# ---- fetch_ctrl_flat ----
==> src/rtl/fetch_ctrl_pkg.sv <==
// Shared definitions for the fetch sequencer: FSM encoding, halt causes
// and the default reset vector.
package fetch_ctrl_pkg;

    typedef enum logic [1:0] {
        ST_BOOT  = 2'd0,
        ST_FETCH = 2'd1,
        ST_HALT  = 2'd2
    } fetch_state_e;

    typedef enum logic [1:0] {
        HC_NONE      = 2'd0,
        HC_EXCEPTION = 2'd1,
        HC_MISALIGN  = 2'd2,
        HC_TIMEOUT   = 2'd3
    } halt_cause_e;

    localparam logic [31:0] RESETVEC_DEFAULT = 32'h0000_0000;

    // Sequential fetch advance; wraps silently at the top of the address space.
    function automatic logic [31:0] pc_inc(input logic [31:0] pc);
        return pc + 32'd4;
    endfunction

endpackage

==> src/rtl/fetch_ctrl_if.sv <==
// Bundle of the imem request handshake, pipeline controls and decode-buffer
// outputs seen by the fetch sequencer.
interface fetch_ctrl_if;
    logic        imem_ready;
    logic [31:0] imem_addr;
    logic        imem_valid;
    logic [31:0] imem_rdata;
    logic        stall;
    logic        ex_redirect;
    logic [31:0] ex_target;
    logic        exception;
    logic        id_valid;
    logic [31:0] id_inst;
    logic [31:0] id_pc;
    logic        id_flush;
    logic        halted;
    logic [1:0]  halt_cause;

    modport master (
        output imem_ready, imem_addr, id_valid, id_inst, id_pc, id_flush,
               halted, halt_cause,
        input  imem_valid, imem_rdata, stall, ex_redirect, ex_target, exception
    );

    modport slave (
        input  imem_ready, imem_addr, id_valid, id_inst, id_pc, id_flush,
               halted, halt_cause,
        output imem_valid, imem_rdata, stall, ex_redirect, ex_target, exception
    );
endinterface

==> src/rtl/fetch_ctrl_buf.sv <==
// One-entry decode buffer: kill clears the valid bit, load captures a new
// instruction, otherwise the contents hold.
module fetch_buf #(
    parameter logic [31:0] RESETVEC = 32'h0000_0000
) (
    input  logic        clk,
    input  logic        resetb,
    input  logic        load_i,
    input  logic        kill_i,
    input  logic [31:0] inst_i,
    input  logic [31:0] pc_i,
    output logic        id_valid_o,
    output logic [31:0] id_inst_o,
    output logic [31:0] id_pc_o
);
    logic        valid_q;
    logic [31:0] inst_q;
    logic [31:0] pc_q;

    always_ff @(posedge clk) begin
        if (resetb) begin
            valid_q <= 1'b0;
            inst_q  <= 32'd0;
            pc_q    <= RESETVEC;
        end else if (kill_i) begin
            valid_q <= 1'b0;
        end else if (load_i) begin
            valid_q <= 1'b1;
            inst_q  <= inst_i;
            pc_q    <= pc_i;
        end
    end

    assign id_valid_o = valid_q;
    assign id_inst_o  = inst_q;
    assign id_pc_o    = pc_q;
endmodule

==> src/rtl/fetch_ctrl.sv <==
// Fetch sequencer: owns the PC, drives the imem request and applies
// exception > redirect > stall > transfer priority each cycle.
module fetch_ctrl
    import fetch_ctrl_pkg::*;
#(
    parameter logic [31:0] RESETVEC = RESETVEC_DEFAULT,
    parameter int          TIMEOUT  = 16
) (
    input  logic         clk,
    input  logic         resetb,
    fetch_ctrl_if.master bus
);
    localparam int WW = (TIMEOUT > 2) ? $clog2(TIMEOUT) : 1;

    fetch_state_e  state_q;
    halt_cause_e   cause_q;
    logic [31:0]   pc_q;
    logic [WW-1:0] wait_q;
    logic          flush_q;

    logic in_fetch, req, waiting, buf_load, buf_kill;

    always_comb begin
        in_fetch = (state_q == ST_FETCH);
        req      = in_fetch && !bus.stall;
        waiting  = req && !bus.imem_valid;
        // Any exception or redirect squashes a same-cycle transfer.
        buf_load = req && bus.imem_valid && !bus.exception && !bus.ex_redirect;
        buf_kill = in_fetch && (bus.exception || bus.ex_redirect || waiting);
    end

    always_ff @(posedge clk) begin
        if (resetb) begin
            state_q <= ST_BOOT;
            cause_q <= HC_NONE;
            pc_q    <= RESETVEC;
            wait_q  <= '0;
            flush_q <= 1'b0;
        end else begin
            flush_q <= 1'b0;
            case (state_q)
                ST_BOOT: state_q <= ST_FETCH;
                ST_FETCH: begin
                    if (bus.exception) begin
                        state_q <= ST_HALT;
                        cause_q <= HC_EXCEPTION;
                    end else if (bus.ex_redirect) begin
                        if (bus.ex_target[1:0] != 2'b00) begin
                            state_q <= ST_HALT;
                            cause_q <= HC_MISALIGN;
                        end else begin
                            pc_q    <= bus.ex_target;
                            wait_q  <= '0;
                            flush_q <= 1'b1;
                        end
                    end else if (!bus.stall) begin
                        if (bus.imem_valid) begin
                            pc_q   <= pc_inc(pc_q);
                            wait_q <= '0;
                        end else if (wait_q == WW'(TIMEOUT - 1)) begin
                            state_q <= ST_HALT;
                            cause_q <= HC_TIMEOUT;
                        end else begin
                            wait_q <= wait_q + 1'b1;
                        end
                    end
                end
                default: state_q <= ST_HALT;
            endcase
        end
    end

    fetch_buf #(.RESETVEC(RESETVEC)) u_buf (
        .clk       (clk),
        .resetb    (resetb),
        .load_i    (buf_load),
        .kill_i    (buf_kill),
        .inst_i    (bus.imem_rdata),
        .pc_i      (pc_q),
        .id_valid_o(bus.id_valid),
        .id_inst_o (bus.id_inst),
        .id_pc_o   (bus.id_pc)
    );

    assign bus.imem_ready = req;
    assign bus.imem_addr  = pc_q;
    assign bus.id_flush   = flush_q;
    assign bus.halted     = (state_q == ST_HALT);
    assign bus.halt_cause = cause_q;
endmodule

==> src/flat_wrapper.sv <==
// flat-port wrapper written by rule: the top's interface ports become plain ports
module fetch_ctrl_flat import fetch_ctrl_pkg::*;
#(
    parameter logic [31:0] RESETVEC = RESETVEC_DEFAULT,
    parameter int          TIMEOUT  = 16
)
  (clk, resetb, bus_imem_ready, bus_imem_addr, bus_id_valid, bus_id_inst, bus_id_pc, bus_id_flush, bus_halted, bus_halt_cause, bus_imem_valid, bus_imem_rdata, bus_stall, bus_ex_redirect, bus_ex_target, bus_exception);
  fetch_ctrl_if bus_i ();
  input  logic clk;
  input  logic resetb;
  output wire logic [$bits(bus_i.imem_ready)-1:0] bus_imem_ready;
  output wire logic [$bits(bus_i.imem_addr)-1:0] bus_imem_addr;
  output wire logic [$bits(bus_i.id_valid)-1:0] bus_id_valid;
  output wire logic [$bits(bus_i.id_inst)-1:0] bus_id_inst;
  output wire logic [$bits(bus_i.id_pc)-1:0] bus_id_pc;
  output wire logic [$bits(bus_i.id_flush)-1:0] bus_id_flush;
  output wire logic [$bits(bus_i.halted)-1:0] bus_halted;
  output wire logic [$bits(bus_i.halt_cause)-1:0] bus_halt_cause;
  input wire logic [$bits(bus_i.imem_valid)-1:0] bus_imem_valid;
  input wire logic [$bits(bus_i.imem_rdata)-1:0] bus_imem_rdata;
  input wire logic [$bits(bus_i.stall)-1:0] bus_stall;
  input wire logic [$bits(bus_i.ex_redirect)-1:0] bus_ex_redirect;
  input wire logic [$bits(bus_i.ex_target)-1:0] bus_ex_target;
  input wire logic [$bits(bus_i.exception)-1:0] bus_exception;
  assign bus_imem_ready = bus_i.imem_ready;
  assign bus_imem_addr = bus_i.imem_addr;
  assign bus_id_valid = bus_i.id_valid;
  assign bus_id_inst = bus_i.id_inst;
  assign bus_id_pc = bus_i.id_pc;
  assign bus_id_flush = bus_i.id_flush;
  assign bus_halted = bus_i.halted;
  assign bus_halt_cause = bus_i.halt_cause;
  assign bus_i.imem_valid = bus_imem_valid;
  assign bus_i.imem_rdata = bus_imem_rdata;
  assign bus_i.stall = bus_stall;
  assign bus_i.ex_redirect = bus_ex_redirect;
  assign bus_i.ex_target = bus_ex_target;
  assign bus_i.exception = bus_exception;
  fetch_ctrl #(.RESETVEC(RESETVEC), .TIMEOUT(TIMEOUT)) u_core (.clk(clk), .resetb(resetb), .bus(bus_i));
endmodule
==> config.mk <==
export PLATFORM = sky130hd
export DESIGN_NAME = fetch_ctrl_flat
export DESIGN_NICKNAME = d
export VERILOG_FILES = /design/src/rtl/fetch_ctrl_pkg.sv /design/src/rtl/fetch_ctrl_if.sv /design/src/rtl/fetch_ctrl_buf.sv /design/src/rtl/fetch_ctrl.sv /design/src/flat_wrapper.sv
export SDC_FILE = /design/constraint.sdc
export NUM_CORES = 1
export LEC_CHECK = 0
export CAP_MARGIN = 20
export CORE_ASPECT_RATIO = 0.5
export CORE_MARGIN = 5
export CORE_UTILIZATION = 40
export DETAILED_ROUTE_END_ITERATION = 6
export PLACE_DENSITY = 0.85
export RECOVER_POWER = 100
export SLEW_MARGIN = 20
export SYNTH_ARGS = -nofsm -noshare
export SYNTH_HDL_FRONTEND = slang
export SYNTH_SLANG_ARGS = --single-unit
==> constraint.sdc <==
create_clock -name clk -period 2.9 [get_ports clk]
set_input_delay 0.435 -clock clk [delete_from_list [all_inputs] [get_ports clk]]
set_output_delay 0.435 -clock clk [all_outputs]
set_load 0.01 [all_outputs]
# ---- commit_monitor ----
<file path="src/rtl/commit_monitor.sv">
// Difftest commit-stream monitor: PC continuity check, retired counter, ebreak halt,
// no-commit watchdog and a record FIFO drained over valid/ready.
module commit_monitor #(
  parameter int unsigned            PC_WIDTH     = 32,
  parameter int unsigned            INSTR_WIDTH  = 32,
  parameter int unsigned            FIFO_DEPTH   = 8,
  parameter int unsigned            CNT_WIDTH    = 32,
  parameter int unsigned            WDT_CYCLES   = 1024,
  parameter logic [PC_WIDTH-1:0]    RESET_PC     = 32'h80000000,
  parameter logic [INSTR_WIDTH-1:0] EBREAK_INSTR = 32'h00100073
) (
  input  logic                   clk,
  input  logic                   rst,
  input  logic                   diff_enable,
  input  logic [PC_WIDTH-1:0]    diff_PC,
  input  logic [INSTR_WIDTH-1:0] diff_Instr,
  input  logic [PC_WIDTH-1:0]    nextPC,
  output logic                   rec_valid,
  input  logic                   rec_ready,
  output logic [PC_WIDTH-1:0]    rec_pc,
  output logic [INSTR_WIDTH-1:0] rec_instr,
  output logic [CNT_WIDTH-1:0]   retired_cnt,
  output logic                   halted,
  output logic                   err_flow,
  output logic [PC_WIDTH-1:0]    err_pc,
  output logic                   err_overflow,
  output logic                   wdt_timeout
);

  localparam int unsigned AW = $clog2(FIFO_DEPTH);
  localparam int unsigned WW = $clog2(WDT_CYCLES) + 1;

  typedef enum logic [1:0] {WAIT_FIRST, RUN, HALTED} state_t;
  state_t state, state_nxt;

  logic [PC_WIDTH-1:0]    expected_pc;
  logic [WW-1:0]          wdt_cnt;
  logic [PC_WIDTH-1:0]    pc_mem    [FIFO_DEPTH];
  logic [INSTR_WIDTH-1:0] instr_mem [FIFO_DEPTH];
  logic [AW-1:0]          rd_ptr, wr_ptr;
  logic [AW:0]            count;
  logic                   commit, is_ebreak, full, pop, push;

  assign is_ebreak = (diff_Instr == EBREAK_INSTR);
  assign commit    = diff_enable && (state != HALTED);
  assign full      = (count == (AW+1)'(FIFO_DEPTH));
  assign pop       = rec_valid && rec_ready;
  assign push      = commit && (!full || pop);
  assign rec_valid = (count != '0);
  assign halted    = (state == HALTED);

  always_comb begin
    state_nxt = state;
    case (state)
      WAIT_FIRST: if (diff_enable) state_nxt = is_ebreak ? HALTED : RUN;
      RUN:        if (diff_enable && is_ebreak) state_nxt = HALTED;
      default:    state_nxt = HALTED;
    endcase
  end

  always_ff @(posedge clk or negedge rst) begin
    if (!rst) state <= WAIT_FIRST;
    else      state <= state_nxt;
  end

  always_ff @(posedge clk or negedge rst) begin
    if (!rst) begin
      expected_pc  <= RESET_PC;
      retired_cnt  <= '0;
      err_flow     <= 1'b0;
      err_pc       <= '0;
      err_overflow <= 1'b0;
      wdt_cnt      <= '0;
      wdt_timeout  <= 1'b0;
    end else begin
      if (commit) begin
        // expected_pc resyncs to nextPC even after a mismatch
        expected_pc <= nextPC;
        retired_cnt <= retired_cnt + 1'b1;
        if (diff_PC != expected_pc) begin
          err_flow <= 1'b1;
          if (!err_flow) err_pc <= diff_PC;
        end
        if (full && !pop) err_overflow <= 1'b1;
      end
      if (state != HALTED) begin
        if (commit)                                wdt_cnt <= '0;
        else if (wdt_cnt == WW'(WDT_CYCLES - 1))   wdt_timeout <= 1'b1;
        else                                       wdt_cnt <= wdt_cnt + 1'b1;
      end
    end
  end

  always_ff @(posedge clk) begin
    if (push) begin
      pc_mem[wr_ptr]    <= diff_PC;
      instr_mem[wr_ptr] <= diff_Instr;
    end
  end

  // Head registers load the incoming record when it becomes the head directly,
  // otherwise the next stored entry on a pop; they hold while empty.
  always_ff @(posedge clk or negedge rst) begin
    if (!rst) begin
      rd_ptr    <= '0;
      wr_ptr    <= '0;
      count     <= '0;
      rec_pc    <= '0;
      rec_instr <= '0;
    end else begin
      if (push) wr_ptr <= wr_ptr + 1'b1;
      if (pop)  rd_ptr <= rd_ptr + 1'b1;
      case ({push, pop})
        2'b10:   count <= count + 1'b1;
        2'b01:   count <= count - 1'b1;
        default: count <= count;
      endcase
      if (push && (count == '0 || (pop && count == (AW+1)'(1)))) begin
        rec_pc    <= diff_PC;
        rec_instr <= diff_Instr;
      end else if (pop && count > (AW+1)'(1)) begin
        rec_pc    <= pc_mem[rd_ptr + 1'b1];
        rec_instr <= instr_mem[rd_ptr + 1'b1];
      end
    end
  end

endmodule

</file>
<file path="config.mk">
export PLATFORM = sky130hd
export DESIGN_NAME = commit_monitor
export DESIGN_NICKNAME = d
export VERILOG_FILES = /design/src/rtl/commit_monitor.sv
export SDC_FILE = /design/constraint.sdc
export NUM_CORES = 1
export LEC_CHECK = 0
export ABC_AREA = 1
export CAP_MARGIN = 0
export CELL_PAD_IN_SITES_DETAIL_PLACEMENT = 1
export CELL_PAD_IN_SITES_GLOBAL_PLACEMENT = 1
export CORE_MARGIN = 2
export CORE_UTILIZATION = 40
export DETAILED_ROUTE_END_ITERATION = 6
export PLACE_DENSITY_LB_ADDON = 0.1
export SLEW_MARGIN = 20
export SYNTH_ARGS = -nofsm -noshare
export SYNTH_HDL_FRONTEND = slang
export SYNTH_SLANG_ARGS = --single-unit
</file>
<file path="constraint.sdc">
create_clock -name clk -period 6.3 [get_ports clk]
set_clock_uncertainty 0.05 [all_clocks]
set_input_delay 0.945 -clock clk [delete_from_list [all_inputs] [get_ports clk]]
set_output_delay 0.945 -clock clk [all_outputs]
set_load 0.02 [all_outputs]
</file>
# ---- comparator ----
## src/rtl/comparator.sv

```systemverilog
// Registered magnitude comparator with one-hot g/e/l flags, a one-cycle
// out_valid strobe and saturating per-outcome event counters.
module comparator #(
  parameter int WIDTH     = 2,
  parameter int SIGNED    = 0,
  parameter int CNT_WIDTH = 8
) (
  input  logic                 clk,
  input  logic                 rst_n,
  input  logic                 in_valid,
  input  logic [WIDTH-1:0]     a,
  input  logic [WIDTH-1:0]     b,
  input  logic                 cnt_clr,
  output logic                 g,
  output logic                 e,
  output logic                 l,
  output logic                 out_valid,
  output logic [CNT_WIDTH-1:0] gt_cnt,
  output logic [CNT_WIDTH-1:0] eq_cnt,
  output logic [CNT_WIDTH-1:0] lt_cnt
);

  logic                 gt_next;
  logic                 eq_next;
  logic                 lt_next;
  logic [2:0]           hit_next;
  logic                 g_reg;
  logic                 e_reg;
  logic                 l_reg;
  logic                 out_valid_reg;
  logic [CNT_WIDTH-1:0] cnt_reg [3];

  // Equality is a plain bitwise match regardless of signedness.
  assign eq_next = (a == b);

  generate
    if (SIGNED != 0) begin : g_signed
      assign gt_next = ($signed(a) > $signed(b));
    end else begin : g_unsigned
      assign gt_next = (a > b);
    end
  endgenerate

  assign lt_next  = ~gt_next & ~eq_next;
  assign hit_next = {lt_next, eq_next, gt_next};

  always_ff @(posedge clk) begin
    if (!rst_n) begin
      g_reg         <= 1'b0;
      e_reg         <= 1'b0;
      l_reg         <= 1'b0;
      out_valid_reg <= 1'b0;
    end else begin
      out_valid_reg <= in_valid;
      if (in_valid) begin
        g_reg <= gt_next;
        e_reg <= eq_next;
        l_reg <= lt_next;
      end
    end
  end

  // Index 0/1/2 = greater/equal/less; a clear wins over a same-cycle increment.
  generate
    for (genvar gi = 0; gi < 3; gi++) begin : g_cnt
      always_ff @(posedge clk) begin
        if (!rst_n) begin
          cnt_reg[gi] <= '0;
        end else if (cnt_clr) begin
          cnt_reg[gi] <= '0;
        end else if (in_valid && hit_next[gi] && (cnt_reg[gi] != {CNT_WIDTH{1'b1}})) begin
          cnt_reg[gi] <= cnt_reg[gi] + CNT_WIDTH'(1);
        end
      end
    end
  endgenerate

  assign g         = g_reg;
  assign e         = e_reg;
  assign l         = l_reg;
  assign out_valid = out_valid_reg;
  assign gt_cnt    = cnt_reg[0];
  assign eq_cnt    = cnt_reg[1];
  assign lt_cnt    = cnt_reg[2];

endmodule

```

## config.mk

```make
export PLATFORM = sky130hd
export DESIGN_NAME = comparator
export DESIGN_NICKNAME = d
export VERILOG_FILES = /design/src/rtl/comparator.sv
export SDC_FILE = /design/constraint.sdc
export NUM_CORES = 1
export LEC_CHECK = 0
export CORE_MARGIN = 4
export CORE_UTILIZATION = 50
export CTS_BUF_LIST = sky130_fd_sc_hd__clkbuf_4
export CTS_CLUSTER_DIAMETER = 40
export CTS_CLUSTER_SIZE = 10
export DETAILED_ROUTE_END_ITERATION = 10
export GPL_ROUTABILITY_DRIVEN = 0
export GPL_TIMING_DRIVEN = 0
export PLACE_DENSITY = 0.79
export SLEW_MARGIN = 15
export SYNTH_ARGS = -nofsm -noshare
export SYNTH_HDL_FRONTEND = slang
export SYNTH_SLANG_ARGS = --single-unit
```

## constraint.sdc

```tcl
create_clock -name clk -period 7.3 [get_ports clk]
set_clock_uncertainty 0.05 [all_clocks]
set_input_delay 1.825 -clock clk [delete_from_list [all_inputs] [get_ports clk]]
set_output_delay 1.825 -clock clk [all_outputs]
set_load 0.02 [all_outputs]
```

# ---- sys_msg_injector ----
File: src/rtl/sys_msg_injector.sv
// Purpose : Host-loadable FIX message buffer (Avalon-MM slave) streamed out as a valid/ready byte source.
// Latency : register reads return one cycle after slave_read; the first byte is valid two cycles after SEND.
// Backpr. : tx_data/tx_last hold while tx_valid && !tx_ready; one byte per clock while tx_ready stays high.
//
// Ports:
//   clk, reset                          single clock, synchronous active-high reset
//   slave_address/read/readdata         register select, read strobe, read data (latency 1)
//   slave_write/writedata               write strobe and data
//   tx_data/tx_valid/tx_last/tx_ready   byte stream toward the FIX engine
//   tx_sel                              0 = initiator input, 1 = acceptor input (latched at SEND)
//
// Register map: 0 CTRL (W: b0 SEND, b1 CLEAR, b2 target; R: {3'b0,ovf,err,done,busy,full}),
//               1 DATA (W: append byte), 2 LEN (R), 3 CKSUM (R), 4 SENT (R).
module sys_msg_injector #(
    parameter int ADDR_WIDTH = 8
) (
    input  logic       clk,
    input  logic       reset,
    input  logic [2:0] slave_address,
    input  logic       slave_read,
    output logic [7:0] slave_readdata,
    input  logic       slave_write,
    input  logic [7:0] slave_writedata,
    output logic [7:0] tx_data,
    output logic       tx_valid,
    output logic       tx_last,
    input  logic       tx_ready,
    output logic       tx_sel
);

    typedef enum logic [1:0] {
        S_IDLE  = 2'd0,
        S_FETCH = 2'd1,
        S_SEND  = 2'd2,
        S_DONE  = 2'd3
    } state_t;

    localparam logic [ADDR_WIDTH-1:0] CAP = '1;
    localparam logic [ADDR_WIDTH-1:0] ONE = ADDR_WIDTH'(1);

    logic [7:0] mem [0:(2**ADDR_WIDTH)-1];

    state_t                state_q,  state_d;
    logic [ADDR_WIDTH-1:0] len_q,    len_d;
    logic [ADDR_WIDTH-1:0] sent_q,   sent_d;
    logic [ADDR_WIDTH-1:0] rd_ptr_q, rd_ptr_d;
    logic [7:0]            cksum_q,  cksum_d;
    logic                  done_q,   done_d;
    logic                  err_q,    err_d;
    logic                  ovf_q,    ovf_d;
    logic                  tx_sel_q, tx_sel_d;
    logic                  tx_valid_q, tx_valid_d;
    logic                  tx_last_q,  tx_last_d;
    logic [7:0]            tx_data_q,  tx_data_d;
    logic [7:0]            rdata_q,    rdata_d;

    logic busy, full, ctrl_wr, data_wr, do_clear, do_send, accept, mem_we;

    always_comb begin
        busy     = (state_q == S_FETCH) || (state_q == S_SEND);
        full     = (len_q == CAP);
        ctrl_wr  = slave_write && (slave_address == 3'd0);
        data_wr  = slave_write && (slave_address == 3'd1);
        do_clear = ctrl_wr && slave_writedata[1];
        // CLEAR wins over SEND in the same write.
        do_send  = ctrl_wr && slave_writedata[0] && !slave_writedata[1];
        accept   = tx_valid_q && tx_ready;
        mem_we   = data_wr && !busy && !full;
    end

    always_comb begin
        state_d    = state_q;
        len_d      = len_q;
        sent_d     = sent_q;
        rd_ptr_d   = rd_ptr_q;
        cksum_d    = cksum_q;
        done_d     = done_q;
        err_d      = err_q;
        ovf_d      = ovf_q;
        tx_sel_d   = tx_sel_q;
        tx_valid_d = tx_valid_q;
        tx_last_d  = tx_last_q;
        tx_data_d  = tx_data_q;
        rdata_d    = 8'h00;

        // Read mux works on current state, so a simultaneous write is not yet visible.
        if (slave_read) begin
            case (slave_address)
                3'd0:    rdata_d = {3'b000, ovf_q, err_q, done_q, busy, full};
                3'd2:    rdata_d = 8'(len_q);
                3'd3:    rdata_d = cksum_q;
                3'd4:    rdata_d = 8'(sent_q);
                default: rdata_d = 8'h00;
            endcase
        end

        case (state_q)
            S_IDLE, S_DONE: begin
                if (data_wr) begin
                    if (full) begin
                        ovf_d = 1'b1;
                    end else begin
                        len_d   = len_q + ONE;
                        cksum_d = cksum_q + slave_writedata;
                    end
                end
                if (do_send) begin
                    if (len_q == '0) begin
                        err_d = 1'b1;
                    end else begin
                        state_d  = S_FETCH;
                        sent_d   = '0;
                        done_d   = 1'b0;
                        rd_ptr_d = '0;
                        tx_sel_d = slave_writedata[2];
                    end
                end
            end
            S_FETCH: begin
                // First byte read out of the buffer; the stream goes valid next cycle.
                tx_data_d  = mem[rd_ptr_q];
                tx_valid_d = 1'b1;
                tx_last_d  = (rd_ptr_q == len_q - ONE);
                state_d    = S_SEND;
            end
            S_SEND: begin
                if (accept) begin
                    sent_d = sent_q + ONE;
                    if (tx_last_q) begin
                        tx_valid_d = 1'b0;
                        tx_last_d  = 1'b0;
                        done_d     = 1'b1;
                        state_d    = S_DONE;
                    end else begin
                        // Prefetch the following byte so the stream has no bubble.
                        rd_ptr_d  = rd_ptr_q + ONE;
                        tx_data_d = mem[rd_ptr_q + ONE];
                        tx_last_d = ((rd_ptr_q + ONE) == (len_q - ONE));
                    end
                end
            end
            default: state_d = S_IDLE;
        endcase

        // Loading or re-sending while the buffer is being streamed is a host error.
        if (busy && (data_wr || do_send)) begin
            err_d = 1'b1;
        end

        // CLEAR aborts everything, including a stream in flight.
        if (do_clear) begin
            state_d    = S_IDLE;
            len_d      = '0;
            sent_d     = '0;
            rd_ptr_d   = '0;
            cksum_d    = 8'h00;
            done_d     = 1'b0;
            err_d      = 1'b0;
            ovf_d      = 1'b0;
            tx_valid_d = 1'b0;
            tx_last_d  = 1'b0;
        end
    end

    always_ff @(posedge clk) begin
        if (reset) begin
            state_q    <= S_IDLE;
            len_q      <= '0;
            sent_q     <= '0;
            rd_ptr_q   <= '0;
            cksum_q    <= 8'h00;
            done_q     <= 1'b0;
            err_q      <= 1'b0;
            ovf_q      <= 1'b0;
            tx_sel_q   <= 1'b0;
            tx_valid_q <= 1'b0;
            tx_last_q  <= 1'b0;
            tx_data_q  <= 8'h00;
            rdata_q    <= 8'h00;
        end else begin
            state_q    <= state_d;
            len_q      <= len_d;
            sent_q     <= sent_d;
            rd_ptr_q   <= rd_ptr_d;
            cksum_q    <= cksum_d;
            done_q     <= done_d;
            err_q      <= err_d;
            ovf_q      <= ovf_d;
            tx_sel_q   <= tx_sel_d;
            tx_valid_q <= tx_valid_d;
            tx_last_q  <= tx_last_d;
            tx_data_q  <= tx_data_d;
            rdata_q    <= rdata_d;
        end
    end

    // Buffer contents are deliberately not reset.
    always_ff @(posedge clk) begin
        if (mem_we) begin
            mem[len_q] <= slave_writedata;
        end
    end

    assign slave_readdata = rdata_q;
    assign tx_data        = tx_data_q;
    assign tx_valid       = tx_valid_q;
    assign tx_last        = tx_last_q;
    assign tx_sel         = tx_sel_q;

endmodule

File: config.mk
export PLATFORM = sky130hd
export DESIGN_NAME = sys_msg_injector
export DESIGN_NICKNAME = d
export VERILOG_FILES = /design/src/rtl/sys_msg_injector.sv
export SDC_FILE = /design/constraint.sdc
export NUM_CORES = 2
export LEC_CHECK = 0
export CORE_MARGIN = 10
export CORE_UTILIZATION = 49
export DETAILED_ROUTE_END_ITERATION = 12
export SLEW_MARGIN = 10
export SYNTH_ARGS = -nofsm -noshare
export SYNTH_HDL_FRONTEND = slang
export SYNTH_SLANG_ARGS = --single-unit
File: constraint.sdc
create_clock -name clk -period 4.64 [get_ports clk]
set_input_delay 0.928 -clock clk [delete_from_list [all_inputs] [get_ports clk]]
set_output_delay 0.928 -clock clk [all_outputs]
set_load 0.02 [all_outputs]
comparator, met1 routing:
The bar under the picture is 20 µm long. Supply wires on this layer in grey.
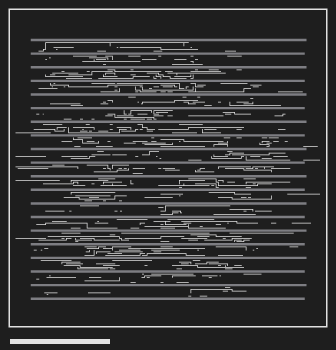
wire length on this layer: 1,410 µm
main direction: horizontal
nets with wire on the layer: 174

==> results_slide.txt, comparator <==
Synthesis and Place & Route Summary

Synth
  • Yosys reg bits: 28
  • FA/HA/MAJ Cells, Area Fraction: 4.119%
  • Avg Cell Area, Syn: 11.17 µm²
  • Gate Count Post-Synth: 136
  • Yosys stat area: 0.001519 mm²
  • Sequential element share of the synthesized area: 52.72%

Floorplanning
  • N_taps: 31
  • DIE WIDTH: 63.12 µm
  • Die area: 0.003984 mm²

Layout
  • Nonclk inv count: 7
  • Num sequential: 28
  • Fillcell total: 235
  • Register share of the cell area: 41.40%
  • Multi-input gate share of total cell area: 35.51%
  • Non-clk buf share: 18.37%
  • Number of diodes: 0
  • Clk tree area frac: 1.358%
  • # nets final: 189

Global routing
  • Vias in the first global route: 1,176
  • M2 GR Usage: 25.30%
  • GR Overflow Total: 0
  • Largest net degree at the start of global routing: 16
  • Grt peak-use layer: met2
  • Initial antenna violation count: 0

Drt
  • Pre-antenna DRT Iters: 4
  • Remaining DRCs: 0

Worst setup path
  • Cells along the critical path: clkdlybuf4s50_1 > inv_1 > ha_1 > nor2b_1 > o211ai_4 > o21ai_1
  • CP Capture Type: register
  • CP max-delay cell: o21ai_1
  • Buf+Inv Stages, Crit Path: 2

Clocking
  • CTS Buf Count: 3
  • CTS root buffer: clkbuf_4
  • CTS clk-pin slew, worst paths: 0.14 ns

Power
  • Leak pwr: 0.0006393 µW
  • Power Dens Cells: 160.8 mW/mm²
  • Design Power: 311.1 µW

Job
  • Stage-log warning count: 26

Final timing
  • Hold Fails Final Rpt: 0
  • Slew Limit Fails: 0
  • Worst hold slack: 0.4491 ns

Placed design
  • Place WS: 2.855 ns
  • HPWL after detailed placement: 2333 µm

Run status
  • Status: completed
[comparator: final timing paths]
path	start	endpoint	slack [ns]	cells after the start
setup / recovery	b[1]	cnt_reg[0][0]	3.55	6
hold / removal	l	l	0.45	2
setup reg to reg	cnt_reg[2][0]	cnt_reg[2][1]	5.23	4
hold reg to reg	l	l	0.45	2
[comparator: cell usage after synthesis]
master	n
edfxtp_1	24
o21ai_0	11
nand3_1	10
nand2_1	9
or3_1	9
inv_1	7
nor2_1	7
nor3_1	6
ha_1	5
xor2_1	5
a21oi_1	4
dfxtp_1	4
nor2b_1	4
xnor2_1	4
a211oi_1	3
nand4_1	3
o211ai_1	3
a211oi_2	2
a21boi_0	2
and2_1	2
nand2b_1	2
nor3b_1	2
o211ai_4	2
and3b_1	1
buf_2	1
mux2i_1	1
nand3_4	1
nor3_2	1
nor3_4	1
[comparator: where the power goes]
group | internal (µW) | switching (µW) | leakage [µW] | total (µW)
clock | 20.0 | 43.4 | 0.0000154 | 63.5
sequential | 183 | 9.83 | 0.000301 | 192
combinational | 26.1 | 29.1 | 0.000323 | 55.2
total | 229 | 82.4 | 0.000639 | 311
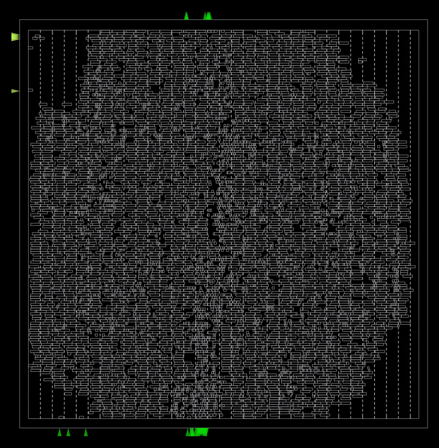
sys_msg_injector: placed standard cells
num sequential: 2,112
Final Non-Filler Cells: 8,809

==> results_slide.txt, sys_msg_injector <==
Synthesis and Place & Route Summary

Clocking
  • Hold buffer count at cts: 0
  • Postcts setup bufs: 0
  • Clock Path Buffers: 3

Floorplanning
  • Rows: 165
  • Die area: 0.2227 mm²
  • Core area: 0.2027 mm²

Layout
  • Most flops, register: mem
  • Max reg flops: 2,048

Job
  • Number of max-cap violations: 0

Run status
  • Status: completed

Drt
  • Routed wire per std cell: 38.98 µm
  • 1st-iter DRT viols: 9,959

Worst setup path
  • CP Capture Type: register
  • Critical Path RT: 5.37 ns
  • CP Launch Type: register
  • WP data arrival: 5.23 ns

Synth
  • Largest combinational cell category by area: multiplexers
  • Yosys reg bits: 2,112
  • Post-synth ARST share: 0%
  • Avg Cell Area, Syn: 17.72 µm²

Final timing
  • Slew Limit Fails: 0

Min path
  • Hold EP: cksum_q[4]
==> sys_msg_injector: metrics by stage <==
step | TNS (ns) | power, µW | setup WS [ns] | util, % | std cells
6_report | 0 | 43610 | 0.1441 | 55.92 | 8809
5_1_grt | 0 | 44680 | 0.2551 | 55.92 | 8805
4_1_cts | 0 | 43720 | 0.06830 | 55.88 | 8800
3_5_place_dp | -0.2335 | 25770 | -0.1531 | 52.26 | 8388
3_3_place_gp | -0.3817 | 25760 | -0.2205 | 52.25 | 8386
2_1_floorplan | 0 | 23850 | 1.460 | - | 5653
==> sys_msg_injector: routing by layer <==
layer	vias up	global-route usage [%]	share of wire, %
met4	16	14.38	5.9
met3	815	9.807	13
met2	4360	44.66	44
met5	-	0	0.031
met1	32280	41.51	37
li1	24120	-	-
==> sys_msg_injector: power breakdown <==
part           switching, µW  internal (µW)
clock network           7720          10400
registers                137          20900
logic                   2660           1700
total                  10500          33100
==> sys_msg_injector: worst register-to-register path, delay by kind of cell (launching register included) <==
kind	cells	cell delay, ns
multiplexers	1	0.66
buffers and inverters	2	0.72
XOR/XNOR	1	0.34
flip-flops	1	0.50
AND-OR/OR-AND	3	0.94
AND/OR/NAND/NOR	1	0.88
adder cells (fa/ha/maj)	1	0.32
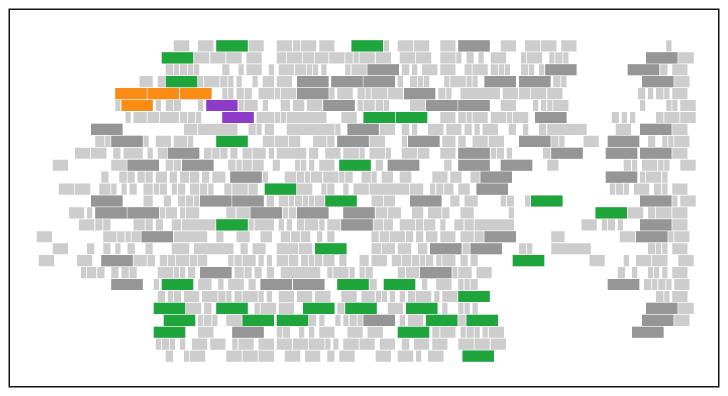
fetch_ctrl_flat: sequential cells coloured by netlist name
Other sequential cells in the stronger grey, the rest of the logic in the fainter grey.
| signal | colour | placed flops |
|---|---|---|
| u_core.wait_q | orange | 4 |
| u_core.u_buf.id_pc_o | green | 32 |
| u_core.state_q | purple | 2 |

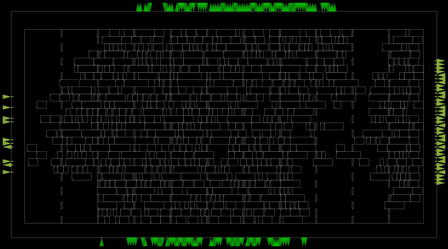
fetch_ctrl_flat: placed standard cells
register share of the cell area: 31.73%
post-layout util: 60.17%
fillcell total: 948
core area: 0.01111 mm²
Final Non-Filler Cells: 890

==> results_slide.txt, fetch_ctrl_flat <==
Synthesis and Place & Route Summary

Layout
  • Sequential cell area: 0.002122 mm²
  • Clock buffer cells: 10
  • Number of diodes: 0
  • Multi-input logic area: 0.002276 mm²
  • Non-clk buf share: 26.75%

Placed design
  • GP Congestion: 0.8916

Worst setup path
  • Reg-to-reg critical path endpoint: u_core.bus.imem_addr[26]
  • Critical Path RT: 3.17 ns
  • CP max stage delay: 0.54 ns
  • CP max-delay cell: buf_4
  • Worst reg-to-reg path cell count: 5

Power
  • Switch share: 22.50%
  • Combinational share of power: 8.7%
  • Int Pwr: 2303 µW

Run status
  • Status: completed

Final timing
  • RSZ-0062 raised after global routing: false
  • Crit path time final: 2.428 ns
  • Setup slack after layout: 0.4715 ns
  • Setup TNS: 0 ns

Job
  • Stage-log warning count: 26

Drt
  • Routed wire per std cell: 16.49 µm
  • Uppermost routed layer: met4

Floorplanning
  • Rows: 27
  • Fp util: 41.25%
  • Num ports: 172

Synth
  • Gate Count Post-Synth: 584
  • Post-synth ARST share: 0%
  • Post-synth top area cell: dfxtp_1
  • Syn Nets: 656
  • Largest combinational cell category by area: simple AND/OR/NAND/NOR gates

Clocking
  • Total number of clock tree sinks: 106
  • CTS Buf Count: 9

Min path
  • Hold EP: u_core.u_buf.id_inst_o[13]
  • Hold Startpoint: u_core.u_buf.id_inst_o[13]
  • Hold WC Path Type: register to register

Global routing
  • Grt peak-use layer: met2
fetch_ctrl_flat: state kept, by name, summed over array words and instances, names as in the netlist:
signal / cells
u_core.u_buf.id_valid_o: 1
u_core.u_buf.id_pc_o: 32
u_core.u_buf.id_inst_o: 32
u_core.bus.imem_addr: 32
u_core.bus.halt_cause: 2
u_core.wait_q: 4
u_core.state_q: 2
u_core.bus.id_flush: 1
fetch_ctrl_flat: how the worst max path moves through the flow:
stage,from,depth (start not counted),to,slack [ns]
2_1_floorplan,u_core.bus.imem_addr[3],6,u_core.bus.imem_addr[26],1.08
3_3_place_gp,bus_imem_valid,7,u_core.bus.imem_addr[17],0.54
3_5_place_dp,bus_imem_valid,6,u_core.u_buf.id_pc_o[18],0.42
4_1_cts,u_core.bus.imem_addr[2],5,u_core.bus.imem_addr[26],0.68
5_1_grt,bus_ex_redirect,7,u_core.u_buf.id_pc_o[29],0.28
6_report,bus_ex_redirect,7,u_core.u_buf.id_pc_o[18],0.47
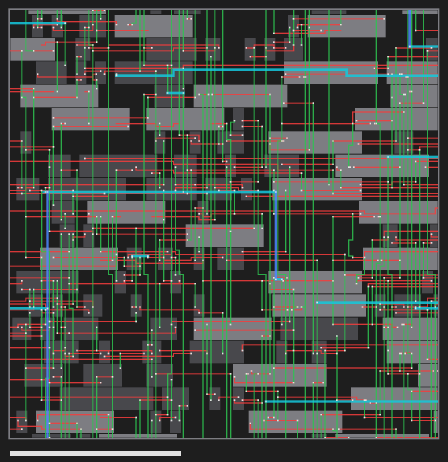
commit_monitor: zoomed window
The bar under the picture is 20 µm long. Region (43, 43) to (93, 93) µm. Cells in grey, sequential cells in the stronger grey; small squares are vias.
| layer | colour |
|---|---|
| met2 | green |
| met1 | red |
| met3 | cyan |
| met4 | blue |
netlist names of flops here include: pc_mem (16), expected_pc (3), rd_ptr (3)
cells with their middle in the window: 101
sequential cells in the window: 28
most frequent: nand2_1 (19), edfxtp_1 (16), dfrtp_1 (11)

==> results_slide.txt, commit_monitor <==
Synthesis and Place & Route Summary

Worst setup path
  • CP Capture Type: register
  • Most frequent CP cell: nand3_1
  • Worst reg-to-reg path cell count: 7
  • CP max FO: 51
  • Cells along the critical path: ha_4 > clkinv_2 > buf_4 > o21ai_0 > o221ai_1 > nand3_1 > nand3_1

Final timing
  • Maximum clock rate: 266.6 MHz
  • Final setup fails: 0

Clocking
  • CTS tree: yes
  • Postcts setup bufs: 0

Synth
  • Main flop type: edfxtp_1
  • Cell Type Count: 46
  • Cell with the most instances after synthesis: edfxtp_1
  • Yosys warns: 0
  • Post-synth top area cell: edfxtp_1
  • Post-synth ARST share: 26.65%
  • Yosys stat area: 0.02880 mm²

Run status
  • Status: completed

Layout
  • # nets final: 2,701
  • Number of diodes: 0

Global routing
  • GR Overflow Total: 0

Placed design
  • Area after DPL: 0.03187 mm²
commit_monitor: sequential cells by signal, indices dropped and copies added, names as in the netlist, 11 cells and up:
name,flops
err_pc,32
expected_pc,32
instr_mem,256
pc_mem,256
rec_instr,32
rec_pc,32
retired_cnt,32
wdt_cnt,11
commit_monitor: layout make-up:
class / count / area, µm²
Clock inverter: 31 / 305.3
Multi-Input combinational cell: 1487 / 7815
Inverter: 64 / 251.5
Clock buffer: 108 / 2187
Fill cell: 7456 / 36960
Tap cell: 950 / 1189
Sequential cell: 698 / 20030
Timing Repair Buffer: 265 / 2619
commit_monitor: power groups by stage:
| stage | clock, µW | sequential [µW] | combinational [µW] |
|---|---|---|---|
| after global routing | 4730 | 5520 | 5510 |
| final | 4460 | 5480 | 5020 |
| after CTS | 4560 | 5490 | 5090 |
| after detailed placement | 0 | 5580 | 5050 |
| after global placement | 0 | 5570 | 4920 |
| after floorplan | 0 | 5680 | 3000 |
commit_monitor: critical path, delay by kind of cell (launching register included):
kind / cells / cell delay (ns)
buffers and inverters: 2 / 1.36
AOI/OAI and AO/OA: 2 / 0.36
DFF: 1 / 0.73
adders and majority gates: 1 / 0.70
and+or+nand+nor: 2 / 0.33

# ---- multi_clk_div ----
multi_clk_div, zoomed window:
The bar under the picture is 20 µm long. Region (33, 33) to (83, 83) µm. Cells in grey, sequential cells in the stronger grey; small squares are vias.
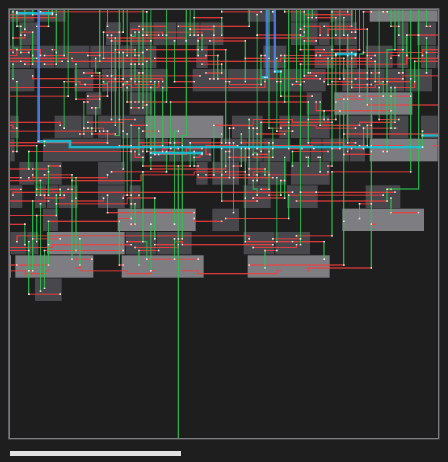

==> src/rtl/clk_div_pkg.sv <==
// clk_div_pkg: shared defaults and helpers for the multi-channel clock divider
package clk_div_pkg;
  localparam int DEFAULT_DIV_1HZ = 1000000;
  localparam int DEFAULT_WIDTH = 20;
  function automatic int clog2_min1(input int n);
    return (n > 1) ? $clog2(n) : 1;
  endfunction
endpackage

==> src/rtl/clk_div_channel.sv <==
// clk_div_channel: one divider channel with pending divisor, tick pulse and square wave
module clk_div_channel
  import clk_div_pkg::*;
#(
  parameter int WIDTH = DEFAULT_WIDTH,
  parameter int DEFAULT_DIV = DEFAULT_DIV_1HZ
) (
  input  logic             clk,
  input  logic             rst,
  input  logic             en,
  input  logic             sync_clr,
  input  logic             load,
  input  logic [WIDTH-1:0] load_val,
  output logic             tick,
  output logic             sq
);
  logic [WIDTH-1:0] cnt, div_act, div_pend, cnt_n, div_n, pend_n;
  logic wrap;
  // a write landing on a wrap or clear edge is taken straight into div_act
  always_comb begin
    pend_n = load ? load_val : div_pend;
    wrap = en && (cnt == div_act - WIDTH'(1));
    cnt_n = sync_clr ? '0 : !en ? cnt : wrap ? '0 : cnt + WIDTH'(1);
    div_n = (sync_clr || wrap) ? pend_n : div_act;
  end
  always_ff @(posedge clk or posedge rst) begin
    if (rst) begin
      cnt <= '0;
      div_act <= WIDTH'(DEFAULT_DIV);
      div_pend <= WIDTH'(DEFAULT_DIV);
      tick <= 1'b0;
      sq <= 1'b0;
    end else begin
      cnt <= cnt_n;
      div_act <= div_n;
      div_pend <= pend_n;
      tick <= wrap && !sync_clr;
      sq <= sync_clr ? 1'b0 : en ? (cnt_n >= (div_n >> 1)) : sq;
    end
  end
endmodule

==> src/rtl/multi_clk_div.sv <==
// multi_clk_div: NUM_CH programmable dividers sharing one reference clock
module multi_clk_div
  import clk_div_pkg::*;
#(
  parameter int NUM_CH = 4,
  parameter int WIDTH = DEFAULT_WIDTH,
  parameter int DEFAULT_DIV = DEFAULT_DIV_1HZ,
  localparam int CH_W = clog2_min1(NUM_CH)
) (
  input  logic              clk,
  input  logic              rst,
  input  logic [NUM_CH-1:0] en,
  input  logic              sync_clr,
  input  logic              wr_en,
  input  logic [CH_W-1:0]   wr_ch,
  input  logic [WIDTH-1:0]  wr_div,
  output logic              wr_err,
  output logic [NUM_CH-1:0] tick,
  output logic [NUM_CH-1:0] sq
);
  logic valid;
  assign valid = wr_en && (wr_div != '0) && (int'(wr_ch) < NUM_CH);
  always_ff @(posedge clk or posedge rst) begin
    if (rst) wr_err <= 1'b0;
    else wr_err <= wr_en && !valid;
  end
  for (genvar g = 0; g < NUM_CH; g++) begin : g_ch
    clk_div_channel #(.WIDTH(WIDTH), .DEFAULT_DIV(DEFAULT_DIV)) u_ch (
      .clk(clk),
      .rst(rst),
      .en(en[g]),
      .sync_clr(sync_clr),
      .load(valid && (wr_ch == CH_W'(g))),
      .load_val(wr_div),
      .tick(tick[g]),
      .sq(sq[g])
    );
  end
endmodule

==> config.mk <==
export PLATFORM = sky130hd
export DESIGN_NAME = multi_clk_div
export DESIGN_NICKNAME = d
export VERILOG_FILES = /design/src/rtl/clk_div_pkg.sv /design/src/rtl/clk_div_channel.sv /design/src/rtl/multi_clk_div.sv
export SDC_FILE = /design/constraint.sdc
export NUM_CORES = 1
export LEC_CHECK = 0
export ABC_CLOCK_PERIOD_IN_PS = 12000
export CORE_MARGIN = 1
export CORE_UTILIZATION = 30
export CTS_CLUSTER_SIZE = 10
export DETAILED_ROUTE_END_ITERATION = 7
export SYNTH_ARGS = -nofsm -noshare
export SYNTH_HDL_FRONTEND = slang
export SYNTH_SLANG_ARGS = --single-unit
==> constraint.sdc <==
create_clock -name clk -period 12 [get_ports clk]
set_input_delay 1.2 -clock clk [delete_from_list [all_inputs] [get_ports clk]]
set_output_delay 1.2 -clock clk [all_outputs]
set_load 0.05 [all_outputs]
# ---- round_controller ----
===== config.mk =====
export PLATFORM = sky130hd
export DESIGN_NAME = round_controller
export DESIGN_NICKNAME = d
export VERILOG_FILES = /design/src/rtl/round_controller.sv
export SDC_FILE = /design/constraint.sdc
export NUM_CORES = 1
export LEC_CHECK = 0
export ABC_AREA = 1
export CAP_MARGIN = 20
export CORE_ASPECT_RATIO = 0.7
export CORE_MARGIN = 3
export CORE_UTILIZATION = 60
export DETAILED_ROUTE_END_ITERATION = 10
export GPL_TIMING_DRIVEN = 0
export PLACE_DENSITY = 0.77
export REMOVE_ABC_BUFFERS = 1
export SYNTH_ARGS = -nofsm -noshare
export SYNTH_HDL_FRONTEND = slang
export SYNTH_SLANG_ARGS = --single-unit

===== constraint.sdc =====
create_clock -name Clk -period 1.9 [get_ports Clk]
set_input_delay 0.38 -clock Clk [delete_from_list [all_inputs] [get_ports Clk]]
set_output_delay 0.38 -clock Clk [all_outputs]
set_load 0.1 [all_outputs]

===== src/rtl/round_controller.sv =====
// round_controller: per-round sequencer for the light-cycle match.
// Runs the pre-round countdown, generates move ticks, scores crashes and
// raises the strobes that move the game state machine out of Round_Started.
// Ports:
//   Clk, Reset            clock, synchronous active-high reset
//   Game_State[2:0]       0 Menu, 1 Round_Paused, 2 Round_Started, 3 Blue_Wins, 4 Red_Wins
//   blue_crash, red_crash collision levels, only looked at while running
//   move_tick             one-cycle strobe, bikes advance one cell
//   countdown_val[2:0]    seconds remaining (HUD), 0 when not counting
//   counting              high during the countdown
//   blue_score, red_score round wins in the current match
//   Blue_W, Red_W         one-cycle match-won strobes
//   Reset_Round           one-cycle round-over strobe, match continues
module round_controller #(
  parameter int TICKS_PER_SEC = 50000000,
  parameter int COUNT_SECS    = 3,
  parameter int MOVE_PERIOD   = 2000000,
  parameter int WINS_TO_MATCH = 3,
  parameter int SCORE_W       = 3
) (
  input  logic               Clk,
  input  logic               Reset,
  input  logic [2:0]         Game_State,
  input  logic               blue_crash,
  input  logic               red_crash,
  output logic               move_tick,
  output logic [2:0]         countdown_val,
  output logic               counting,
  output logic [SCORE_W-1:0] blue_score,
  output logic [SCORE_W-1:0] red_score,
  output logic               Blue_W,
  output logic               Red_W,
  output logic               Reset_Round
);
  localparam int PW = TICKS_PER_SEC > 1 ? $clog2(TICKS_PER_SEC) : 1;
  localparam int MW = $clog2(MOVE_PERIOD);
  typedef enum logic [2:0] {IDLE, COUNTDOWN, RUN, RESOLVE, WAIT_ROUND, WAIT_MENU} state_t;
  state_t            state_q;
  logic [2:0]        gs_q;
  logic [PW-1:0]     pre_q;
  logic [MW-1:0]     mv_q;
  logic              b_q, r_q;
  logic              in_round, pre_wrap, mv_wrap, blue_inc, red_inc, blue_win, red_win;
  logic [SCORE_W-1:0] blue_d, red_d;
  always_comb begin
    in_round = Game_State == 3'd2;
    pre_wrap = pre_q == PW'(TICKS_PER_SEC - 1);
    mv_wrap  = mv_q == MW'(MOVE_PERIOD - 1);
    // a crash scores a point for the other bike; a double crash is a draw
    blue_inc = r_q & ~b_q;
    red_inc  = b_q & ~r_q;
    blue_d   = (blue_inc && blue_score != '1) ? blue_score + 1'b1 : blue_score;
    red_d    = (red_inc && red_score != '1) ? red_score + 1'b1 : red_score;
    blue_win = blue_inc && blue_d == SCORE_W'(WINS_TO_MATCH);
    red_win  = red_inc && red_d == SCORE_W'(WINS_TO_MATCH);
  end
  // previous Game_State, used to detect a fresh entry into Round_Started
  always_ff @(posedge Clk) gs_q <= Game_State;
  always_ff @(posedge Clk) begin
    if (Reset) begin
      state_q       <= IDLE;
      pre_q         <= '0;
      mv_q          <= '0;
      b_q           <= 1'b0;
      r_q           <= 1'b0;
      move_tick     <= 1'b0;
      countdown_val <= 3'd0;
      counting      <= 1'b0;
      blue_score    <= '0;
      red_score     <= '0;
      Blue_W        <= 1'b0;
      Red_W         <= 1'b0;
      Reset_Round   <= 1'b0;
    end else begin
      move_tick   <= 1'b0;
      Blue_W      <= 1'b0;
      Red_W       <= 1'b0;
      Reset_Round <= 1'b0;
      case (state_q)
        IDLE: begin
          if (Game_State == 3'd0) begin
            blue_score <= '0;
            red_score  <= '0;
          end
          if (in_round && gs_q != 3'd2) begin
            state_q       <= COUNTDOWN;
            countdown_val <= 3'(COUNT_SECS);
            pre_q         <= '0;
            counting      <= 1'b1;
          end
        end
        COUNTDOWN: begin
          if (!in_round) begin
            state_q       <= IDLE;
            countdown_val <= 3'd0;
            counting      <= 1'b0;
          end else if (pre_wrap) begin
            pre_q         <= '0;
            countdown_val <= countdown_val - 3'd1;
            if (countdown_val == 3'd1) begin
              state_q  <= RUN;
              counting <= 1'b0;
              mv_q     <= '0;
            end
          end else pre_q <= pre_q + 1'b1;
        end
        RUN: begin
          if (!in_round) state_q <= IDLE;
          else if (blue_crash || red_crash) begin
            b_q     <= blue_crash;
            r_q     <= red_crash;
            state_q <= RESOLVE;
          end else begin
            mv_q      <= mv_wrap ? '0 : mv_q + 1'b1;
            move_tick <= mv_wrap;
          end
        end
        RESOLVE: begin
          blue_score  <= blue_d;
          red_score   <= red_d;
          Blue_W      <= blue_win;
          Red_W       <= red_win;
          Reset_Round <= !(blue_win || red_win);
          state_q     <= (blue_win || red_win) ? WAIT_MENU : WAIT_ROUND;
        end
        WAIT_ROUND: state_q <= in_round ? WAIT_ROUND : IDLE;
        WAIT_MENU: begin
          if (Game_State == 3'd0) begin
            blue_score <= '0;
            red_score  <= '0;
            state_q    <= IDLE;
          end
        end
        default: state_q <= IDLE;
      endcase
    end
  end
endmodule


multi_clk_div, placed cells, one colour a class:
Fill, decap, tap and diode cells in grey.
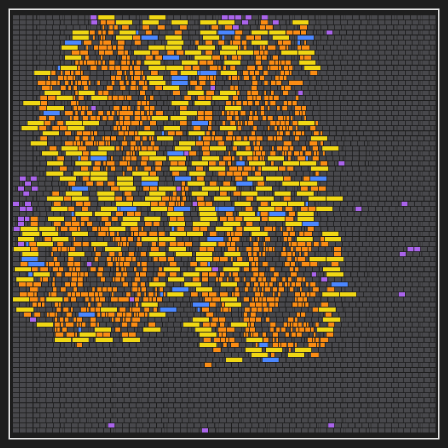
| class | colour | cells |
|---|---|---|
| other buffers and delay cells | purple | 48 |
| clock drivers and dummy loads | blue | 54 |
| all other logic | orange | 1,150 |
| flip-flops | yellow | 249 |

About 'zoomed window' of multi_clk_div:
| layer | colour |
|---|---|
| met3 | cyan |
| met1 | red |
| met2 | green |
| met4 | blue |
most frequent: xnor2_1 (9), nor2_1 (9), xor2_1 (8)
netlist names of flops here include: g_ch.u_ch.cnt (6), g_ch.u_ch.div_act (3)
cells with their middle in the window: 101
sequential cells in the window: 10

==> results_slide.txt, multi_clk_div <==
Synthesis and Place & Route Summary

Worst setup path
  • CP max-delay cell: buf_4
  • Cells along the critical path: inv_1 > ha_1 > or4b_1 > or3b_1 > a211oi_1 > nand2_1 > or4_4 > o21ai_4 > buf_4 > mux2_2 > ha_1 > nand2b_1 > a21o_1 > a211oi_1 > o31ai_1 > a311o_1 > a211oi_1 > a211oi_1
  • WP data arrival: 6.54 ns
  • Most frequent CP cell: a211oi_1
  • Crit Path Category: register to register
  • Reg-to-reg critical path endpoint: g_ch[2].u_ch.sq

Final timing
  • Setup slack after layout: 5.891 ns

Drt
  • Vias per inst: 5.172
  • Final ANT Viol Nets: 0
  • Routed wire per std cell: 17.71 µm
  • Met3 routed WL: 1225 µm

Clocking
  • CTS tree: yes
  • Postcts setup bufs: 0
  • # resized after CTS: 0

Min path
  • Hold EP: g_ch[0].u_ch.div_pend[0]

Synth
  • Avg Cell Area, Syn: 10.62 µm²
  • Top cells by area: dfrtp_1 31%, mux2_2 11%, dfstp_2 9.3%, ha_1 6.7%, xor2_1 4.8%

Run status
  • Status: completed

Power
  • Leak pwr: 0.007314 µW

Layout
  • # nets final: 1,593
## multi_clk_div: worst reg2reg max path, cell delays in order, from the launching register on
cell	delay [ns]
dfrtp_1	0.51
inv_1	0.11
ha_1	0.38
or4b_1	0.61
or3b_1	0.40
a211oi_1	0.37
nand2_1	0.10
or4_4	0.55
o21ai_4	0.14
buf_4	0.62
mux2_2	0.44
ha_1	0.28
nand2b_1	0.14
a21o_1	0.18
a211oi_1	0.32
o31ai_1	0.13
a311o_1	0.39
a211oi_1	0.25
a211oi_1	0.07
## multi_clk_div: power by group
group | internal (µW) | total (µW) | switching (µW)
Sequential | 988 | 1130 | 147
Clock | 486 | 832 | 346
Combinational | 284 | 593 | 309
Total | 1760 | 2560 | 802
## multi_clk_div: area by class of cell
class	count	area (µm²)
flip-flops and latches	249	6301
fillers	5108	34070
multi-input cells	1128	8961
clock inverters	4	22.52
clock buffers	50	867.1
well taps	680	850.8
inverters	22	90.09
repair buffers	48	455.4
## multi_clk_div: state kept, by name (all words and copies together), names as in the netlist
name / count
g_ch.u_ch.cnt: 80
g_ch.u_ch.div_pend: 80
g_ch.u_ch.sq: 4
wr_err: 1
g_ch.u_ch.tick: 4
g_ch.u_ch.div_act: 80
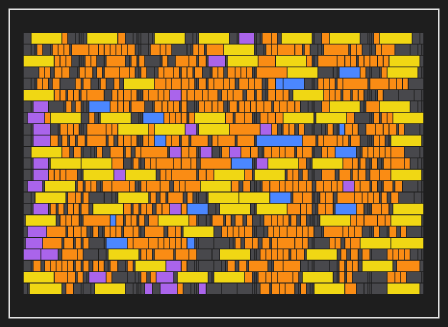
round_controller: placed cells, one colour a class
Fill, decap, tap and diode cells in grey.
| class | colour | cells |
|---|---|---|
| all other logic | orange | 516 |
| other buffers and delay cells | purple | 30 |
| clock drivers and dummy loads | blue | 16 |
| flip-flops | yellow | 69 |

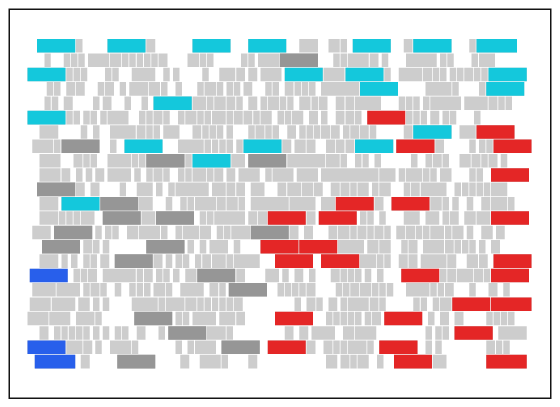
round_controller: sequential cells coloured by netlist name
Other sequential cells in the stronger grey, the rest of the logic in the fainter grey.
| signal | colour | placed flops |
|---|---|---|
| mv_q | cyan | 21 |
| pre_q | red | 26 |
| blue_score | blue | 3 |
not coloured: 19

==> results_slide.txt, round_controller <==
Synthesis and Place & Route Summary

Run status
  • Status: completed

Floorplanning
  • Rows: 23
  • Fp util: 65.11%
  • DIE WIDTH: 102.3 µm
  • Die area: 0.007514 mm²
  • Num ports: 21

Synth
  • Cell Type Count: 36
  • Avg Cell Area, Syn: 6.561 µm²
  • Post-synth top area cell: dfxtp_1
  • Main flop type: dfxtp_1
  • Cells in synth_stat.txt: 594
  • Gate Count Post-Synth: 594

Layout
  • Non-clk buf share: 6.112%
  • Top flop regs: pre_q (26), mv_q (21)
  • Max reg flops: 26
  • Multi-input logic area: 0.002281 mm²
  • Multi-input gate share of total cell area: 49.74%

Global routing
  • Grt peak-use layer: met2
  • Vias in the first global route: 3,515

Min path
  • Hold EP: gs_q[1]

Final timing
  • Final worst-path cycle share: 99.35%
  • Clk_skew: 0.01131 ns

Power
  • Combinational share of power: 12.5%
  • Leak pwr: 0.001788 µW
  • P_sw: 845.1 µW

Clocking
  • Hold buffer count at cts: 0
  • # resized after CTS: 52
  • CTS Buf Count: 9
  • Postcts setup bufs: 2

Worst setup path
  • Cells along the critical path: clkdlybuf4s15_1 > clkinv_2 > nand2_2 > nand2_4 > o21ai_0 > nor2_1
  • Critical path capture point: mv_q[2]
  • CP max-delay cell: clkdlybuf4s15_1
  • Critical Path RT: 2.14 ns
  • CP Capture Type: register
  • RR Startpoint: state_q[1]
  • Reg-to-reg critical path endpoint: blue_score[0]
  • WP data arrival: 2.13 ns
  • Reg2reg setup slack: 0.06 ns

Drt
  • Final ANT Viol Nets: 0
  • 1st-iter DRT viols: 356

Placed design
  • HPWL after detailed placement: 6478 µm
==> round_controller: per-stage QoR <==
step	power, µW	std cells	setup TNS (ns)
3_5_place_dp	1809	678	-48.13
6_report	3068	706	0
3_3_place_gp	1805	678	-46.28
5_1_grt	3190	706	-0.5197
2_1_floorplan	1729	583	-10.18
4_1_cts	3027	697	-0.006620
==> round_controller: power groups by stage <==
stage	combinational, µW	sequential (µW)	clock (µW)
6_report	382	1480	1210
5_1_grt	414	1480	1290
4_1_cts	327	1480	1220
3_5_place_dp	296	1510	0
3_3_place_gp	292	1510	0
2_1_floorplan	155	1570	0
==> round_controller: layout by cell type, fill, tap and decap left out, drive strengths merged <==
cell type / n
a21oi: 29
buf: 10
bufinv: 1
clkbuf: 14
clkdlybuf4s15: 13
clkdlybuf4s50: 4
clkinv: 4
clkinvlp: 1
dfxtp: 69
dlymetal6s2s: 1
ha: 8
inv: 86
nand2: 150
nand3: 51
nand3b: 6
nand4: 13
nor2: 95
nor3: 24
nor3b: 5
nor4: 7
o21ai: 22
o21bai: 2
o311ai: 1
o32ai: 2
or2: 3
xnor2: 2
xor2: 8

==> notes/layouts.md <==
Pictures saved along the way, in no particular order.

Wiring heat map.
picture 1
The bar under the picture is 50 µm long. The die is cut into 23 by 23 equal tiles; black is low, pale yellow is high, scaled to the fullest tile. Values are wire area over tile area, all layers added.
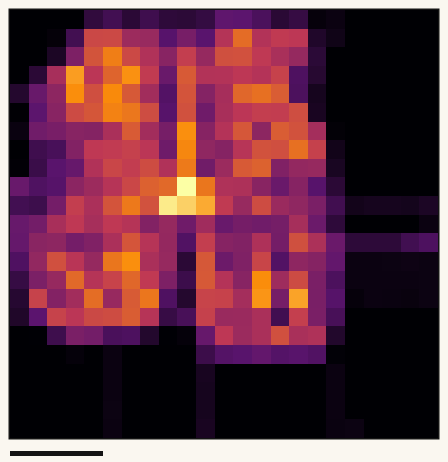
picture 2
The bar under the picture is 20 µm long. The die is cut into 20 by 15 equal tiles; black is low, pale yellow is high, scaled to the fullest tile. Values are wire area over tile area, all layers added.
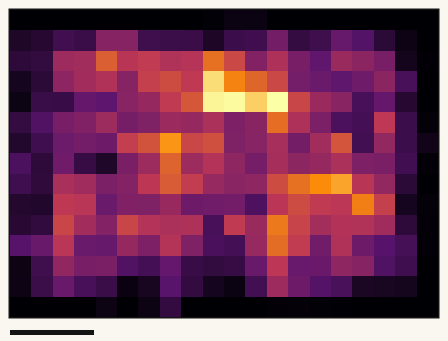
The one with the largest die is picture 1.
picture 1 -> multi_clk_div
picture 2 -> round_controller

Key to picture 1:
tiles over half the peak: 19%
mean over tiles: 0.11
nearly empty tiles: 34%
fullest tile: 0.46


# ---- alu_issue_ctrl ----
alu_issue_ctrl, sequential cells coloured by netlist name:
Other sequential cells in the stronger grey, the rest of the logic in the fainter grey.
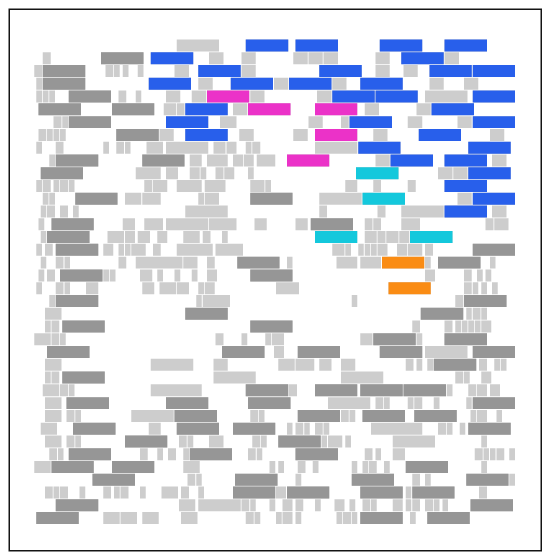

$ cat config.mk
export PLATFORM = sky130hd
export DESIGN_NAME = alu_issue_ctrl
export DESIGN_NICKNAME = d
export VERILOG_FILES = /design/src/rtl/alu_issue_ctrl.sv
export SDC_FILE = /design/constraint.sdc
export NUM_CORES = 1
export LEC_CHECK = 0
export CAP_MARGIN = 40
export CORE_AREA = 5 5 108 110
export CTS_CLUSTER_DIAMETER = 50
export CTS_CLUSTER_SIZE = 28
export DETAILED_ROUTE_END_ITERATION = 10
export DIE_AREA = 0 0 113 115
export DONT_BUFFER_PORTS = 1
export SYNTH_ARGS = -nofsm -noshare
export SYNTH_HDL_FRONTEND = slang
export SYNTH_SLANG_ARGS = --single-unit
$ cat constraint.sdc
create_clock -name clk -period 2.5 [get_ports clk]
set_input_delay 0.5 -clock clk [delete_from_list [all_inputs] [get_ports clk]]
set_output_delay 0.5 -clock clk [all_outputs]
set_load 0.01 [all_outputs]
$ cat src/rtl/alu_issue_ctrl.sv
// Issue controller between a MIPS-style decoder and an external combinational ALU.
// Accepts one instruction, drives the ALU, waits WAIT_CYCLES edges, then holds the result until taken.
module alu_issue_ctrl #(
  parameter int unsigned WAIT_CYCLES = 2
) (
  input  logic        clk,
  input  logic        reset_n,
  input  logic        in_valid,
  output logic        in_ready,
  input  logic [5:0]  opcode,
  input  logic [5:0]  funct,
  input  logic [31:0] rs_val,
  input  logic [31:0] rt_val,
  input  logic [15:0] imm,
  input  logic [4:0]  shamt,
  output logic [31:0] alu_in1,
  output logic [31:0] alu_in2,
  output logic [3:0]  alu_operation,
  output logic [4:0]  alu_shmt,
  input  logic [31:0] alu_out,
  output logic        out_valid,
  input  logic        out_ready,
  output logic [31:0] result,
  output logic        zero,
  output logic        branch_taken,
  output logic        illegal
);

  localparam logic [3:0] ALU_AND = 4'b0000;
  localparam logic [3:0] ALU_OR  = 4'b0001;
  localparam logic [3:0] ALU_ADD = 4'b0010;
  localparam logic [3:0] ALU_SLL = 4'b0011;
  localparam logic [3:0] ALU_SUB = 4'b0110;
  localparam logic [3:0] ALU_SLT = 4'b0111;
  localparam logic [3:0] ALU_NOR = 4'b1100;

  localparam logic [3:0] WAIT_LOAD = 4'(WAIT_CYCLES);

  typedef enum logic [1:0] {S_IDLE, S_WAIT, S_DONE} state_t;
  typedef enum logic [1:0] {BR_NONE, BR_EQ, BR_NE} br_kind_t;

  typedef struct packed {
    logic [3:0]  op;
    logic [31:0] in1;
    logic [31:0] in2;
    logic [4:0]  shmt;
    br_kind_t    br;
    logic        ill;
  } dec_t;

  state_t      state, state_nxt;
  dec_t        dec;
  logic [3:0]  cnt;
  br_kind_t    br_q;
  logic        ill_q;
  logic        accept;
  logic        capture;
  logic [31:0] cap_val;
  logic        cap_zero;

  logic [31:0] sext_imm;
  logic [31:0] zext_imm;
  logic        legal;

  assign sext_imm = {{16{imm[15]}}, imm};
  assign zext_imm = {16'h0000, imm};

  // Instruction decode. Unlisted encodings collapse to an all-zero ALU drive.
  // NOTE: every always_comb output gets a default first so no path can infer a latch.
  always_comb begin
    dec       = '0;
    legal     = 1'b1;
    dec.in1   = rs_val;
    dec.in2   = rt_val;
    if (opcode == 6'h00) begin
      case (funct)
        6'h20, 6'h21: dec.op = ALU_ADD;
        6'h22, 6'h23: dec.op = ALU_SUB;
        6'h24:        dec.op = ALU_AND;
        6'h25:        dec.op = ALU_OR;
        6'h27:        dec.op = ALU_NOR;
        6'h2A:        dec.op = ALU_SLT;
        6'h00: begin
          dec.op   = ALU_SLL;
          dec.shmt = shamt;
        end
        default:      legal = 1'b0;
      endcase
    end else begin
      case (opcode)
        6'h08, 6'h09, 6'h23, 6'h2B: begin
          dec.op  = ALU_ADD;
          dec.in2 = sext_imm;
        end
        6'h0A: begin
          dec.op  = ALU_SLT;
          dec.in2 = sext_imm;
        end
        6'h0C: begin
          dec.op  = ALU_AND;
          dec.in2 = zext_imm;
        end
        6'h0D: begin
          dec.op  = ALU_OR;
          dec.in2 = zext_imm;
        end
        6'h04: begin
          dec.op = ALU_SUB;
          dec.br = BR_EQ;
        end
        6'h05: begin
          dec.op = ALU_SUB;
          dec.br = BR_NE;
        end
        default: legal = 1'b0;
      endcase
    end
    if (!legal) begin
      dec     = '0;
      dec.ill = 1'b1;
    end
  end

  assign in_ready  = (state == S_IDLE);
  assign out_valid = (state == S_DONE);
  assign accept    = in_valid && (state == S_IDLE);
  assign capture   = (state == S_WAIT) && (cnt == 4'd1);
  assign cap_val   = ill_q ? 32'h0 : alu_out;
  assign cap_zero  = (cap_val == 32'h0);

  always_comb begin
    state_nxt = state;
    case (state)
      S_IDLE:  if (in_valid)  state_nxt = S_WAIT;
      S_WAIT:  if (cnt == 4'd1) state_nxt = S_DONE;
      S_DONE:  if (out_ready) state_nxt = S_IDLE;
      default: state_nxt = S_IDLE;
    endcase
  end

  // NOTE: sequential state uses non-blocking assignments so every register samples pre-edge values.
  always_ff @(posedge clk or negedge reset_n) begin
    if (!reset_n) state <= S_IDLE;
    else          state <= state_nxt;
  end

  // A reset mid-flight clears every register, so the abandoned instruction leaves no trace.
  always_ff @(posedge clk or negedge reset_n) begin
    if (!reset_n) begin
      alu_in1       <= '0;
      alu_in2       <= '0;
      alu_operation <= '0;
      alu_shmt      <= '0;
      cnt           <= '0;
      br_q          <= BR_NONE;
      ill_q         <= 1'b0;
      result        <= '0;
      zero          <= 1'b0;
      branch_taken  <= 1'b0;
      illegal       <= 1'b0;
    end else begin
      if (accept) begin
        alu_in1       <= dec.in1;
        alu_in2       <= dec.in2;
        alu_operation <= dec.op;
        alu_shmt      <= dec.shmt;
        br_q          <= dec.br;
        ill_q         <= dec.ill;
        cnt           <= WAIT_LOAD;
      end else if (state == S_WAIT) begin
        cnt <= cnt - 4'd1;
      end
      if (capture) begin
        result       <= cap_val;
        zero         <= cap_zero;
        illegal      <= ill_q;
        branch_taken <= ((br_q == BR_EQ) && cap_zero) || ((br_q == BR_NE) && !cap_zero);
      end
    end
  end

endmodule

# ---- rom_load_sequencer ----
$ cat src/rtl/rom_load_sequencer.sv
// rom_load_sequencer: assembles the 2-bit RGBY-ROM colour stream into 12-bit
// words, validates the header, writes program words into RAM, verifies the
// trailing checksum and keeps the CPU halted until a clean load completes.
module rom_load_sequencer #(
    parameter int unsigned TIMEOUT_CYCLES = 1000000
) (
    input  logic        clk,
    input  logic        reset,
    input  logic        start,
    input  logic        colorReady,
    input  logic [1:0]  color,
    input  logic [7:0]  cpuAddress,
    output logic        ramWriteEnable,
    output logic [7:0]  ramWriteAddress,
    output logic [11:0] ramWriteData,
    output logic [7:0]  ramReadAddress,
    output logic        cpuHalt,
    output logic        loadDone,
    output logic [1:0]  errorCode,
    output logic [8:0]  wordCount
);

    // The counter only ever holds 0..TIMEOUT_CYCLES-1; the terminal value is
    // detected one step early so the abort lands exactly TIMEOUT_CYCLES edges
    // after the last nit.
    localparam int unsigned TW = (TIMEOUT_CYCLES > 2) ? $clog2(TIMEOUT_CYCLES) : 1;
    localparam logic [TW-1:0] TMO_LAST = TW'(TIMEOUT_CYCLES - 1);

    typedef enum logic [2:0] {
        S_IDLE,
        S_HEADER,
        S_PROGRAM,
        S_CHECKSUM,
        S_DONE,
        S_ERROR
    } state_e;

    typedef enum logic [1:0] {
        ERR_NONE     = 2'd0,
        ERR_HEADER   = 2'd1,
        ERR_CHECKSUM = 2'd2,
        ERR_TIMEOUT  = 2'd3
    } err_e;

    state_e        state_q,  state_d;
    logic [2:0]    nit_q,    nit_d;
    logic [11:0]   shift_q,  shift_d;
    logic [11:0]   acc_q,    acc_d;
    logic [TW-1:0] tmo_q,    tmo_d;
    logic [8:0]    wcnt_q,   wcnt_d;
    logic [8:0]    nwords_q, nwords_d;
    logic          halt_q,   halt_d;
    logic          done_q,   done_d;
    err_e          err_q,    err_d;
    logic          we_q,     we_d;
    logic [7:0]    wa_q,     wa_d;
    logic [11:0]   wd_q,     wd_d;

    logic          active;
    logic [11:0]   word;

    assign active = (state_q == S_HEADER) || (state_q == S_PROGRAM) ||
                    (state_q == S_CHECKSUM);
    // Word as it stands once the current nit is shifted in (MSB-first).
    assign word   = {shift_q[9:0], color};

    // State register and all registered outputs.
    always_ff @(posedge clk or negedge reset) begin
        if (!reset) begin
            state_q  <= S_IDLE;
            nit_q    <= '0;
            shift_q  <= '0;
            acc_q    <= '0;
            tmo_q    <= '0;
            wcnt_q   <= '0;
            nwords_q <= '0;
            halt_q   <= 1'b1;
            done_q   <= 1'b0;
            err_q    <= ERR_NONE;
            we_q     <= 1'b0;
            wa_q     <= '0;
            wd_q     <= '0;
        end else begin
            // NOTE: non-blocking so every register samples pre-edge values.
            state_q  <= state_d;
            nit_q    <= nit_d;
            shift_q  <= shift_d;
            acc_q    <= acc_d;
            tmo_q    <= tmo_d;
            wcnt_q   <= wcnt_d;
            nwords_q <= nwords_d;
            halt_q   <= halt_d;
            done_q   <= done_d;
            err_q    <= err_d;
            we_q     <= we_d;
            wa_q     <= wa_d;
            wd_q     <= wd_d;
        end
    end

    // Next-state logic: start handling, nit assembly, word actions, timeout.
    always_comb begin
        // NOTE: every target gets a default first so no latch can be inferred.
        state_d  = state_q;
        nit_d    = nit_q;
        shift_d  = shift_q;
        acc_d    = acc_q;
        tmo_d    = tmo_q;
        wcnt_d   = wcnt_q;
        nwords_d = nwords_q;
        halt_d   = halt_q;
        done_d   = done_q;
        err_d    = err_q;
        we_d     = 1'b0;
        wa_d     = wa_q;
        wd_d     = wd_q;

        if (!active) begin
            // start wins over any simultaneous colorReady; that nit is dropped.
            if (start) begin
                state_d = S_HEADER;
                nit_d   = '0;
                shift_d = '0;
                acc_d   = '0;
                tmo_d   = '0;
                wcnt_d  = '0;
                err_d   = ERR_NONE;
                done_d  = 1'b0;
                halt_d  = 1'b1;
            end
        end else if (colorReady) begin
            // A nit always beats the timeout terminal count.
            tmo_d   = '0;
            shift_d = word;
            if (nit_q == 3'd5) begin
                nit_d = '0;
                case (state_q)
                    S_HEADER: begin
                        if (word[11:8] == 4'hA) begin
                            nwords_d = (word[7:0] == 8'd0) ? 9'd256 : {1'b0, word[7:0]};
                            state_d  = S_PROGRAM;
                        end else begin
                            state_d = S_ERROR;
                            err_d   = ERR_HEADER;
                        end
                    end
                    S_PROGRAM: begin
                        we_d   = 1'b1;
                        wa_d   = wcnt_q[7:0];
                        wd_d   = word;
                        acc_d  = acc_q + word;
                        wcnt_d = wcnt_q + 9'd1;
                        if (wcnt_q + 9'd1 == nwords_q) begin
                            state_d = S_CHECKSUM;
                        end
                    end
                    S_CHECKSUM: begin
                        if (word == acc_q) begin
                            state_d = S_DONE;
                            done_d  = 1'b1;
                            halt_d  = 1'b0;
                        end else begin
                            state_d = S_ERROR;
                            err_d   = ERR_CHECKSUM;
                        end
                    end
                    default: ;
                endcase
            end else begin
                nit_d = nit_q + 3'd1;
            end
        end else if (tmo_q == TMO_LAST) begin
            state_d = S_ERROR;
            err_d   = ERR_TIMEOUT;
            nit_d   = '0;
            shift_d = '0;
        end else begin
            tmo_d = tmo_q + 1'b1;
        end
    end

    assign ramWriteEnable  = we_q;
    assign ramWriteAddress = wa_q;
    assign ramWriteData    = wd_q;
    assign cpuHalt         = halt_q;
    assign loadDone        = done_q;
    assign errorCode       = err_q;
    assign wordCount       = wcnt_q;
    // The CPU sees address 0 while it is held, its own address otherwise.
    assign ramReadAddress  = halt_q ? 8'd0 : cpuAddress;

endmodule

$ cat config.mk
export PLATFORM = sky130hd
export DESIGN_NAME = rom_load_sequencer
export DESIGN_NICKNAME = d
export VERILOG_FILES = /design/src/rtl/rom_load_sequencer.sv
export SDC_FILE = /design/constraint.sdc
export NUM_CORES = 1
export LEC_CHECK = 0
export CORE_MARGIN = 5
export CORE_UTILIZATION = 50
export CTS_CLUSTER_DIAMETER = 30
export CTS_CLUSTER_SIZE = 25
export DETAILED_ROUTE_END_ITERATION = 6
export MAX_ROUTING_LAYER = met4
export PLACE_DENSITY_LB_ADDON = 0.25
export RECOVER_POWER = 25
export SLEW_MARGIN = 0
export SYNTH_ARGS = -nofsm -noshare
export SYNTH_HDL_FRONTEND = slang
export SYNTH_SLANG_ARGS = --single-unit
$ cat constraint.sdc
create_clock -name clk -period 3.5 [get_ports clk]
set_clock_uncertainty 0.1 [all_clocks]
set_input_delay 0.525 -clock clk [delete_from_list [all_inputs] [get_ports clk]]
set_output_delay 0.525 -clock clk [all_outputs]
set_load 0.02 [all_outputs]
# ---- song_playback_ctrl ----
File: src/rtl/song_playback_ctrl.sv
// Song sequencer and note arbiter: steps an external note ROM at a selectable tempo
// (play/pause/stop/loop) and merges autoplay notes with manual keys, keys first.
module song_playback_ctrl #(
  parameter int unsigned DIV_BASE  = 12_500_000,
  parameter int unsigned LAST0     = 30,
  parameter int unsigned LAST1     = 31,
  parameter int unsigned STEP_W    = 6,
  parameter logic [3:0]  NOTE_NONE = 4'd0
) (
  input  logic              CLK,
  input  logic              RESET,
  input  logic              btn_play,
  input  logic              btn_stop,
  input  logic              loop_en,
  input  logic [1:0]        tempo_sel,
  input  logic              song_sel,
  input  logic [3:0]        key_note,
  input  logic [3:0]        rom_data,
  output logic              rom_song,
  output logic [STEP_W-1:0] rom_addr,
  output logic [3:0]        note,
  output logic              beat_tick,
  output logic              playing,
  output logic              paused,
  output logic              song_done,
  output logic [1:0]        dbg_state
);

  localparam int unsigned DIV_W = (DIV_BASE > 1) ? $clog2(DIV_BASE) : 1;

  localparam logic [1:0] S_IDLE  = 2'd0;
  localparam logic [1:0] S_PLAY  = 2'd1;
  localparam logic [1:0] S_PAUSE = 2'd2;

  logic [1:0]        state_q, state_d;
  logic [STEP_W-1:0] step_q, step_d;
  logic [DIV_W-1:0]  div_q, div_d;
  logic              song_q, song_d;
  logic              tick_q, tick_d;
  logic              done_q, done_d;
  logic [3:0]        note_q, note_d;

  logic [DIV_W-1:0]  term;
  logic [STEP_W-1:0] last_step;
  logic              boundary;

  assign term      = DIV_W'((DIV_BASE >> tempo_sel) - 1);
  assign last_step = song_q ? STEP_W'(LAST1) : STEP_W'(LAST0);
  // >= so that shrinking the tempo period mid-beat fires at once instead of wrapping
  assign boundary  = (div_q >= term);

  always_comb begin
    state_d = state_q;
    step_d  = step_q;
    div_d   = div_q;
    song_d  = song_q;
    tick_d  = 1'b0;
    done_d  = 1'b0;
    case (state_q)
      S_IDLE: begin
        step_d = '0;
        div_d  = '0;
        if (btn_play && !btn_stop) begin
          state_d = S_PLAY;
          song_d  = song_sel;
        end
      end
      S_PLAY: begin
        if (btn_stop) begin
          state_d = S_IDLE;
          step_d  = '0;
          div_d   = '0;
        end else if (btn_play) begin
          state_d = S_PAUSE;
        end else if (boundary) begin
          div_d  = '0;
          tick_d = 1'b1;
          if (step_q == last_step) begin
            done_d = 1'b1;
            step_d = '0;
            if (!loop_en) state_d = S_IDLE;
          end else begin
            step_d = step_q + 1'b1;
          end
        end else begin
          div_d = div_q + 1'b1;
        end
      end
      S_PAUSE: begin
        // div is held, so resuming keeps the remaining part of the beat
        if (btn_stop) begin
          state_d = S_IDLE;
          step_d  = '0;
          div_d   = '0;
        end else if (btn_play) begin
          state_d = S_PLAY;
        end
      end
      default: begin
        state_d = S_IDLE;
        step_d  = '0;
        div_d   = '0;
      end
    endcase
    note_d = (key_note != NOTE_NONE) ? key_note
           : ((state_q == S_PLAY) ? rom_data : NOTE_NONE);
  end

  always_ff @(posedge CLK) begin
    if (RESET) begin
      state_q <= S_IDLE;
      step_q  <= '0;
      div_q   <= '0;
      song_q  <= 1'b0;
      tick_q  <= 1'b0;
      done_q  <= 1'b0;
      note_q  <= NOTE_NONE;
    end else begin
      state_q <= state_d;
      step_q  <= step_d;
      div_q   <= div_d;
      song_q  <= song_d;
      tick_q  <= tick_d;
      done_q  <= done_d;
      note_q  <= note_d;
    end
  end

  assign rom_song  = song_q;
  assign rom_addr  = step_q;
  assign note      = note_q;
  assign beat_tick = tick_q;
  assign song_done = done_q;
  assign playing   = (state_q == S_PLAY);
  assign paused    = (state_q == S_PAUSE);
  assign dbg_state = state_q;

endmodule
File: config.mk
export PLATFORM = sky130hd
export DESIGN_NAME = song_playback_ctrl
export DESIGN_NICKNAME = d
export VERILOG_FILES = /design/src/rtl/song_playback_ctrl.sv
export SDC_FILE = /design/constraint.sdc
export NUM_CORES = 1
export LEC_CHECK = 0
export CORE_ASPECT_RATIO = 2
export CORE_UTILIZATION = 52
export CTS_CLUSTER_SIZE = 10
export DETAILED_ROUTE_END_ITERATION = 10
export GPL_ROUTABILITY_DRIVEN = 1
export GPL_TIMING_DRIVEN = 0
export MAX_ROUTING_LAYER = met4
export PLACE_DENSITY = 0.76
export SLEW_MARGIN = 20
export SYNTH_ARGS = -nofsm -noshare
export SYNTH_HDL_FRONTEND = slang
export SYNTH_SLANG_ARGS = --single-unit
File: constraint.sdc
create_clock -name CLK -period 4 [get_ports CLK]
set_input_delay 0.8 -clock CLK [delete_from_list [all_inputs] [get_ports CLK]]
set_output_delay 0.8 -clock CLK [all_outputs]
set_load 0.01 [all_outputs]
rom_load_sequencer, placed standard cells:
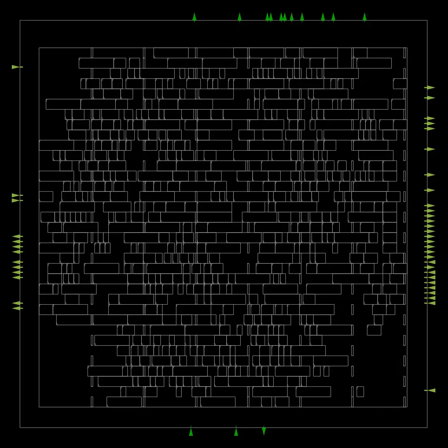
Final Non-Filler Cells: 699
fillcell total: 789

==> results_slide.txt, rom_load_sequencer <==
Synthesis and Place & Route Summary

Final timing
  • Slew Limit Fails: 71
  • Slew @ Worst Pin: 1.733 ns
  • Crit path time final: 2.972 ns

Worst setup path
  • Reg-to-reg critical path endpoint: acc_q[11]
  • Total number of cells along the worst setup path: 8

Drt
  • Final ANT Viol Nets: 0

Synth
  • Post-synth top area share: 47.00%
  • Top cells by area: dfrtp_1 47%, nand2_1 7.9%, o21ai_0 4.7%, ha_1 3.4%, a22o_1 2.9%
  • Sequential element share of the synthesized area: 47.55%
  • Number of synthesized flops with an enable pin: 0
  • Avg Cell Area, Syn: 9.378 µm²

Global routing
  • GR Util met1: 29.30%
  • Gr usage total: 21.23%

Layout
  • Most frequent logic cell in the layout: nand2_1

Clocking
  • # resized after CTS: 0

Min path
  • Hold EP: ramWriteData[9]

Run status
  • Failing checks: max-capacitance violations, max-slew violations
  • Status: finished with violations

Power
  • Design Power: 2516 µW
  • VDD IR max: 0.0002822 V

Floorplanning
  • DIE WIDTH: 107.9 µm
  • Core area: 0.009284 mm²

Job
  • Number of max-cap violations: 1
rom_load_sequencer: metrics by stage:
stage	hold WS, ns	std cells	instance area [µm²]	util, %
2_1_floorplan	0.1294	511	4792	-
3_3_place_gp	0.3613	683	5482	59.04
3_5_place_dp	0.3624	683	5482	59.04
4_1_cts	0.2253	699	5684	61.23
5_1_grt	0.4126	699	5682	61.20
6_report	0.3781	699	5682	61.20
rom_load_sequencer: cells by family (layout without fill, tap and decap cells):
group                    Yosys count  after routing
XOR/XNOR                          29             29
AND-OR/OR-AND                    124            124
multiplexers                      12             12
AND/OR/NAND/NOR                  213            213
flip-flops                        91             91
adder cells (fa/ha/maj)           14             14
buffers and inverters             28             87
rom_load_sequencer: area by class of cell:
class / instances / area (µm²) / share of cell area, %
timing repair buffer: 65 / 620.6 / 10.92
inverter: 6 / 22.52 / 0.3964
sequential: 91 / 2278 / 40.10
tap: 129 / 161.4 / 2.841
multi-input combinational: 392 / 2396 / 42.17
clock buffer: 10 / 137.6 / 2.422
clock inverter: 6 / 65.06 / 1.145
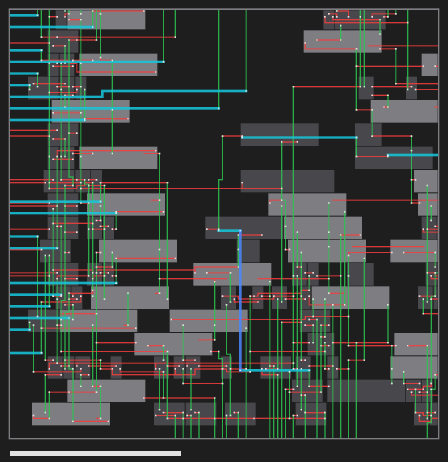
alu_issue_ctrl: zoomed window
The bar under the picture is 20 µm long. Region (3, 4) to (53, 54) µm. Cells in grey, sequential cells in the stronger grey; small squares are vias.
| layer | colour |
|---|---|
| met2 | green |
| met4 | blue |
| met1 | red |
| met3 | cyan |
sequential cells in the window: 22
netlist names of flops here include: alu_in2 (17), result (3), br_q (2)
most frequent: dfrtp_1 (22), nand2_1 (21), mux2i_1 (16)
cells with their middle in the window: 90

About 'sequential cells coloured by netlist name' of alu_issue_ctrl:
| signal | colour | placed flops |
|---|---|---|
| alu_shmt | magenta | 5 |
| cnt | cyan | 4 |
| state | orange | 2 |
| alu_in1 | blue | 32 |

==> results_slide.txt, alu_issue_ctrl <==
Synthesis and Place & Route Summary

Drt
  • 1st-iter DRT viols: 275
  • Remaining DRCs: 0
  • Final ANT Viol Nets: 0

Layout
  • Non-clk buf share: 0.7876%
  • Nonclk inv count: 8
  • Top cells excl fill/tap: 117 x dfrtp_1, 109 x nand2_1, 52 x o21ai_0, 37 x a22o_1, 22 x o21ai_1
  • Num sequential: 117
  • Fillcell total: 968
  • Clock buffer cells: 17
  • Number of non-clock buffers: 6
  • Dominant kind of cell: sequential cells

Clocking
  • H-tree depth: 4
  • CTS clk-pin slew, worst paths: 0.06 ns

Final timing
  • Worst hold slack: -0.3165 ns
  • Final setup fails: 0
  • Final worst-path cycle share: 76.18%
  • Hold Fails Final Rpt: 117

Synth
  • Main flop type: dfrtp_1
  • Aoi share: 18.17%
  • Simple Share, Synth: 15.65%
  • Cell Type Count: 57

Worst setup path
  • CP max stage delay: 0.55 ns
  • Cells along the critical path: or3b_4 > nor2_4 > o21ai_1 > nor4_2 > a22o_1
  • Buf+Inv Stages, Crit Path: 0

Floorplanning
  • Num ports: 243
  • Die area: 0.01300 mm²

Run status
  • Status: finished with violations
  • Failing checks: negative hold slack

Job
  • Stage-log warning count: 31

Min path
  • Hold WC Path Type: input port to async pin
==> alu_issue_ctrl: through the flow <==
step | cell area (µm²) | setup WS, ns | hold WS [ns] | std cells | util [%]
after floorplan | 5117 | 0.5257 | 0.2044 | 486 | -
after global placement | 5149 | 0.4951 | 0.2072 | 600 | 48.56
after detailed placement | 5149 | 0.4452 | 0.2072 | 600 | 48.56
after CTS | 5719 | 0.5815 | -0.3542 | 632 | 53.94
after global routing | 5719 | 0.4565 | -0.3599 | 632 | 53.94
final | 5719 | 0.5956 | -0.3165 | 632 | 53.94
==> alu_issue_ctrl: cell families after synthesis <==
| kind of cell | after synthesis |
|---|---|
| xor gates and xnor gates | 1 |
| DFF | 117 |
| adders and majority gates | 3 |
| and+or+nand+nor | 172 |
| muxes | 19 |
| buffers and inverters | 40 |
| AOI/OAI and AO/OA | 134 |
==> alu_issue_ctrl: metal layers <==
metal | share of wire [%] | up-vias | wire length, µm
li1 | - | 1693 | -
met2 | 49 | 164 | 6073
met3 | 11 | 21 | 1338
met4 | 1.7 | 0 | 215
met1 | 39 | 1753 | 4860
met5 | 0 | - | 0
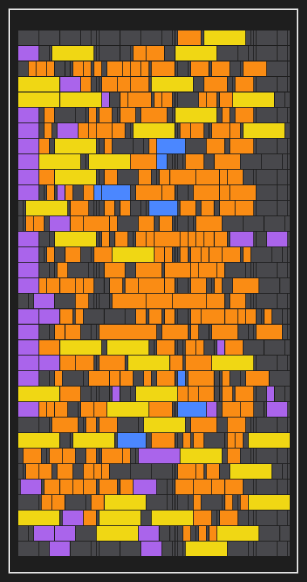
song_playback_ctrl: placed cells, one colour a class
Fill, decap, tap and diode cells in grey.
| class | colour | cells |
|---|---|---|
| other buffers and delay cells | purple | 41 |
| flip-flops | yellow | 39 |
| all other logic | orange | 230 |
| clock drivers and dummy loads | blue | 8 |

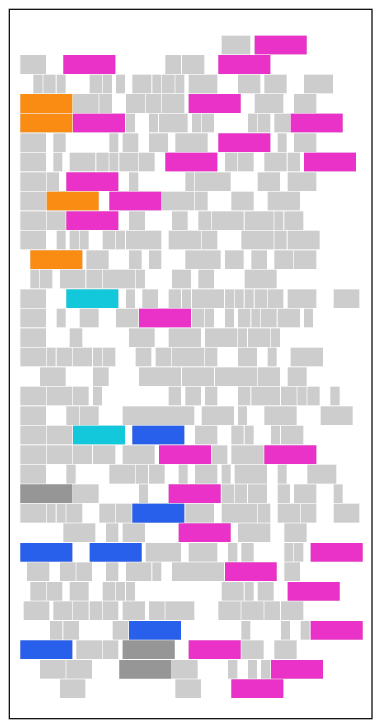
song_playback_ctrl: sequential cells coloured by netlist name
Other sequential cells in the stronger grey, the rest of the logic in the fainter grey.
| signal | colour | placed flops |
|---|---|---|
| note | orange | 4 |
| rom_addr | blue | 6 |
| dbg_state | cyan | 2 |
| div_q | magenta | 24 |
not coloured: 3

==> results_slide.txt, song_playback_ctrl <==
Synthesis and Place & Route Summary

Synth
  • Main flop type: dfxtp_1
  • Post-synth top area share: 32.10%
  • Gate Count Post-Synth: 277
  • Yosys stat area: 0.002432 mm²
  • Aoi share: 13.48%
  • Mux area share: 0.8230%
  • Cell Type Count: 53

Worst setup path
  • CP max stage delay: 0.63 ns

Layout
  • MI comb cells: 221
  • Clock buffer cells: 7
  • Layout cell share with drive strength beyond 1: 8.805%
  • Number of diodes: 0

Global routing
  • Met3 GRT Util: 3.704%
  • GR Overflow Total: 0

Floorplanning
  • Fp util: 54.98%
  • Rows: 34
  • N_taps: 54

Final timing
  • Slew Limit Fails: 0
  • Setup slack after layout: 0.2850 ns
  • Final setup fails: 0
  • Crit path time final: 3.715 ns
  • Maximum clock rate: 269.2 MHz
  • Clk_skew: 0.005992 ns

Power
  • Power Dens Cells: 250.2 mW/mm²
  • Seq pwr share: 53.9%

Placed design
  • Placed cell count: 364
  • Area after DPL: 0.002824 mm²

Run status
  • Status: completed

Job
  • Stage-log warning count: 26

Drt
  • Met2 wire len: 3000 µm
[song_playback_ctrl: cell usage after synthesis, types with 3 or more instances]
cell      number
clkbuf_1       4
a21oi_1       17
nor2b_1        5
nand3_1       13
ha_1          22
inv_1          8
and3_1        10
o21ai_0        4
nand4_1        8
o21a_1         3
a21o_1         6
xnor2_1        3
or3_1          6
nand2_1       23
nor2_1        23
dfxtp_1       39
nand2b_1       6
nor3_1         5
a211oi_1       3
nor2_4        10
and4_1         3
xor2_1        17
[song_playback_ctrl: how the worst max path moves through the flow]
stage | from | end | slack, ns
CTS | tempo_sel[0] | div_q[8] | 0.22
detailed placement | tempo_sel[0] | div_q[12] | -0.1
floorplan | tempo_sel[0] | div_q[6] | 0.94
finish | tempo_sel[0] | div_q[8] | 0.29
global placement | tempo_sel[0] | div_q[6] | -0.05
global route | tempo_sel[0] | song_done | 0.03
[song_playback_ctrl: state kept, by name (all words and copies together) (netlist names)]
signal     cells
song_done      1
dbg_state      2
rom_addr       6
beat_tick      1
note           4
div_q         24
rom_song       1

==> screenshots <==
Wiring heat map.
(a)
The bar under the picture is 20 µm long. The die is cut into 23 by 23 equal tiles; black is low, pale yellow is high, scaled to the fullest tile. Values are wire area over tile area, all layers added.
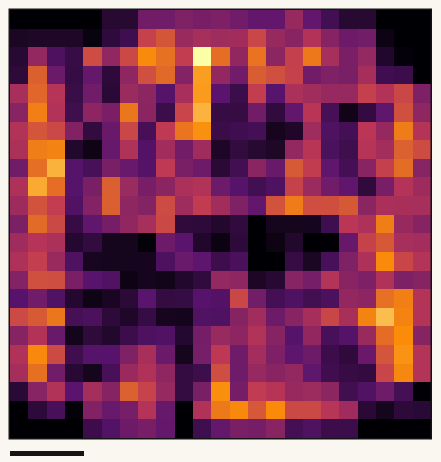
(b)
The bar under the picture is 20 µm long. The die is cut into 10 by 20 equal tiles; black is low, pale yellow is high, scaled to the fullest tile. Values are wire area over tile area, all layers added.
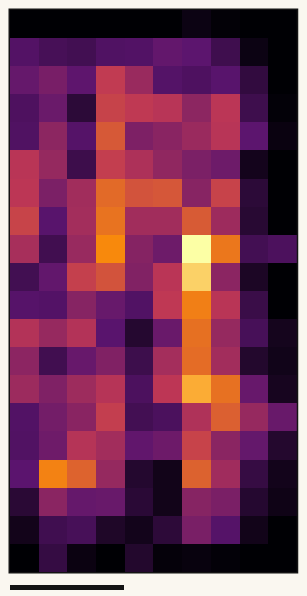
(c)
The bar under the picture is 20 µm long. The die is cut into 22 by 22 equal tiles; black is low, pale yellow is high, scaled to the fullest tile. Values are wire area over tile area, all layers added.
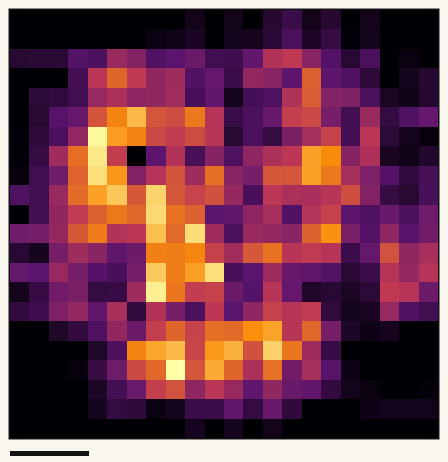
- smallest die: (b)
| picture | from |
|---|---|
| (c) | rom_load_sequencer |
| (b) | song_playback_ctrl |
| (a) | alu_issue_ctrl |

Key to (a):
emptiest ninth of the die: centre
mean over tiles: 0.16
nearly empty tiles: 6.2%
fullest tile: 0.49
tiles over half the peak: 20%


# ---- box_line_gen ----
box_line_gen, zoomed window:
The bar under the picture is 20 µm long. Region (1, 1) to (51, 51) µm. Cells in grey, sequential cells in the stronger grey; small squares are vias.
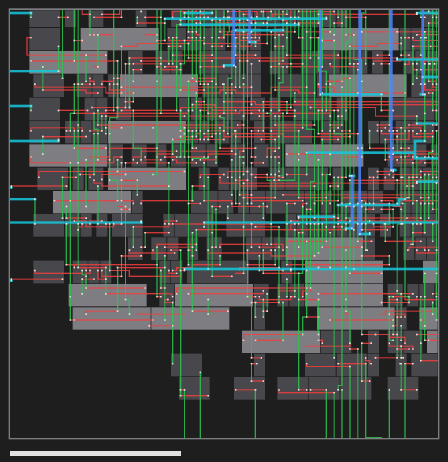

**config.mk**
```make
export PLATFORM = sky130hd
export DESIGN_NAME = box_line_gen
export DESIGN_NICKNAME = d
export VERILOG_FILES = /design/src/rtl/box_line_gen.sv
export SDC_FILE = /design/constraint.sdc
export NUM_CORES = 1
export LEC_CHECK = 0
export ABC_AREA = 1
export ABC_CLOCK_PERIOD_IN_PS = 3200
export CAP_MARGIN = 40
export CORE_MARGIN = 3
export CORE_UTILIZATION = 56
export DETAILED_ROUTE_END_ITERATION = 10
export PLACE_DENSITY = 0.92
export SLEW_MARGIN = 20
export SYNTH_ARGS = -nofsm -noshare
export SYNTH_HDL_FRONTEND = slang
export SYNTH_SLANG_ARGS = --single-unit
```
**constraint.sdc**
```tcl
create_clock -name i_clk -period 3.2 [get_ports i_clk]
set_input_delay 0.32 -clock i_clk [delete_from_list [all_inputs] [get_ports i_clk]]
set_output_delay 0.32 -clock i_clk [all_outputs]
set_load 0.02 [all_outputs]
```
**src/rtl/box_line_gen.sv**
```systemverilog
// Horizontal run generator: captures a run descriptor on start and streams one
// pixel per accepted handshake (solid / dashed / outline / clear), then pulses done.
module box_line_gen #(
  parameter int XW = 12,
  parameter int CW = 4,
  parameter int DW = 4
) (
  input  logic          i_clk,
  input  logic          i_reset,
  input  logic          i_start,
  input  logic [XW-1:0] i_x0,
  input  logic [XW-1:0] i_width,
  input  logic [1:0]    i_mode,
  input  logic [DW-1:0] i_dash_len,
  input  logic [CW-1:0] i_fg_color,
  input  logic [CW-1:0] i_bg_color,
  output logic          o_busy,
  output logic          o_pix_valid,
  input  logic          i_pix_ready,
  output logic [XW-1:0] o_pix_x,
  output logic [XW-1:0] o_pix_delta,
  output logic [CW-1:0] o_pix_color,
  output logic          o_done
);

  localparam logic [1:0] S_IDLE = 2'd0;
  localparam logic [1:0] S_RUN  = 2'd1;
  localparam logic [1:0] S_FIN  = 2'd2;

  localparam logic [1:0] M_SOLID = 2'd0;
  localparam logic [1:0] M_DASH  = 2'd1;
  localparam logic [1:0] M_OUTL  = 2'd2;
  localparam logic [1:0] M_CLEAR = 2'd3;

  localparam logic [XW-1:0] X_ONE = XW'(1);
  localparam logic [DW-1:0] D_ONE = DW'(1);

  logic [1:0]    r_state;
  logic [XW-1:0] r_x0;
  logic [XW-1:0] r_width;
  logic [1:0]    r_mode;
  logic [DW-1:0] r_dash_len;
  logic [CW-1:0] r_fg;
  logic [CW-1:0] r_bg;
  logic [DW-1:0] r_seg;
  logic          r_ph;
  logic          r_busy;
  logic          r_pix_valid;
  logic [XW-1:0] r_pix_x;
  logic [XW-1:0] r_pix_delta;
  logic [CW-1:0] r_pix_color;
  logic          r_done;

  logic          w_accept;
  logic          w_last;
  logic [XW-1:0] w_delta_nxt;
  logic          w_seg_wrap;
  logic [DW-1:0] w_seg_nxt;
  logic          w_ph_nxt;
  logic [CW-1:0] w_color_nxt;
  logic [CW-1:0] w_start_color;
  logic [DW-1:0] w_dash_cap;

  assign w_accept    = (r_state == S_RUN) && r_pix_valid && i_pix_ready;
  assign w_last      = (r_pix_delta == r_width - X_ONE);
  assign w_delta_nxt = r_pix_delta + X_ONE;
  assign w_seg_wrap  = (r_seg == r_dash_len - D_ONE);
  assign w_seg_nxt   = w_seg_wrap ? '0 : r_seg + D_ONE;
  assign w_ph_nxt    = r_ph ^ w_seg_wrap;

  // First pixel of any run is fg except in clear mode
  assign w_start_color = (i_mode == M_CLEAR) ? i_bg_color : i_fg_color;
  assign w_dash_cap    = (i_dash_len == '0) ? D_ONE : i_dash_len;

  always_comb begin
    w_color_nxt = r_fg;
    case (r_mode)
      M_SOLID: w_color_nxt = r_fg;
      M_DASH:  w_color_nxt = w_ph_nxt ? r_bg : r_fg;
      M_OUTL:  w_color_nxt = (w_delta_nxt == r_width - X_ONE) ? r_fg : r_bg;
      M_CLEAR: w_color_nxt = r_bg;
      default: w_color_nxt = r_fg;
    endcase
  end

  always_ff @(posedge i_clk or posedge i_reset) begin
    if (i_reset) begin
      r_state     <= S_IDLE;
      r_x0        <= '0;
      r_width     <= '0;
      r_mode      <= '0;
      r_dash_len  <= '0;
      r_fg        <= '0;
      r_bg        <= '0;
      r_seg       <= '0;
      r_ph        <= 1'b0;
      r_busy      <= 1'b0;
      r_pix_valid <= 1'b0;
      r_pix_x     <= '0;
      r_pix_delta <= '0;
      r_pix_color <= '0;
      r_done      <= 1'b0;
    end else begin
      case (r_state)
        S_IDLE: begin
          r_done <= 1'b0;
          // busy still high here means done is on the wire; drop busy, ignore start
          if (r_busy) begin
            r_busy <= 1'b0;
          end else if (i_start) begin
            r_x0        <= i_x0;
            r_width     <= i_width;
            r_mode      <= i_mode;
            r_dash_len  <= w_dash_cap;
            r_fg        <= i_fg_color;
            r_bg        <= i_bg_color;
            r_seg       <= '0;
            r_ph        <= 1'b0;
            r_busy      <= 1'b1;
            r_pix_x     <= i_x0;
            r_pix_delta <= '0;
            if (i_width != '0) begin
              r_pix_valid <= 1'b1;
              r_pix_color <= w_start_color;
              r_state     <= S_RUN;
            end else begin
              r_state <= S_FIN;
            end
          end
        end
        S_RUN: begin
          if (w_accept) begin
            if (w_last) begin
              r_pix_valid <= 1'b0;
              r_state     <= S_FIN;
            end else begin
              r_pix_delta <= w_delta_nxt;
              r_pix_x     <= r_x0 + w_delta_nxt;
              r_pix_color <= w_color_nxt;
              r_seg       <= w_seg_nxt;
              r_ph        <= w_ph_nxt;
            end
          end
        end
        S_FIN: begin
          r_done  <= 1'b1;
          r_state <= S_IDLE;
        end
        default: r_state <= S_IDLE;
      endcase
    end
  end

  assign o_busy      = r_busy;
  assign o_pix_valid = r_pix_valid;
  assign o_pix_x     = r_pix_x;
  assign o_pix_delta = r_pix_delta;
  assign o_pix_color = r_pix_color;
  assign o_done      = r_done;

endmodule

```
# ---- fpu_op_sequencer ----
**src/rtl/fpu_pkg.sv**
```systemverilog
// Shared definitions for the FPU result-bus protocol: opcodes, data width and
// the sequencer state encoding.
package fpu_pkg;

    localparam int FP_W = 32;

    localparam logic [3:0] OP_ADD  = 4'd0;
    localparam logic [3:0] OP_SUB  = 4'd1;
    localparam logic [3:0] OP_MUL  = 4'd2;
    localparam logic [3:0] OP_DIV  = 4'd3;
    localparam logic [3:0] OP_SQRT = 4'd4;
    localparam logic [3:0] OP_ABS  = 4'd5;
    localparam logic [3:0] OP_NEG  = 4'd6;
    localparam logic [3:0] OP_CMP  = 4'd7;
    localparam logic [3:0] OP_CVT  = 4'd8;
    localparam logic [3:0] OP_MOV  = 4'd9;
    localparam logic [3:0] OP_NOP  = 4'd15;

    typedef enum logic [1:0] {
        ST_IDLE = 2'd0,
        ST_BUSY = 2'd1,
        ST_DONE = 2'd2
    } seq_state_t;

endpackage

```
**src/rtl/fpu_op_sequencer.sv**
```systemverilog
// Issues one FPU request at a time onto the shared op-unit bus, waits for the
// selected unit to settle, then returns the sampled result bus as a response.
module fpu_op_sequencer
    import fpu_pkg::*;
#(
    parameter int WAIT_CYCLES = 2,
    parameter int NUM_OPS     = 10
) (
    input  logic            clk,
    input  logic            rst,
    input  logic            req_valid,
    output logic            req_ready,
    input  logic [3:0]      req_op,
    input  logic [FP_W-1:0] req_a,
    input  logic [FP_W-1:0] req_b,
    output logic [3:0]      bus_operation,
    output logic [FP_W-1:0] bus_a,
    output logic [FP_W-1:0] bus_b,
    input  logic [FP_W-1:0] bus_result,
    output logic            rsp_valid,
    input  logic            rsp_ready,
    output logic [FP_W-1:0] rsp_data,
    output logic            rsp_err
);

    localparam logic [4:0] NUM_OPS_W = 5'(NUM_OPS);
    localparam logic [3:0] WAIT_LOAD = 4'(WAIT_CYCLES - 1);

    // Handshakes: a transfer happens on a rising edge where valid and ready are
    // both high. req_ready depends only on state; rsp_valid, once raised, stays
    // high with rsp_data/rsp_err stable until the edge where rsp_ready is seen.
    seq_state_t      state, state_n;
    logic [3:0]      counter, counter_n;
    logic [3:0]      op_n;
    logic [FP_W-1:0] a_n, b_n;
    logic            rsp_valid_n, rsp_err_n;
    logic [FP_W-1:0] rsp_data_n;
    logic            op_legal;

    assign req_ready = (state == ST_IDLE);
    assign op_legal  = ({1'b0, req_op} < NUM_OPS_W);

    always_ff @(posedge clk) begin
        if (rst) begin
            state         <= ST_IDLE;
            counter       <= 4'd0;
            bus_operation <= OP_NOP;
            bus_a         <= '0;
            bus_b         <= '0;
            rsp_valid     <= 1'b0;
            rsp_data      <= '0;
            rsp_err       <= 1'b0;
        end else begin
            state         <= state_n;
            counter       <= counter_n;
            bus_operation <= op_n;
            bus_a         <= a_n;
            bus_b         <= b_n;
            rsp_valid     <= rsp_valid_n;
            rsp_data      <= rsp_data_n;
            rsp_err       <= rsp_err_n;
        end
    end

    always_comb begin
        state_n     = state;
        counter_n   = counter;
        op_n        = bus_operation;
        a_n         = bus_a;
        b_n         = bus_b;
        rsp_valid_n = rsp_valid;
        rsp_data_n  = rsp_data;
        rsp_err_n   = rsp_err;

        case (state)
            ST_IDLE: begin
                if (req_valid) begin
                    if (op_legal) begin
                        a_n       = req_a;
                        b_n       = req_b;
                        op_n      = req_op;
                        counter_n = WAIT_LOAD;
                        state_n   = ST_BUSY;
                    end else begin
                        // Rejected codes never reach the bus; answer straight away.
                        rsp_data_n  = '0;
                        rsp_err_n   = 1'b1;
                        rsp_valid_n = 1'b1;
                        state_n     = ST_DONE;
                    end
                end
            end
            ST_BUSY: begin
                if (counter != 4'd0) begin
                    counter_n = counter - 4'd1;
                end else begin
                    rsp_data_n  = bus_result;
                    rsp_err_n   = 1'b0;
                    rsp_valid_n = 1'b1;
                    op_n        = OP_NOP;
                    state_n     = ST_DONE;
                end
            end
            ST_DONE: begin
                if (rsp_ready) begin
                    rsp_valid_n = 1'b0;
                    state_n     = ST_IDLE;
                end
            end
            default: begin
                state_n = ST_IDLE;
            end
        endcase
    end

endmodule
```
**config.mk**
```make
export PLATFORM = sky130hd
export DESIGN_NAME = fpu_op_sequencer
export DESIGN_NICKNAME = d
export VERILOG_FILES = /design/src/rtl/fpu_pkg.sv /design/src/rtl/fpu_op_sequencer.sv
export SDC_FILE = /design/constraint.sdc
export NUM_CORES = 1
export LEC_CHECK = 0
export CORE_ASPECT_RATIO = 1.5
export CORE_UTILIZATION = 30
export CTS_CLUSTER_SIZE = 40
export DETAILED_ROUTE_END_ITERATION = 10
export GPL_TIMING_DRIVEN = 0
export PLACE_DENSITY = 0.65
export SLEW_MARGIN = 20
export SYNTH_ARGS = -nofsm -noshare
export SYNTH_HDL_FRONTEND = slang
export SYNTH_SLANG_ARGS = --single-unit
```
**constraint.sdc**
```tcl
create_clock -name clk -period 4.6 [get_ports clk]
set_input_delay 1.38 -clock clk [delete_from_list [all_inputs] [get_ports clk]]
set_output_delay 1.38 -clock clk [all_outputs]
set_load 0.01 [all_outputs]
```
box_line_gen, placed standard cells:
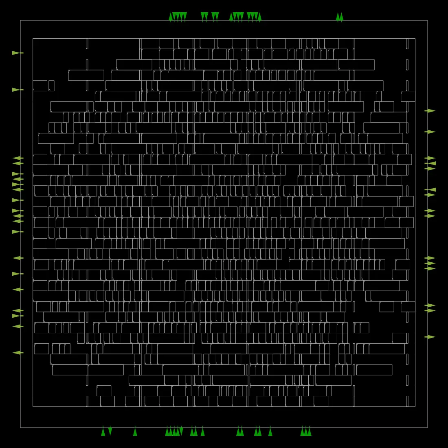
n_taps: 129
core area: 0.009415 mm²
num sequential: 76
Rows: 35

## Picture notes: 'zoomed window' of box_line_gen
| layer | colour |
|---|---|
| met3 | cyan |
| met2 | green |
| met4 | blue |
| met1 | red |
cells with their middle in the window: 205
sequential cells in the window: 19
most frequent: nand2_1 (69), inv_1 (22), nand3_1 (22)
netlist names of flops here include: r_x0 (8), o_pix_x (7), r_width (3)

==> results_slide.txt, box_line_gen <==
Synthesis and Place & Route Summary

Run status
  • Status: completed

Synth
  • Avg Cell Area, Syn: 6.357 µm²
  • Cell Type Count: 35
  • Yosys stat area: 0.005524 mm²
  • Synth cell count leaders: 330 x nand2_1, 117 x inv_1, 87 x nand3_1, 76 x dfrtp_1, 66 x nor2_1
  • Mapped cell area: 0.005524 mm²
  • Mux area share: 0%
  • Aoi share: 7.837%

Drt
  • Vias per inst: 5.292
  • Routed wire length: 14,290 µm
  • Routed wire per std cell: 13.42 µm
  • Met2 wire len: 6609 µm

Layout
  • Sequential cell area: 0.001902 mm²
  • Fillcell total: 809
  • Clk tree area frac: 2.515%
  • MI comb cells: 647
  • Post-layout util: 69.22%
  • Design Area, Final: 0.006518 mm²
  • Non-clk buf share: 12.00%

Final timing
  • Crit path time final: 2.902 ns
  • Setup TNS: 0 ns
  • Worst hold slack: 0.3881 ns
  • RSZ-0062 raised after global routing: false

Power
  • Seq pwr share: 29.5%
  • Design Power: 5703 µW
  • Switch share: 49.65%

Global routing
  • GR Overflow Total: 0
  • Initial antenna violation count: 0
  • GR Util met1: 35.61%
  • First-pass GRT wire length: 23,940 µm

Clocking
  • CTS Buf Count: 9
  • Total number of clock tree sinks: 76
  • Clock Path Buffers: 2
  • Insertion delay at the late pin of the worst-skew pair: 0.36 ns

Worst setup path
  • Critical Path RT: 3.45 ns
  • CP Capture Type: register
  • CP max stage delay: 0.50 ns
  • Worst Setup SP: o_pix_delta[2]
  • RR Startpoint: o_pix_delta[2]
  • WP data arrival: 3.15 ns

Floorplanning
  • Num ports: 73

Placed design
  • Placed cell count: 1,051
  • GP Congestion: 0.9845

Job
  • Stage-log warning count: 26
-- box_line_gen: path summary, 6_finish.rpt --
check	to	slack [ns]	cells after the start
min in group i_clk	o_done	0.51	2
max	o_pix_x[8]	0.30	16
max in group asynchronous	o_pix_delta[5]	2.12	3
max reg2reg	o_pix_x[8]	0.30	16
min	r_mode[1]	0.39	2
min reg2reg	o_done	0.51	2
-- box_line_gen: power by group through the flow --
stage                     registers, µW  clock network (µW)  logic (µW)
after floorplan                    1760                   0        2320
after global placement             1670                   0        3200
after detailed placement           1680                   0        3290
after CTS                          1670                 664        3320
after global routing               1730                 710        3810
final                              1680                 657        3360
-- box_line_gen: cell usage in the layout, fill, tap and decap left out, drive strengths merged --
master,count
clkbuf,11
inv,120
o22ai,1
o2111ai,1
clkinv,3
nor4,1
buf,6
o21bai,2
nand4,10
fa,1
a31oi,2
nand3,87
xor2,13
nand2,342
and2,1
dfrtp,76
xnor2,6
ha,15
nor2,72
nand3b,3
clkinvlp,1
clkdlybuf4s50,72
or2,4
o21ai,52
a21oi,26
nor3,8
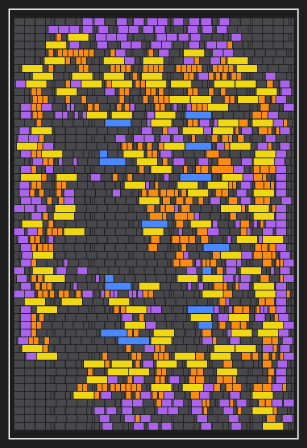
fpu_op_sequencer: placed cells, one colour a class
Fill, decap, tap and diode cells in grey.
| class | colour | cells |
|---|---|---|
| other buffers and delay cells | purple | 261 |
| flip-flops | yellow | 108 |
| all other logic | orange | 339 |
| clock drivers and dummy loads | blue | 15 |

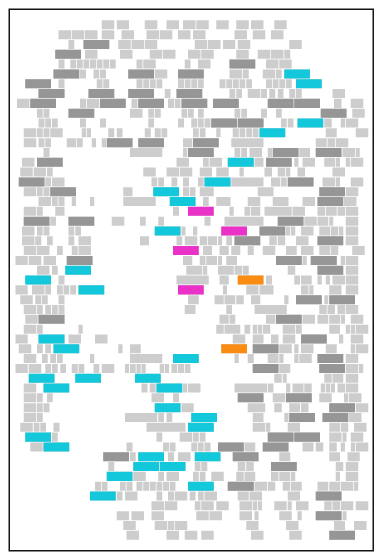
fpu_op_sequencer: sequential cells coloured by netlist name
Other sequential cells in the stronger grey, the rest of the logic in the fainter grey.
| signal | colour | placed flops |
|---|---|---|
| counter | magenta | 4 |
| bus_b | cyan | 32 |
| state | orange | 2 |

==> results_slide.txt, fpu_op_sequencer <==
Synthesis and Place & Route Summary

Run status
  • Status: completed

Drt
  • Routed wire length: 14,200 µm
  • 1st-iter DRT viols: 166
  • Uppermost routed layer: met5
  • Met2 wire len: 7456 µm

Placed design
  • Port bufs: 205
  • GP Congestion: 0.7786

Final timing
  • Hold Fails Final Rpt: 0
  • Crit path time final: 2.907 ns
  • Final worst-path cycle share: 63.19%
  • Slew @ Worst Pin: 0.7345 ns
  • Maximum clock rate: 344.0 MHz

Synth
  • Mapped cell area: 0.004359 mm²
  • Main flop type: dfxtp_1
  • Syn Nets: 608
  • Aoi share: 24.74%

Worst setup path
  • Critical path capture point: bus_a[30]
  • Worst reg-to-reg path cell count: 6
  • Critical Path RT: 4.87 ns
  • Reg-to-reg critical path endpoint: rsp_data[7]
  • RR Startpoint: state[0]

Global routing
  • Gr usage total: 18.35%
  • GR Util met1: 19.49%

Floorplanning
  • Num ports: 207

Min path
  • Hold Path Stages: 1
[fpu_op_sequencer: critical path: stages]
cell,delay [ns]
clkdlybuf4s50_1,0.55
o21a_1,0.39
buf_2,0.34
buf_4,0.22
o21ai_0,0.11
a21oi_1,0.17
[fpu_op_sequencer: power by group through the flow]
stage / sequential [µW] / combinational (µW) / clock [µW]
2_1_floorplan: 1070 / 208 / 0
4_1_cts: 1030 / 510 / 866
6_report: 1030 / 506 / 835
3_3_place_gp: 1050 / 499 / 0
5_1_grt: 1030 / 548 / 901
3_5_place_dp: 1050 / 508 / 0
[fpu_op_sequencer: metrics by stage]
stage                     power [µW]  std cells
after floorplan                 1279        503
after global placement          1545        900
after detailed placement        1556        900
after CTS                       2402        915
after global routing            2482        915
final                           2367        915
[fpu_op_sequencer: placed cells by master, fill, tap and decap left out, drive strengths merged, types with 3 or more instances in the layout]
cell           netlist  routed
clkbuf              32      42
o21ai               65      65
nor2                 6       6
o32ai               32      32
nand3               64      64
inv                 36      37
dfxtp              108     108
nand2b              33      33
a21oi               67      67
buf                 24      24
a211oi               3       3
nor3                 3       3
a31oi                5       5
nor4                 3       3
clkdlybuf4s50        0     205

# ---- mvm_stream_feeder_flat ----
mvm_stream_feeder_flat, placed cells, one colour a class:
Fill, decap, tap and diode cells in grey.
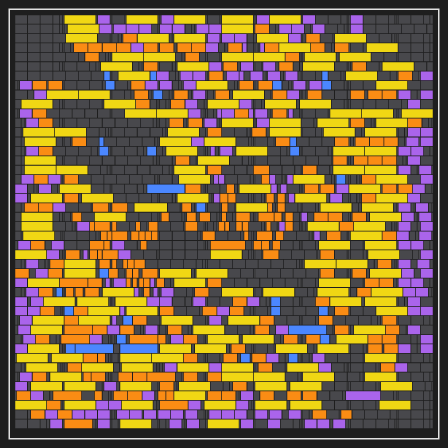
[src/rtl/mvm_pkg.sv]
// rtl/mvm_pkg.sv - shared word/vector types and feeder state encoding for the MVM front-end
package mvm_pkg;

  localparam int MVM_NUM_BIT    = 8;
  localparam int MVM_DIM        = 4;
  localparam int MVM_NUM_VECTOR = 3;

  typedef logic [MVM_NUM_BIT-1:0]            word_t;
  typedef logic [MVM_DIM-1:0][MVM_NUM_BIT-1:0] xvec_t;

  typedef enum logic [1:0] {
    LOAD  = 2'd0,
    START = 2'd1,
    WAIT  = 2'd2,
    DRAIN = 2'd3
  } feeder_state_e;

endpackage

[src/rtl/mvm_stream_feeder_if.sv]
// rtl/mvm_stream_feeder_if.sv - input word stream and output result stream of the feeder
interface mvm_stream_feeder_if
  import mvm_pkg::*;
#(
  parameter int NUM_BIT = MVM_NUM_BIT
) ();

  logic               in_valid;
  logic               in_ready;
  logic [NUM_BIT-1:0] in_data;
  logic               out_valid;
  logic               out_ready;
  logic [NUM_BIT-1:0] out_data;
  logic               out_last;

  // master is the host side, slave is the feeder
  modport master (
    output in_valid, in_data, out_ready,
    input  in_ready, out_valid, out_data, out_last
  );

  modport slave (
    input  in_valid, in_data, out_ready,
    output in_ready, out_valid, out_data, out_last
  );

endinterface

[src/rtl/mvm_result_serializer.sv]
// rtl/mvm_result_serializer.sv - holds the captured result vector and streams it word by word
module mvm_result_serializer #(
  parameter int NUM_BIT = 8,
  parameter int DIM     = 4
) (
  input  logic                         i_clk_topMvm,
  input  logic                         i_rst_topMvm,
  input  logic                         capture_i,
  input  logic [DIM-1:0][NUM_BIT-1:0]  y_i,
  input  logic                         ready_i,
  output logic                         valid_o,
  output logic [NUM_BIT-1:0]           data_o,
  output logic                         last_o,
  output logic                         done_o
);

  localparam int RW = (DIM > 1) ? $clog2(DIM) : 1;
  localparam logic [RW-1:0] RD_LAST = RW'(DIM - 1);

  logic [DIM-1:0][NUM_BIT-1:0] buf_q;
  logic [RW-1:0]               rd_q;
  logic                        valid_q;

  always_ff @(posedge i_clk_topMvm or posedge i_rst_topMvm) begin
    if (i_rst_topMvm) begin
      buf_q   <= '0;
      rd_q    <= '0;
      valid_q <= 1'b0;
    end else if (capture_i) begin
      buf_q   <= y_i;
      rd_q    <= '0;
      valid_q <= 1'b1;
    end else if (valid_q && ready_i) begin
      if (rd_q == RD_LAST) begin
        rd_q    <= '0;
        valid_q <= 1'b0;
      end else begin
        rd_q <= rd_q + 1'b1;
      end
    end
  end

  // Data is forced to zero when idle so the bus reads 0 outside a drain
  assign valid_o = valid_q;
  assign data_o  = valid_q ? buf_q[rd_q] : '0;
  assign last_o  = valid_q && (rd_q == RD_LAST);
  assign done_o  = valid_q && ready_i && (rd_q == RD_LAST);

endmodule

[src/rtl/mvm_stream_feeder.sv]
// rtl/mvm_stream_feeder.sv - frame loader, TOP_MVM start/capture handshake and result streamer
// Build option: define MVM_TIMEOUT_EN to add the WAIT watchdog and the o_error port.
module mvm_stream_feeder
  import mvm_pkg::*;
#(
  parameter int NUM_BIT    = MVM_NUM_BIT,
  parameter int DIM        = MVM_DIM,
  parameter int NUM_VECTOR = MVM_NUM_VECTOR
`ifdef MVM_TIMEOUT_EN
  ,
  parameter int TIMEOUT_CYC = 1024
`endif
) (
  input  logic                                        i_clk_topMvm,
  input  logic                                        i_rst_topMvm,
  mvm_stream_feeder_if.slave                          strm,
  output logic [NUM_VECTOR-1:0][DIM-1:0][NUM_BIT-1:0] o_x_vectors,
  output logic [NUM_VECTOR-1:0][NUM_BIT-1:0]          o_wts,
  output logic                                        o_start_topMvm,
  input  logic [DIM-1:0][NUM_BIT-1:0]                 i_y_vector,
  input  logic                                        i_isAcc
`ifdef MVM_TIMEOUT_EN
  ,
  output logic                                        o_error
`endif
);

  localparam int PW  = $clog2(DIM + 1);
  localparam int VW  = $clog2(NUM_VECTOR + 1);
  localparam int XW  = (DIM > 1) ? $clog2(DIM) : 1;
  localparam int VIW = (NUM_VECTOR > 1) ? $clog2(NUM_VECTOR) : 1;
  localparam logic [PW-1:0] WR_LAST  = PW'(DIM);
  localparam logic [VW-1:0] VEC_LAST = VW'(NUM_VECTOR - 1);

  feeder_state_e                              state_q;
  logic [PW-1:0]                              wr_ptr_q;
  logic [VW-1:0]                              vec_ptr_q;
  logic [NUM_VECTOR-1:0][DIM-1:0][NUM_BIT-1:0] x_q;
  logic [NUM_VECTOR-1:0][NUM_BIT-1:0]         w_q;
  logic                                       in_ready_q;
  logic                                       start_q;
  logic                                       capture;
  logic                                       drain_done;

`ifdef MVM_TIMEOUT_EN
  localparam int TW = $clog2(TIMEOUT_CYC + 1);
  localparam logic [TW-1:0] TO_LAST = TW'(TIMEOUT_CYC - 1);
  logic [TW-1:0] wd_q;
  logic          err_q;
  assign o_error = err_q;
`endif

  // Sampled every WAIT edge, so a single-cycle isAcc low is never lost
  assign capture = (state_q == WAIT) && !i_isAcc;

  always_ff @(posedge i_clk_topMvm or posedge i_rst_topMvm) begin
    if (i_rst_topMvm) begin
      state_q    <= LOAD;
      wr_ptr_q   <= '0;
      vec_ptr_q  <= '0;
      x_q        <= '0;
      w_q        <= '0;
      in_ready_q <= 1'b1;
      start_q    <= 1'b0;
`ifdef MVM_TIMEOUT_EN
      wd_q       <= '0;
      err_q      <= 1'b0;
`endif
    end else begin
      case (state_q)
        LOAD: begin
          if (strm.in_valid && in_ready_q) begin
            if (wr_ptr_q == WR_LAST) begin
              w_q[vec_ptr_q[VIW-1:0]] <= strm.in_data;
              wr_ptr_q                <= '0;
              if (vec_ptr_q == VEC_LAST) begin
                vec_ptr_q  <= '0;
                state_q    <= START;
                in_ready_q <= 1'b0;
                start_q    <= 1'b1;
              end else begin
                vec_ptr_q <= vec_ptr_q + 1'b1;
              end
            end else begin
              x_q[vec_ptr_q[VIW-1:0]][wr_ptr_q[XW-1:0]] <= strm.in_data;
              wr_ptr_q <= wr_ptr_q + 1'b1;
            end
          end
        end
        START: begin
          start_q <= 1'b0;
          state_q <= WAIT;
`ifdef MVM_TIMEOUT_EN
          wd_q    <= '0;
`endif
        end
        WAIT: begin
          if (capture) begin
            state_q <= DRAIN;
          end
`ifdef MVM_TIMEOUT_EN
          else if (wd_q == TO_LAST) begin
            err_q      <= 1'b1;
            state_q    <= LOAD;
            in_ready_q <= 1'b1;
          end else begin
            wd_q <= wd_q + 1'b1;
          end
`endif
        end
        DRAIN: begin
          if (drain_done) begin
            state_q    <= LOAD;
            in_ready_q <= 1'b1;
          end
        end
        default: begin
          state_q    <= LOAD;
          in_ready_q <= 1'b1;
        end
      endcase
    end
  end

  mvm_result_serializer #(
    .NUM_BIT (NUM_BIT),
    .DIM     (DIM)
  ) u_serializer (
    .i_clk_topMvm (i_clk_topMvm),
    .i_rst_topMvm (i_rst_topMvm),
    .capture_i    (capture),
    .y_i          (i_y_vector),
    .ready_i      (strm.out_ready),
    .valid_o      (strm.out_valid),
    .data_o       (strm.out_data),
    .last_o       (strm.out_last),
    .done_o       (drain_done)
  );

  assign strm.in_ready  = in_ready_q;
  assign o_start_topMvm = start_q;
  assign o_x_vectors    = x_q;
  assign o_wts          = w_q;

endmodule

[src/flat_wrapper.sv]
// flat-port wrapper written by rule: the top's interface ports become plain ports
module mvm_stream_feeder_flat import mvm_pkg::*;
#(
  parameter int NUM_BIT    = MVM_NUM_BIT,
  parameter int DIM        = MVM_DIM,
  parameter int NUM_VECTOR = MVM_NUM_VECTOR

)
  (i_clk_topMvm, i_rst_topMvm, o_x_vectors, o_wts, o_start_topMvm, i_y_vector, i_isAcc, strm_in_valid, strm_in_data, strm_out_ready, strm_in_ready, strm_out_valid, strm_out_data, strm_out_last);
  mvm_stream_feeder_if #(.NUM_BIT(NUM_BIT)) strm_i ();
  input  logic i_clk_topMvm;
  input  logic i_rst_topMvm;
  output logic [NUM_VECTOR-1:0][DIM-1:0][NUM_BIT-1:0] o_x_vectors;
  output logic [NUM_VECTOR-1:0][NUM_BIT-1:0] o_wts;
  output logic o_start_topMvm;
  input  logic [DIM-1:0][NUM_BIT-1:0] i_y_vector;
  input  logic i_isAcc;
  input wire logic [$bits(strm_i.in_valid)-1:0] strm_in_valid;
  input wire logic [$bits(strm_i.in_data)-1:0] strm_in_data;
  input wire logic [$bits(strm_i.out_ready)-1:0] strm_out_ready;
  output wire logic [$bits(strm_i.in_ready)-1:0] strm_in_ready;
  output wire logic [$bits(strm_i.out_valid)-1:0] strm_out_valid;
  output wire logic [$bits(strm_i.out_data)-1:0] strm_out_data;
  output wire logic [$bits(strm_i.out_last)-1:0] strm_out_last;
  assign strm_i.in_valid = strm_in_valid;
  assign strm_i.in_data = strm_in_data;
  assign strm_i.out_ready = strm_out_ready;
  assign strm_in_ready = strm_i.in_ready;
  assign strm_out_valid = strm_i.out_valid;
  assign strm_out_data = strm_i.out_data;
  assign strm_out_last = strm_i.out_last;
  mvm_stream_feeder #(.NUM_BIT(NUM_BIT), .DIM(DIM), .NUM_VECTOR(NUM_VECTOR)) u_core (.i_clk_topMvm(i_clk_topMvm), .i_rst_topMvm(i_rst_topMvm), .strm(strm_i), .o_x_vectors(o_x_vectors), .o_wts(o_wts), .o_start_topMvm(o_start_topMvm), .i_y_vector(i_y_vector), .i_isAcc(i_isAcc));
endmodule
[config.mk]
export PLATFORM = sky130hd
export DESIGN_NAME = mvm_stream_feeder_flat
export DESIGN_NICKNAME = d
export VERILOG_FILES = /design/src/rtl/mvm_pkg.sv /design/src/rtl/mvm_stream_feeder_if.sv /design/src/rtl/mvm_result_serializer.sv /design/src/rtl/mvm_stream_feeder.sv /design/src/flat_wrapper.sv
export SDC_FILE = /design/constraint.sdc
export NUM_CORES = 1
export LEC_CHECK = 0
export CORE_UTILIZATION = 45
export CTS_BUF_LIST = sky130_fd_sc_hd__clkbuf_4
export DETAILED_ROUTE_END_ITERATION = 16
export GPL_TIMING_DRIVEN = 0
export PLACE_DENSITY = 0.86
export SYNTH_ARGS = -nofsm -noshare
export SYNTH_HDL_FRONTEND = slang
export SYNTH_SLANG_ARGS = --single-unit
[constraint.sdc]
create_clock -name i_clk_topMvm -period 5.2 [get_ports i_clk_topMvm]
set_input_delay 0.52 -clock i_clk_topMvm [delete_from_list [all_inputs] [get_ports i_clk_topMvm]]
set_output_delay 0.52 -clock i_clk_topMvm [all_outputs]
set_load 0.02 [all_outputs]
==> results_slide.txt <==
Synthesis and Place & Route Summary

Run status
  • Status: completed

Layout
  • Multi-input logic area: 0.002439 mm²
  • Sequential cell area: 0.004105 mm²
  • Dominant kind of cell: sequential cells
  • Nonclk inv count: 6
  • Multi-input gate share of total cell area: 27.10%
  • Design Area, Final: 0.008999 mm²
  • Final Non-Filler Cells: 822

Final timing
  • Hold Fails Final Rpt: 0
  • Setup slack after layout: 1.933 ns
  • Clk_skew: 0.02141 ns

Placed design
  • Placed cell count: 791
  • HPWL after detailed placement: 11,180 µm

Synth
  • Aoi share: 1.875%
  • Sequential element share of the synthesized area: 61.52%
  • Yosys stat area: 0.006673 mm²

Floorplanning
  • Fp util: 46.09%
  • Die H: 123.8 µm
  • DIE WIDTH: 123.8 µm

Worst setup path
  • Worst Setup SP: u_core.u_serializer.rd_q[0]

Drt
  • M1 wire length: 6299 µm
  • Met2 wire len: 8104 µm
  • Total number of vias: 4,289

Global routing
  • GR Overflow Total: 0
  • GR Util met1: 25.79%

Clocking
  • CTS tree: yes

Power
  • Power Dens Cells: 368.6 mW/mm²

Min path
  • Hold WC Path Type: input port to async pin
## Picture notes: 'placed cells, one colour a class' of mvm_stream_feeder_flat
| class | colour | cells |
|---|---|---|
| other buffers and delay cells | purple | 202 |
| clock drivers and dummy loads | blue | 30 |
| all other logic | orange | 241 |
| flip-flops | yellow | 164 |

## Yosys cell counts (all sizes together) (2+ instances only)
library cell / n
ha: 10
buf: 12
and3: 9
clkbuf: 13
inv: 6
nand2: 11
nor2b: 3
o21ai: 6
mux2: 154
nor3: 2
nor2: 4
and2: 9
nand3: 5
a21o: 3
dfrtp: 163
mux4: 8
a21oi: 4
## flip-flops by register name (all words and copies together) (netlist names)
name and flops:
u_core.state_q 2, u_core.u_serializer.buf_q 32, u_core.vec_ptr_q 2, u_core.o_x_vectors 96
u_core.o_wts 24, u_core.wr_ptr_q 3, u_core.o_start_topMvm 1, u_core.u_serializer.valid_o 1
u_core.u_serializer.rd_q 2, u_core.strm.in_ready 1
## stage by stage
step	util, %	hold WS, ns
6_report	62.15	0.4394
5_1_grt	62.15	0.4645
4_1_cts	62.13	0.4321
3_5_place_dp	60.07	0.4899
3_3_place_gp	59.84	0.4855
2_1_floorplan	-	0.4752
## critical path: stages, from the launching register on
cell and delay [ns]:
dfrtp_1 0.38, clkbuf_1 0.54, mux4_2 0.59, and2_1 0.17, clkdlybuf4s50_1 0.54


## Gallery

Zoomed window.
Plate I
The bar under the picture is 20 µm long. Region (15, 0) to (65, 50) µm. Cells in grey, sequential cells in the stronger grey; small squares are vias.
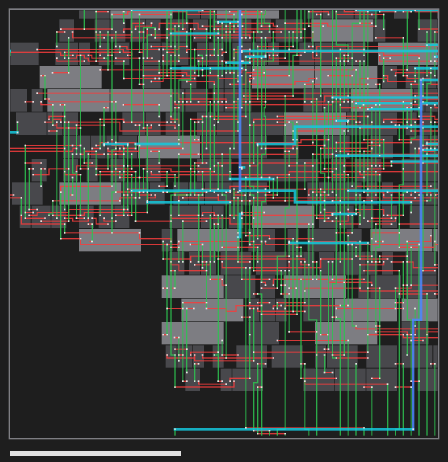
Plate II
The bar under the picture is 20 µm long. Region (0, 12) to (50, 62) µm. Cells in grey, sequential cells in the stronger grey; small squares are vias.
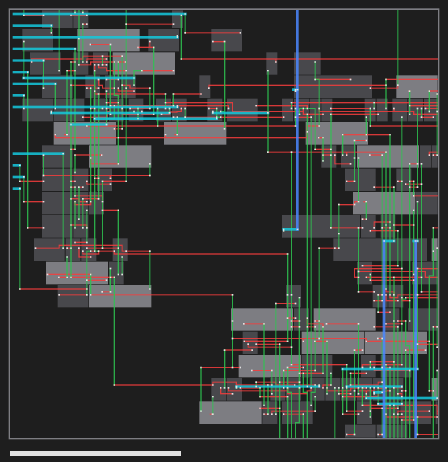
Plate III
The bar under the picture is 20 µm long. Region (2, 2) to (52, 52) µm. Cells in grey, sequential cells in the stronger grey; small squares are vias.
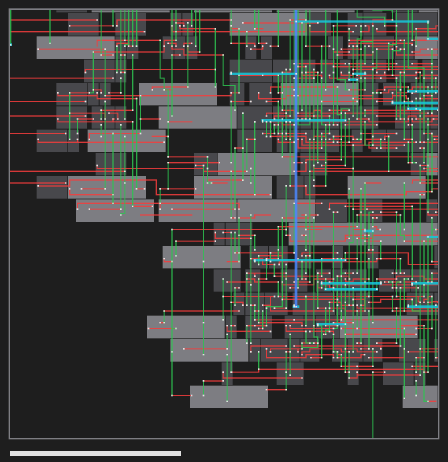
Plate IV
The bar under the picture is 20 µm long. Region (93, 93) to (143, 143) µm. Cells in grey, sequential cells in the stronger grey; small squares are vias.
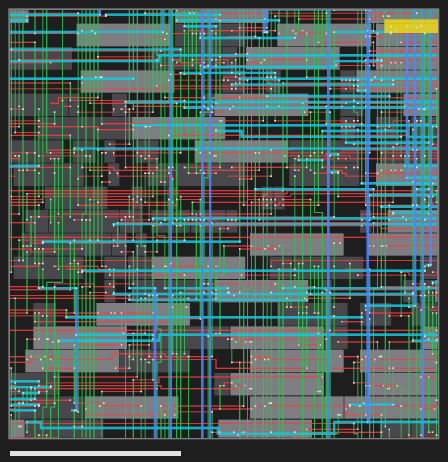
Plate V
The bar under the picture is 20 µm long. Region (6, 6) to (56, 56) µm. Cells in grey, sequential cells in the stronger grey; small squares are vias.
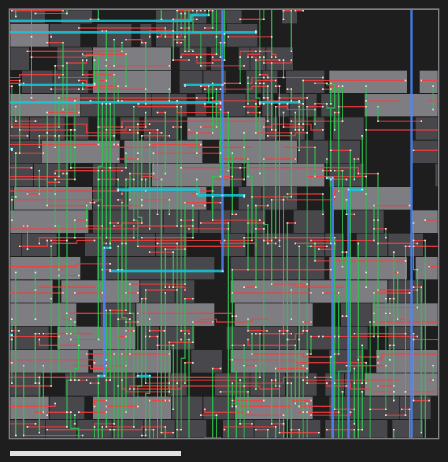
sys_msg_injector: Plate IV
fetch_ctrl_flat: Plate I
rom_load_sequencer: Plate III
fpu_op_sequencer: Plate II
mvm_stream_feeder_flat: Plate V
The one with the largest die is Plate IV.


==> layout pictures side by side <==
Placed standard cells.
shot_01.png
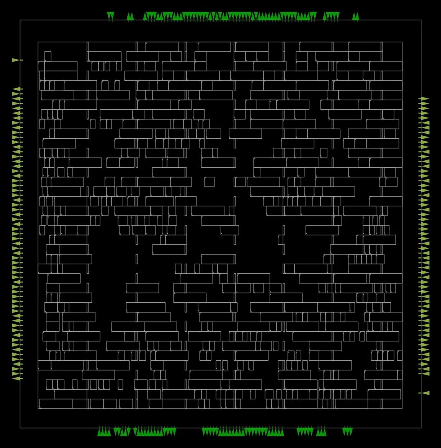
shot_02.png
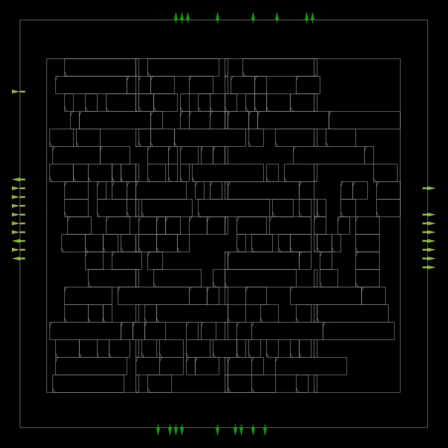
shot_03.png
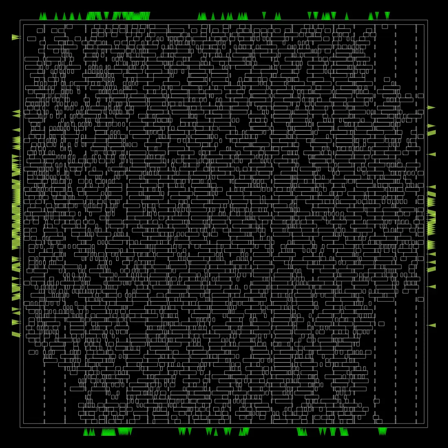
shot_04.png
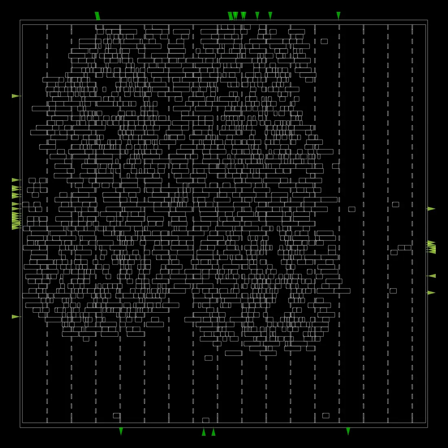
shot_05.png
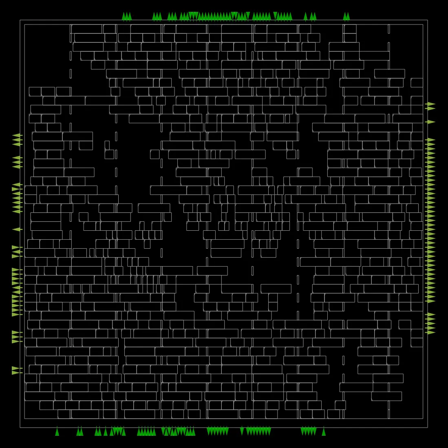
shot_06.png
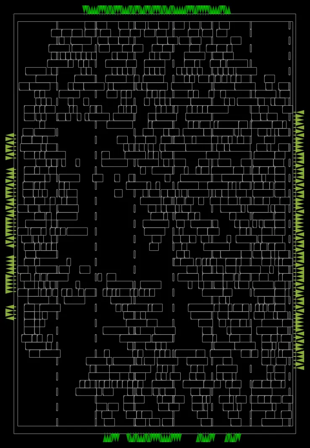
shot_01.png -> alu_issue_ctrl
shot_03.png -> commit_monitor
shot_04.png -> multi_clk_div
shot_05.png -> mvm_stream_feeder_flat
shot_06.png -> fpu_op_sequencer
shot_02.png -> comparator

Power and IR drop assume default switching activity.
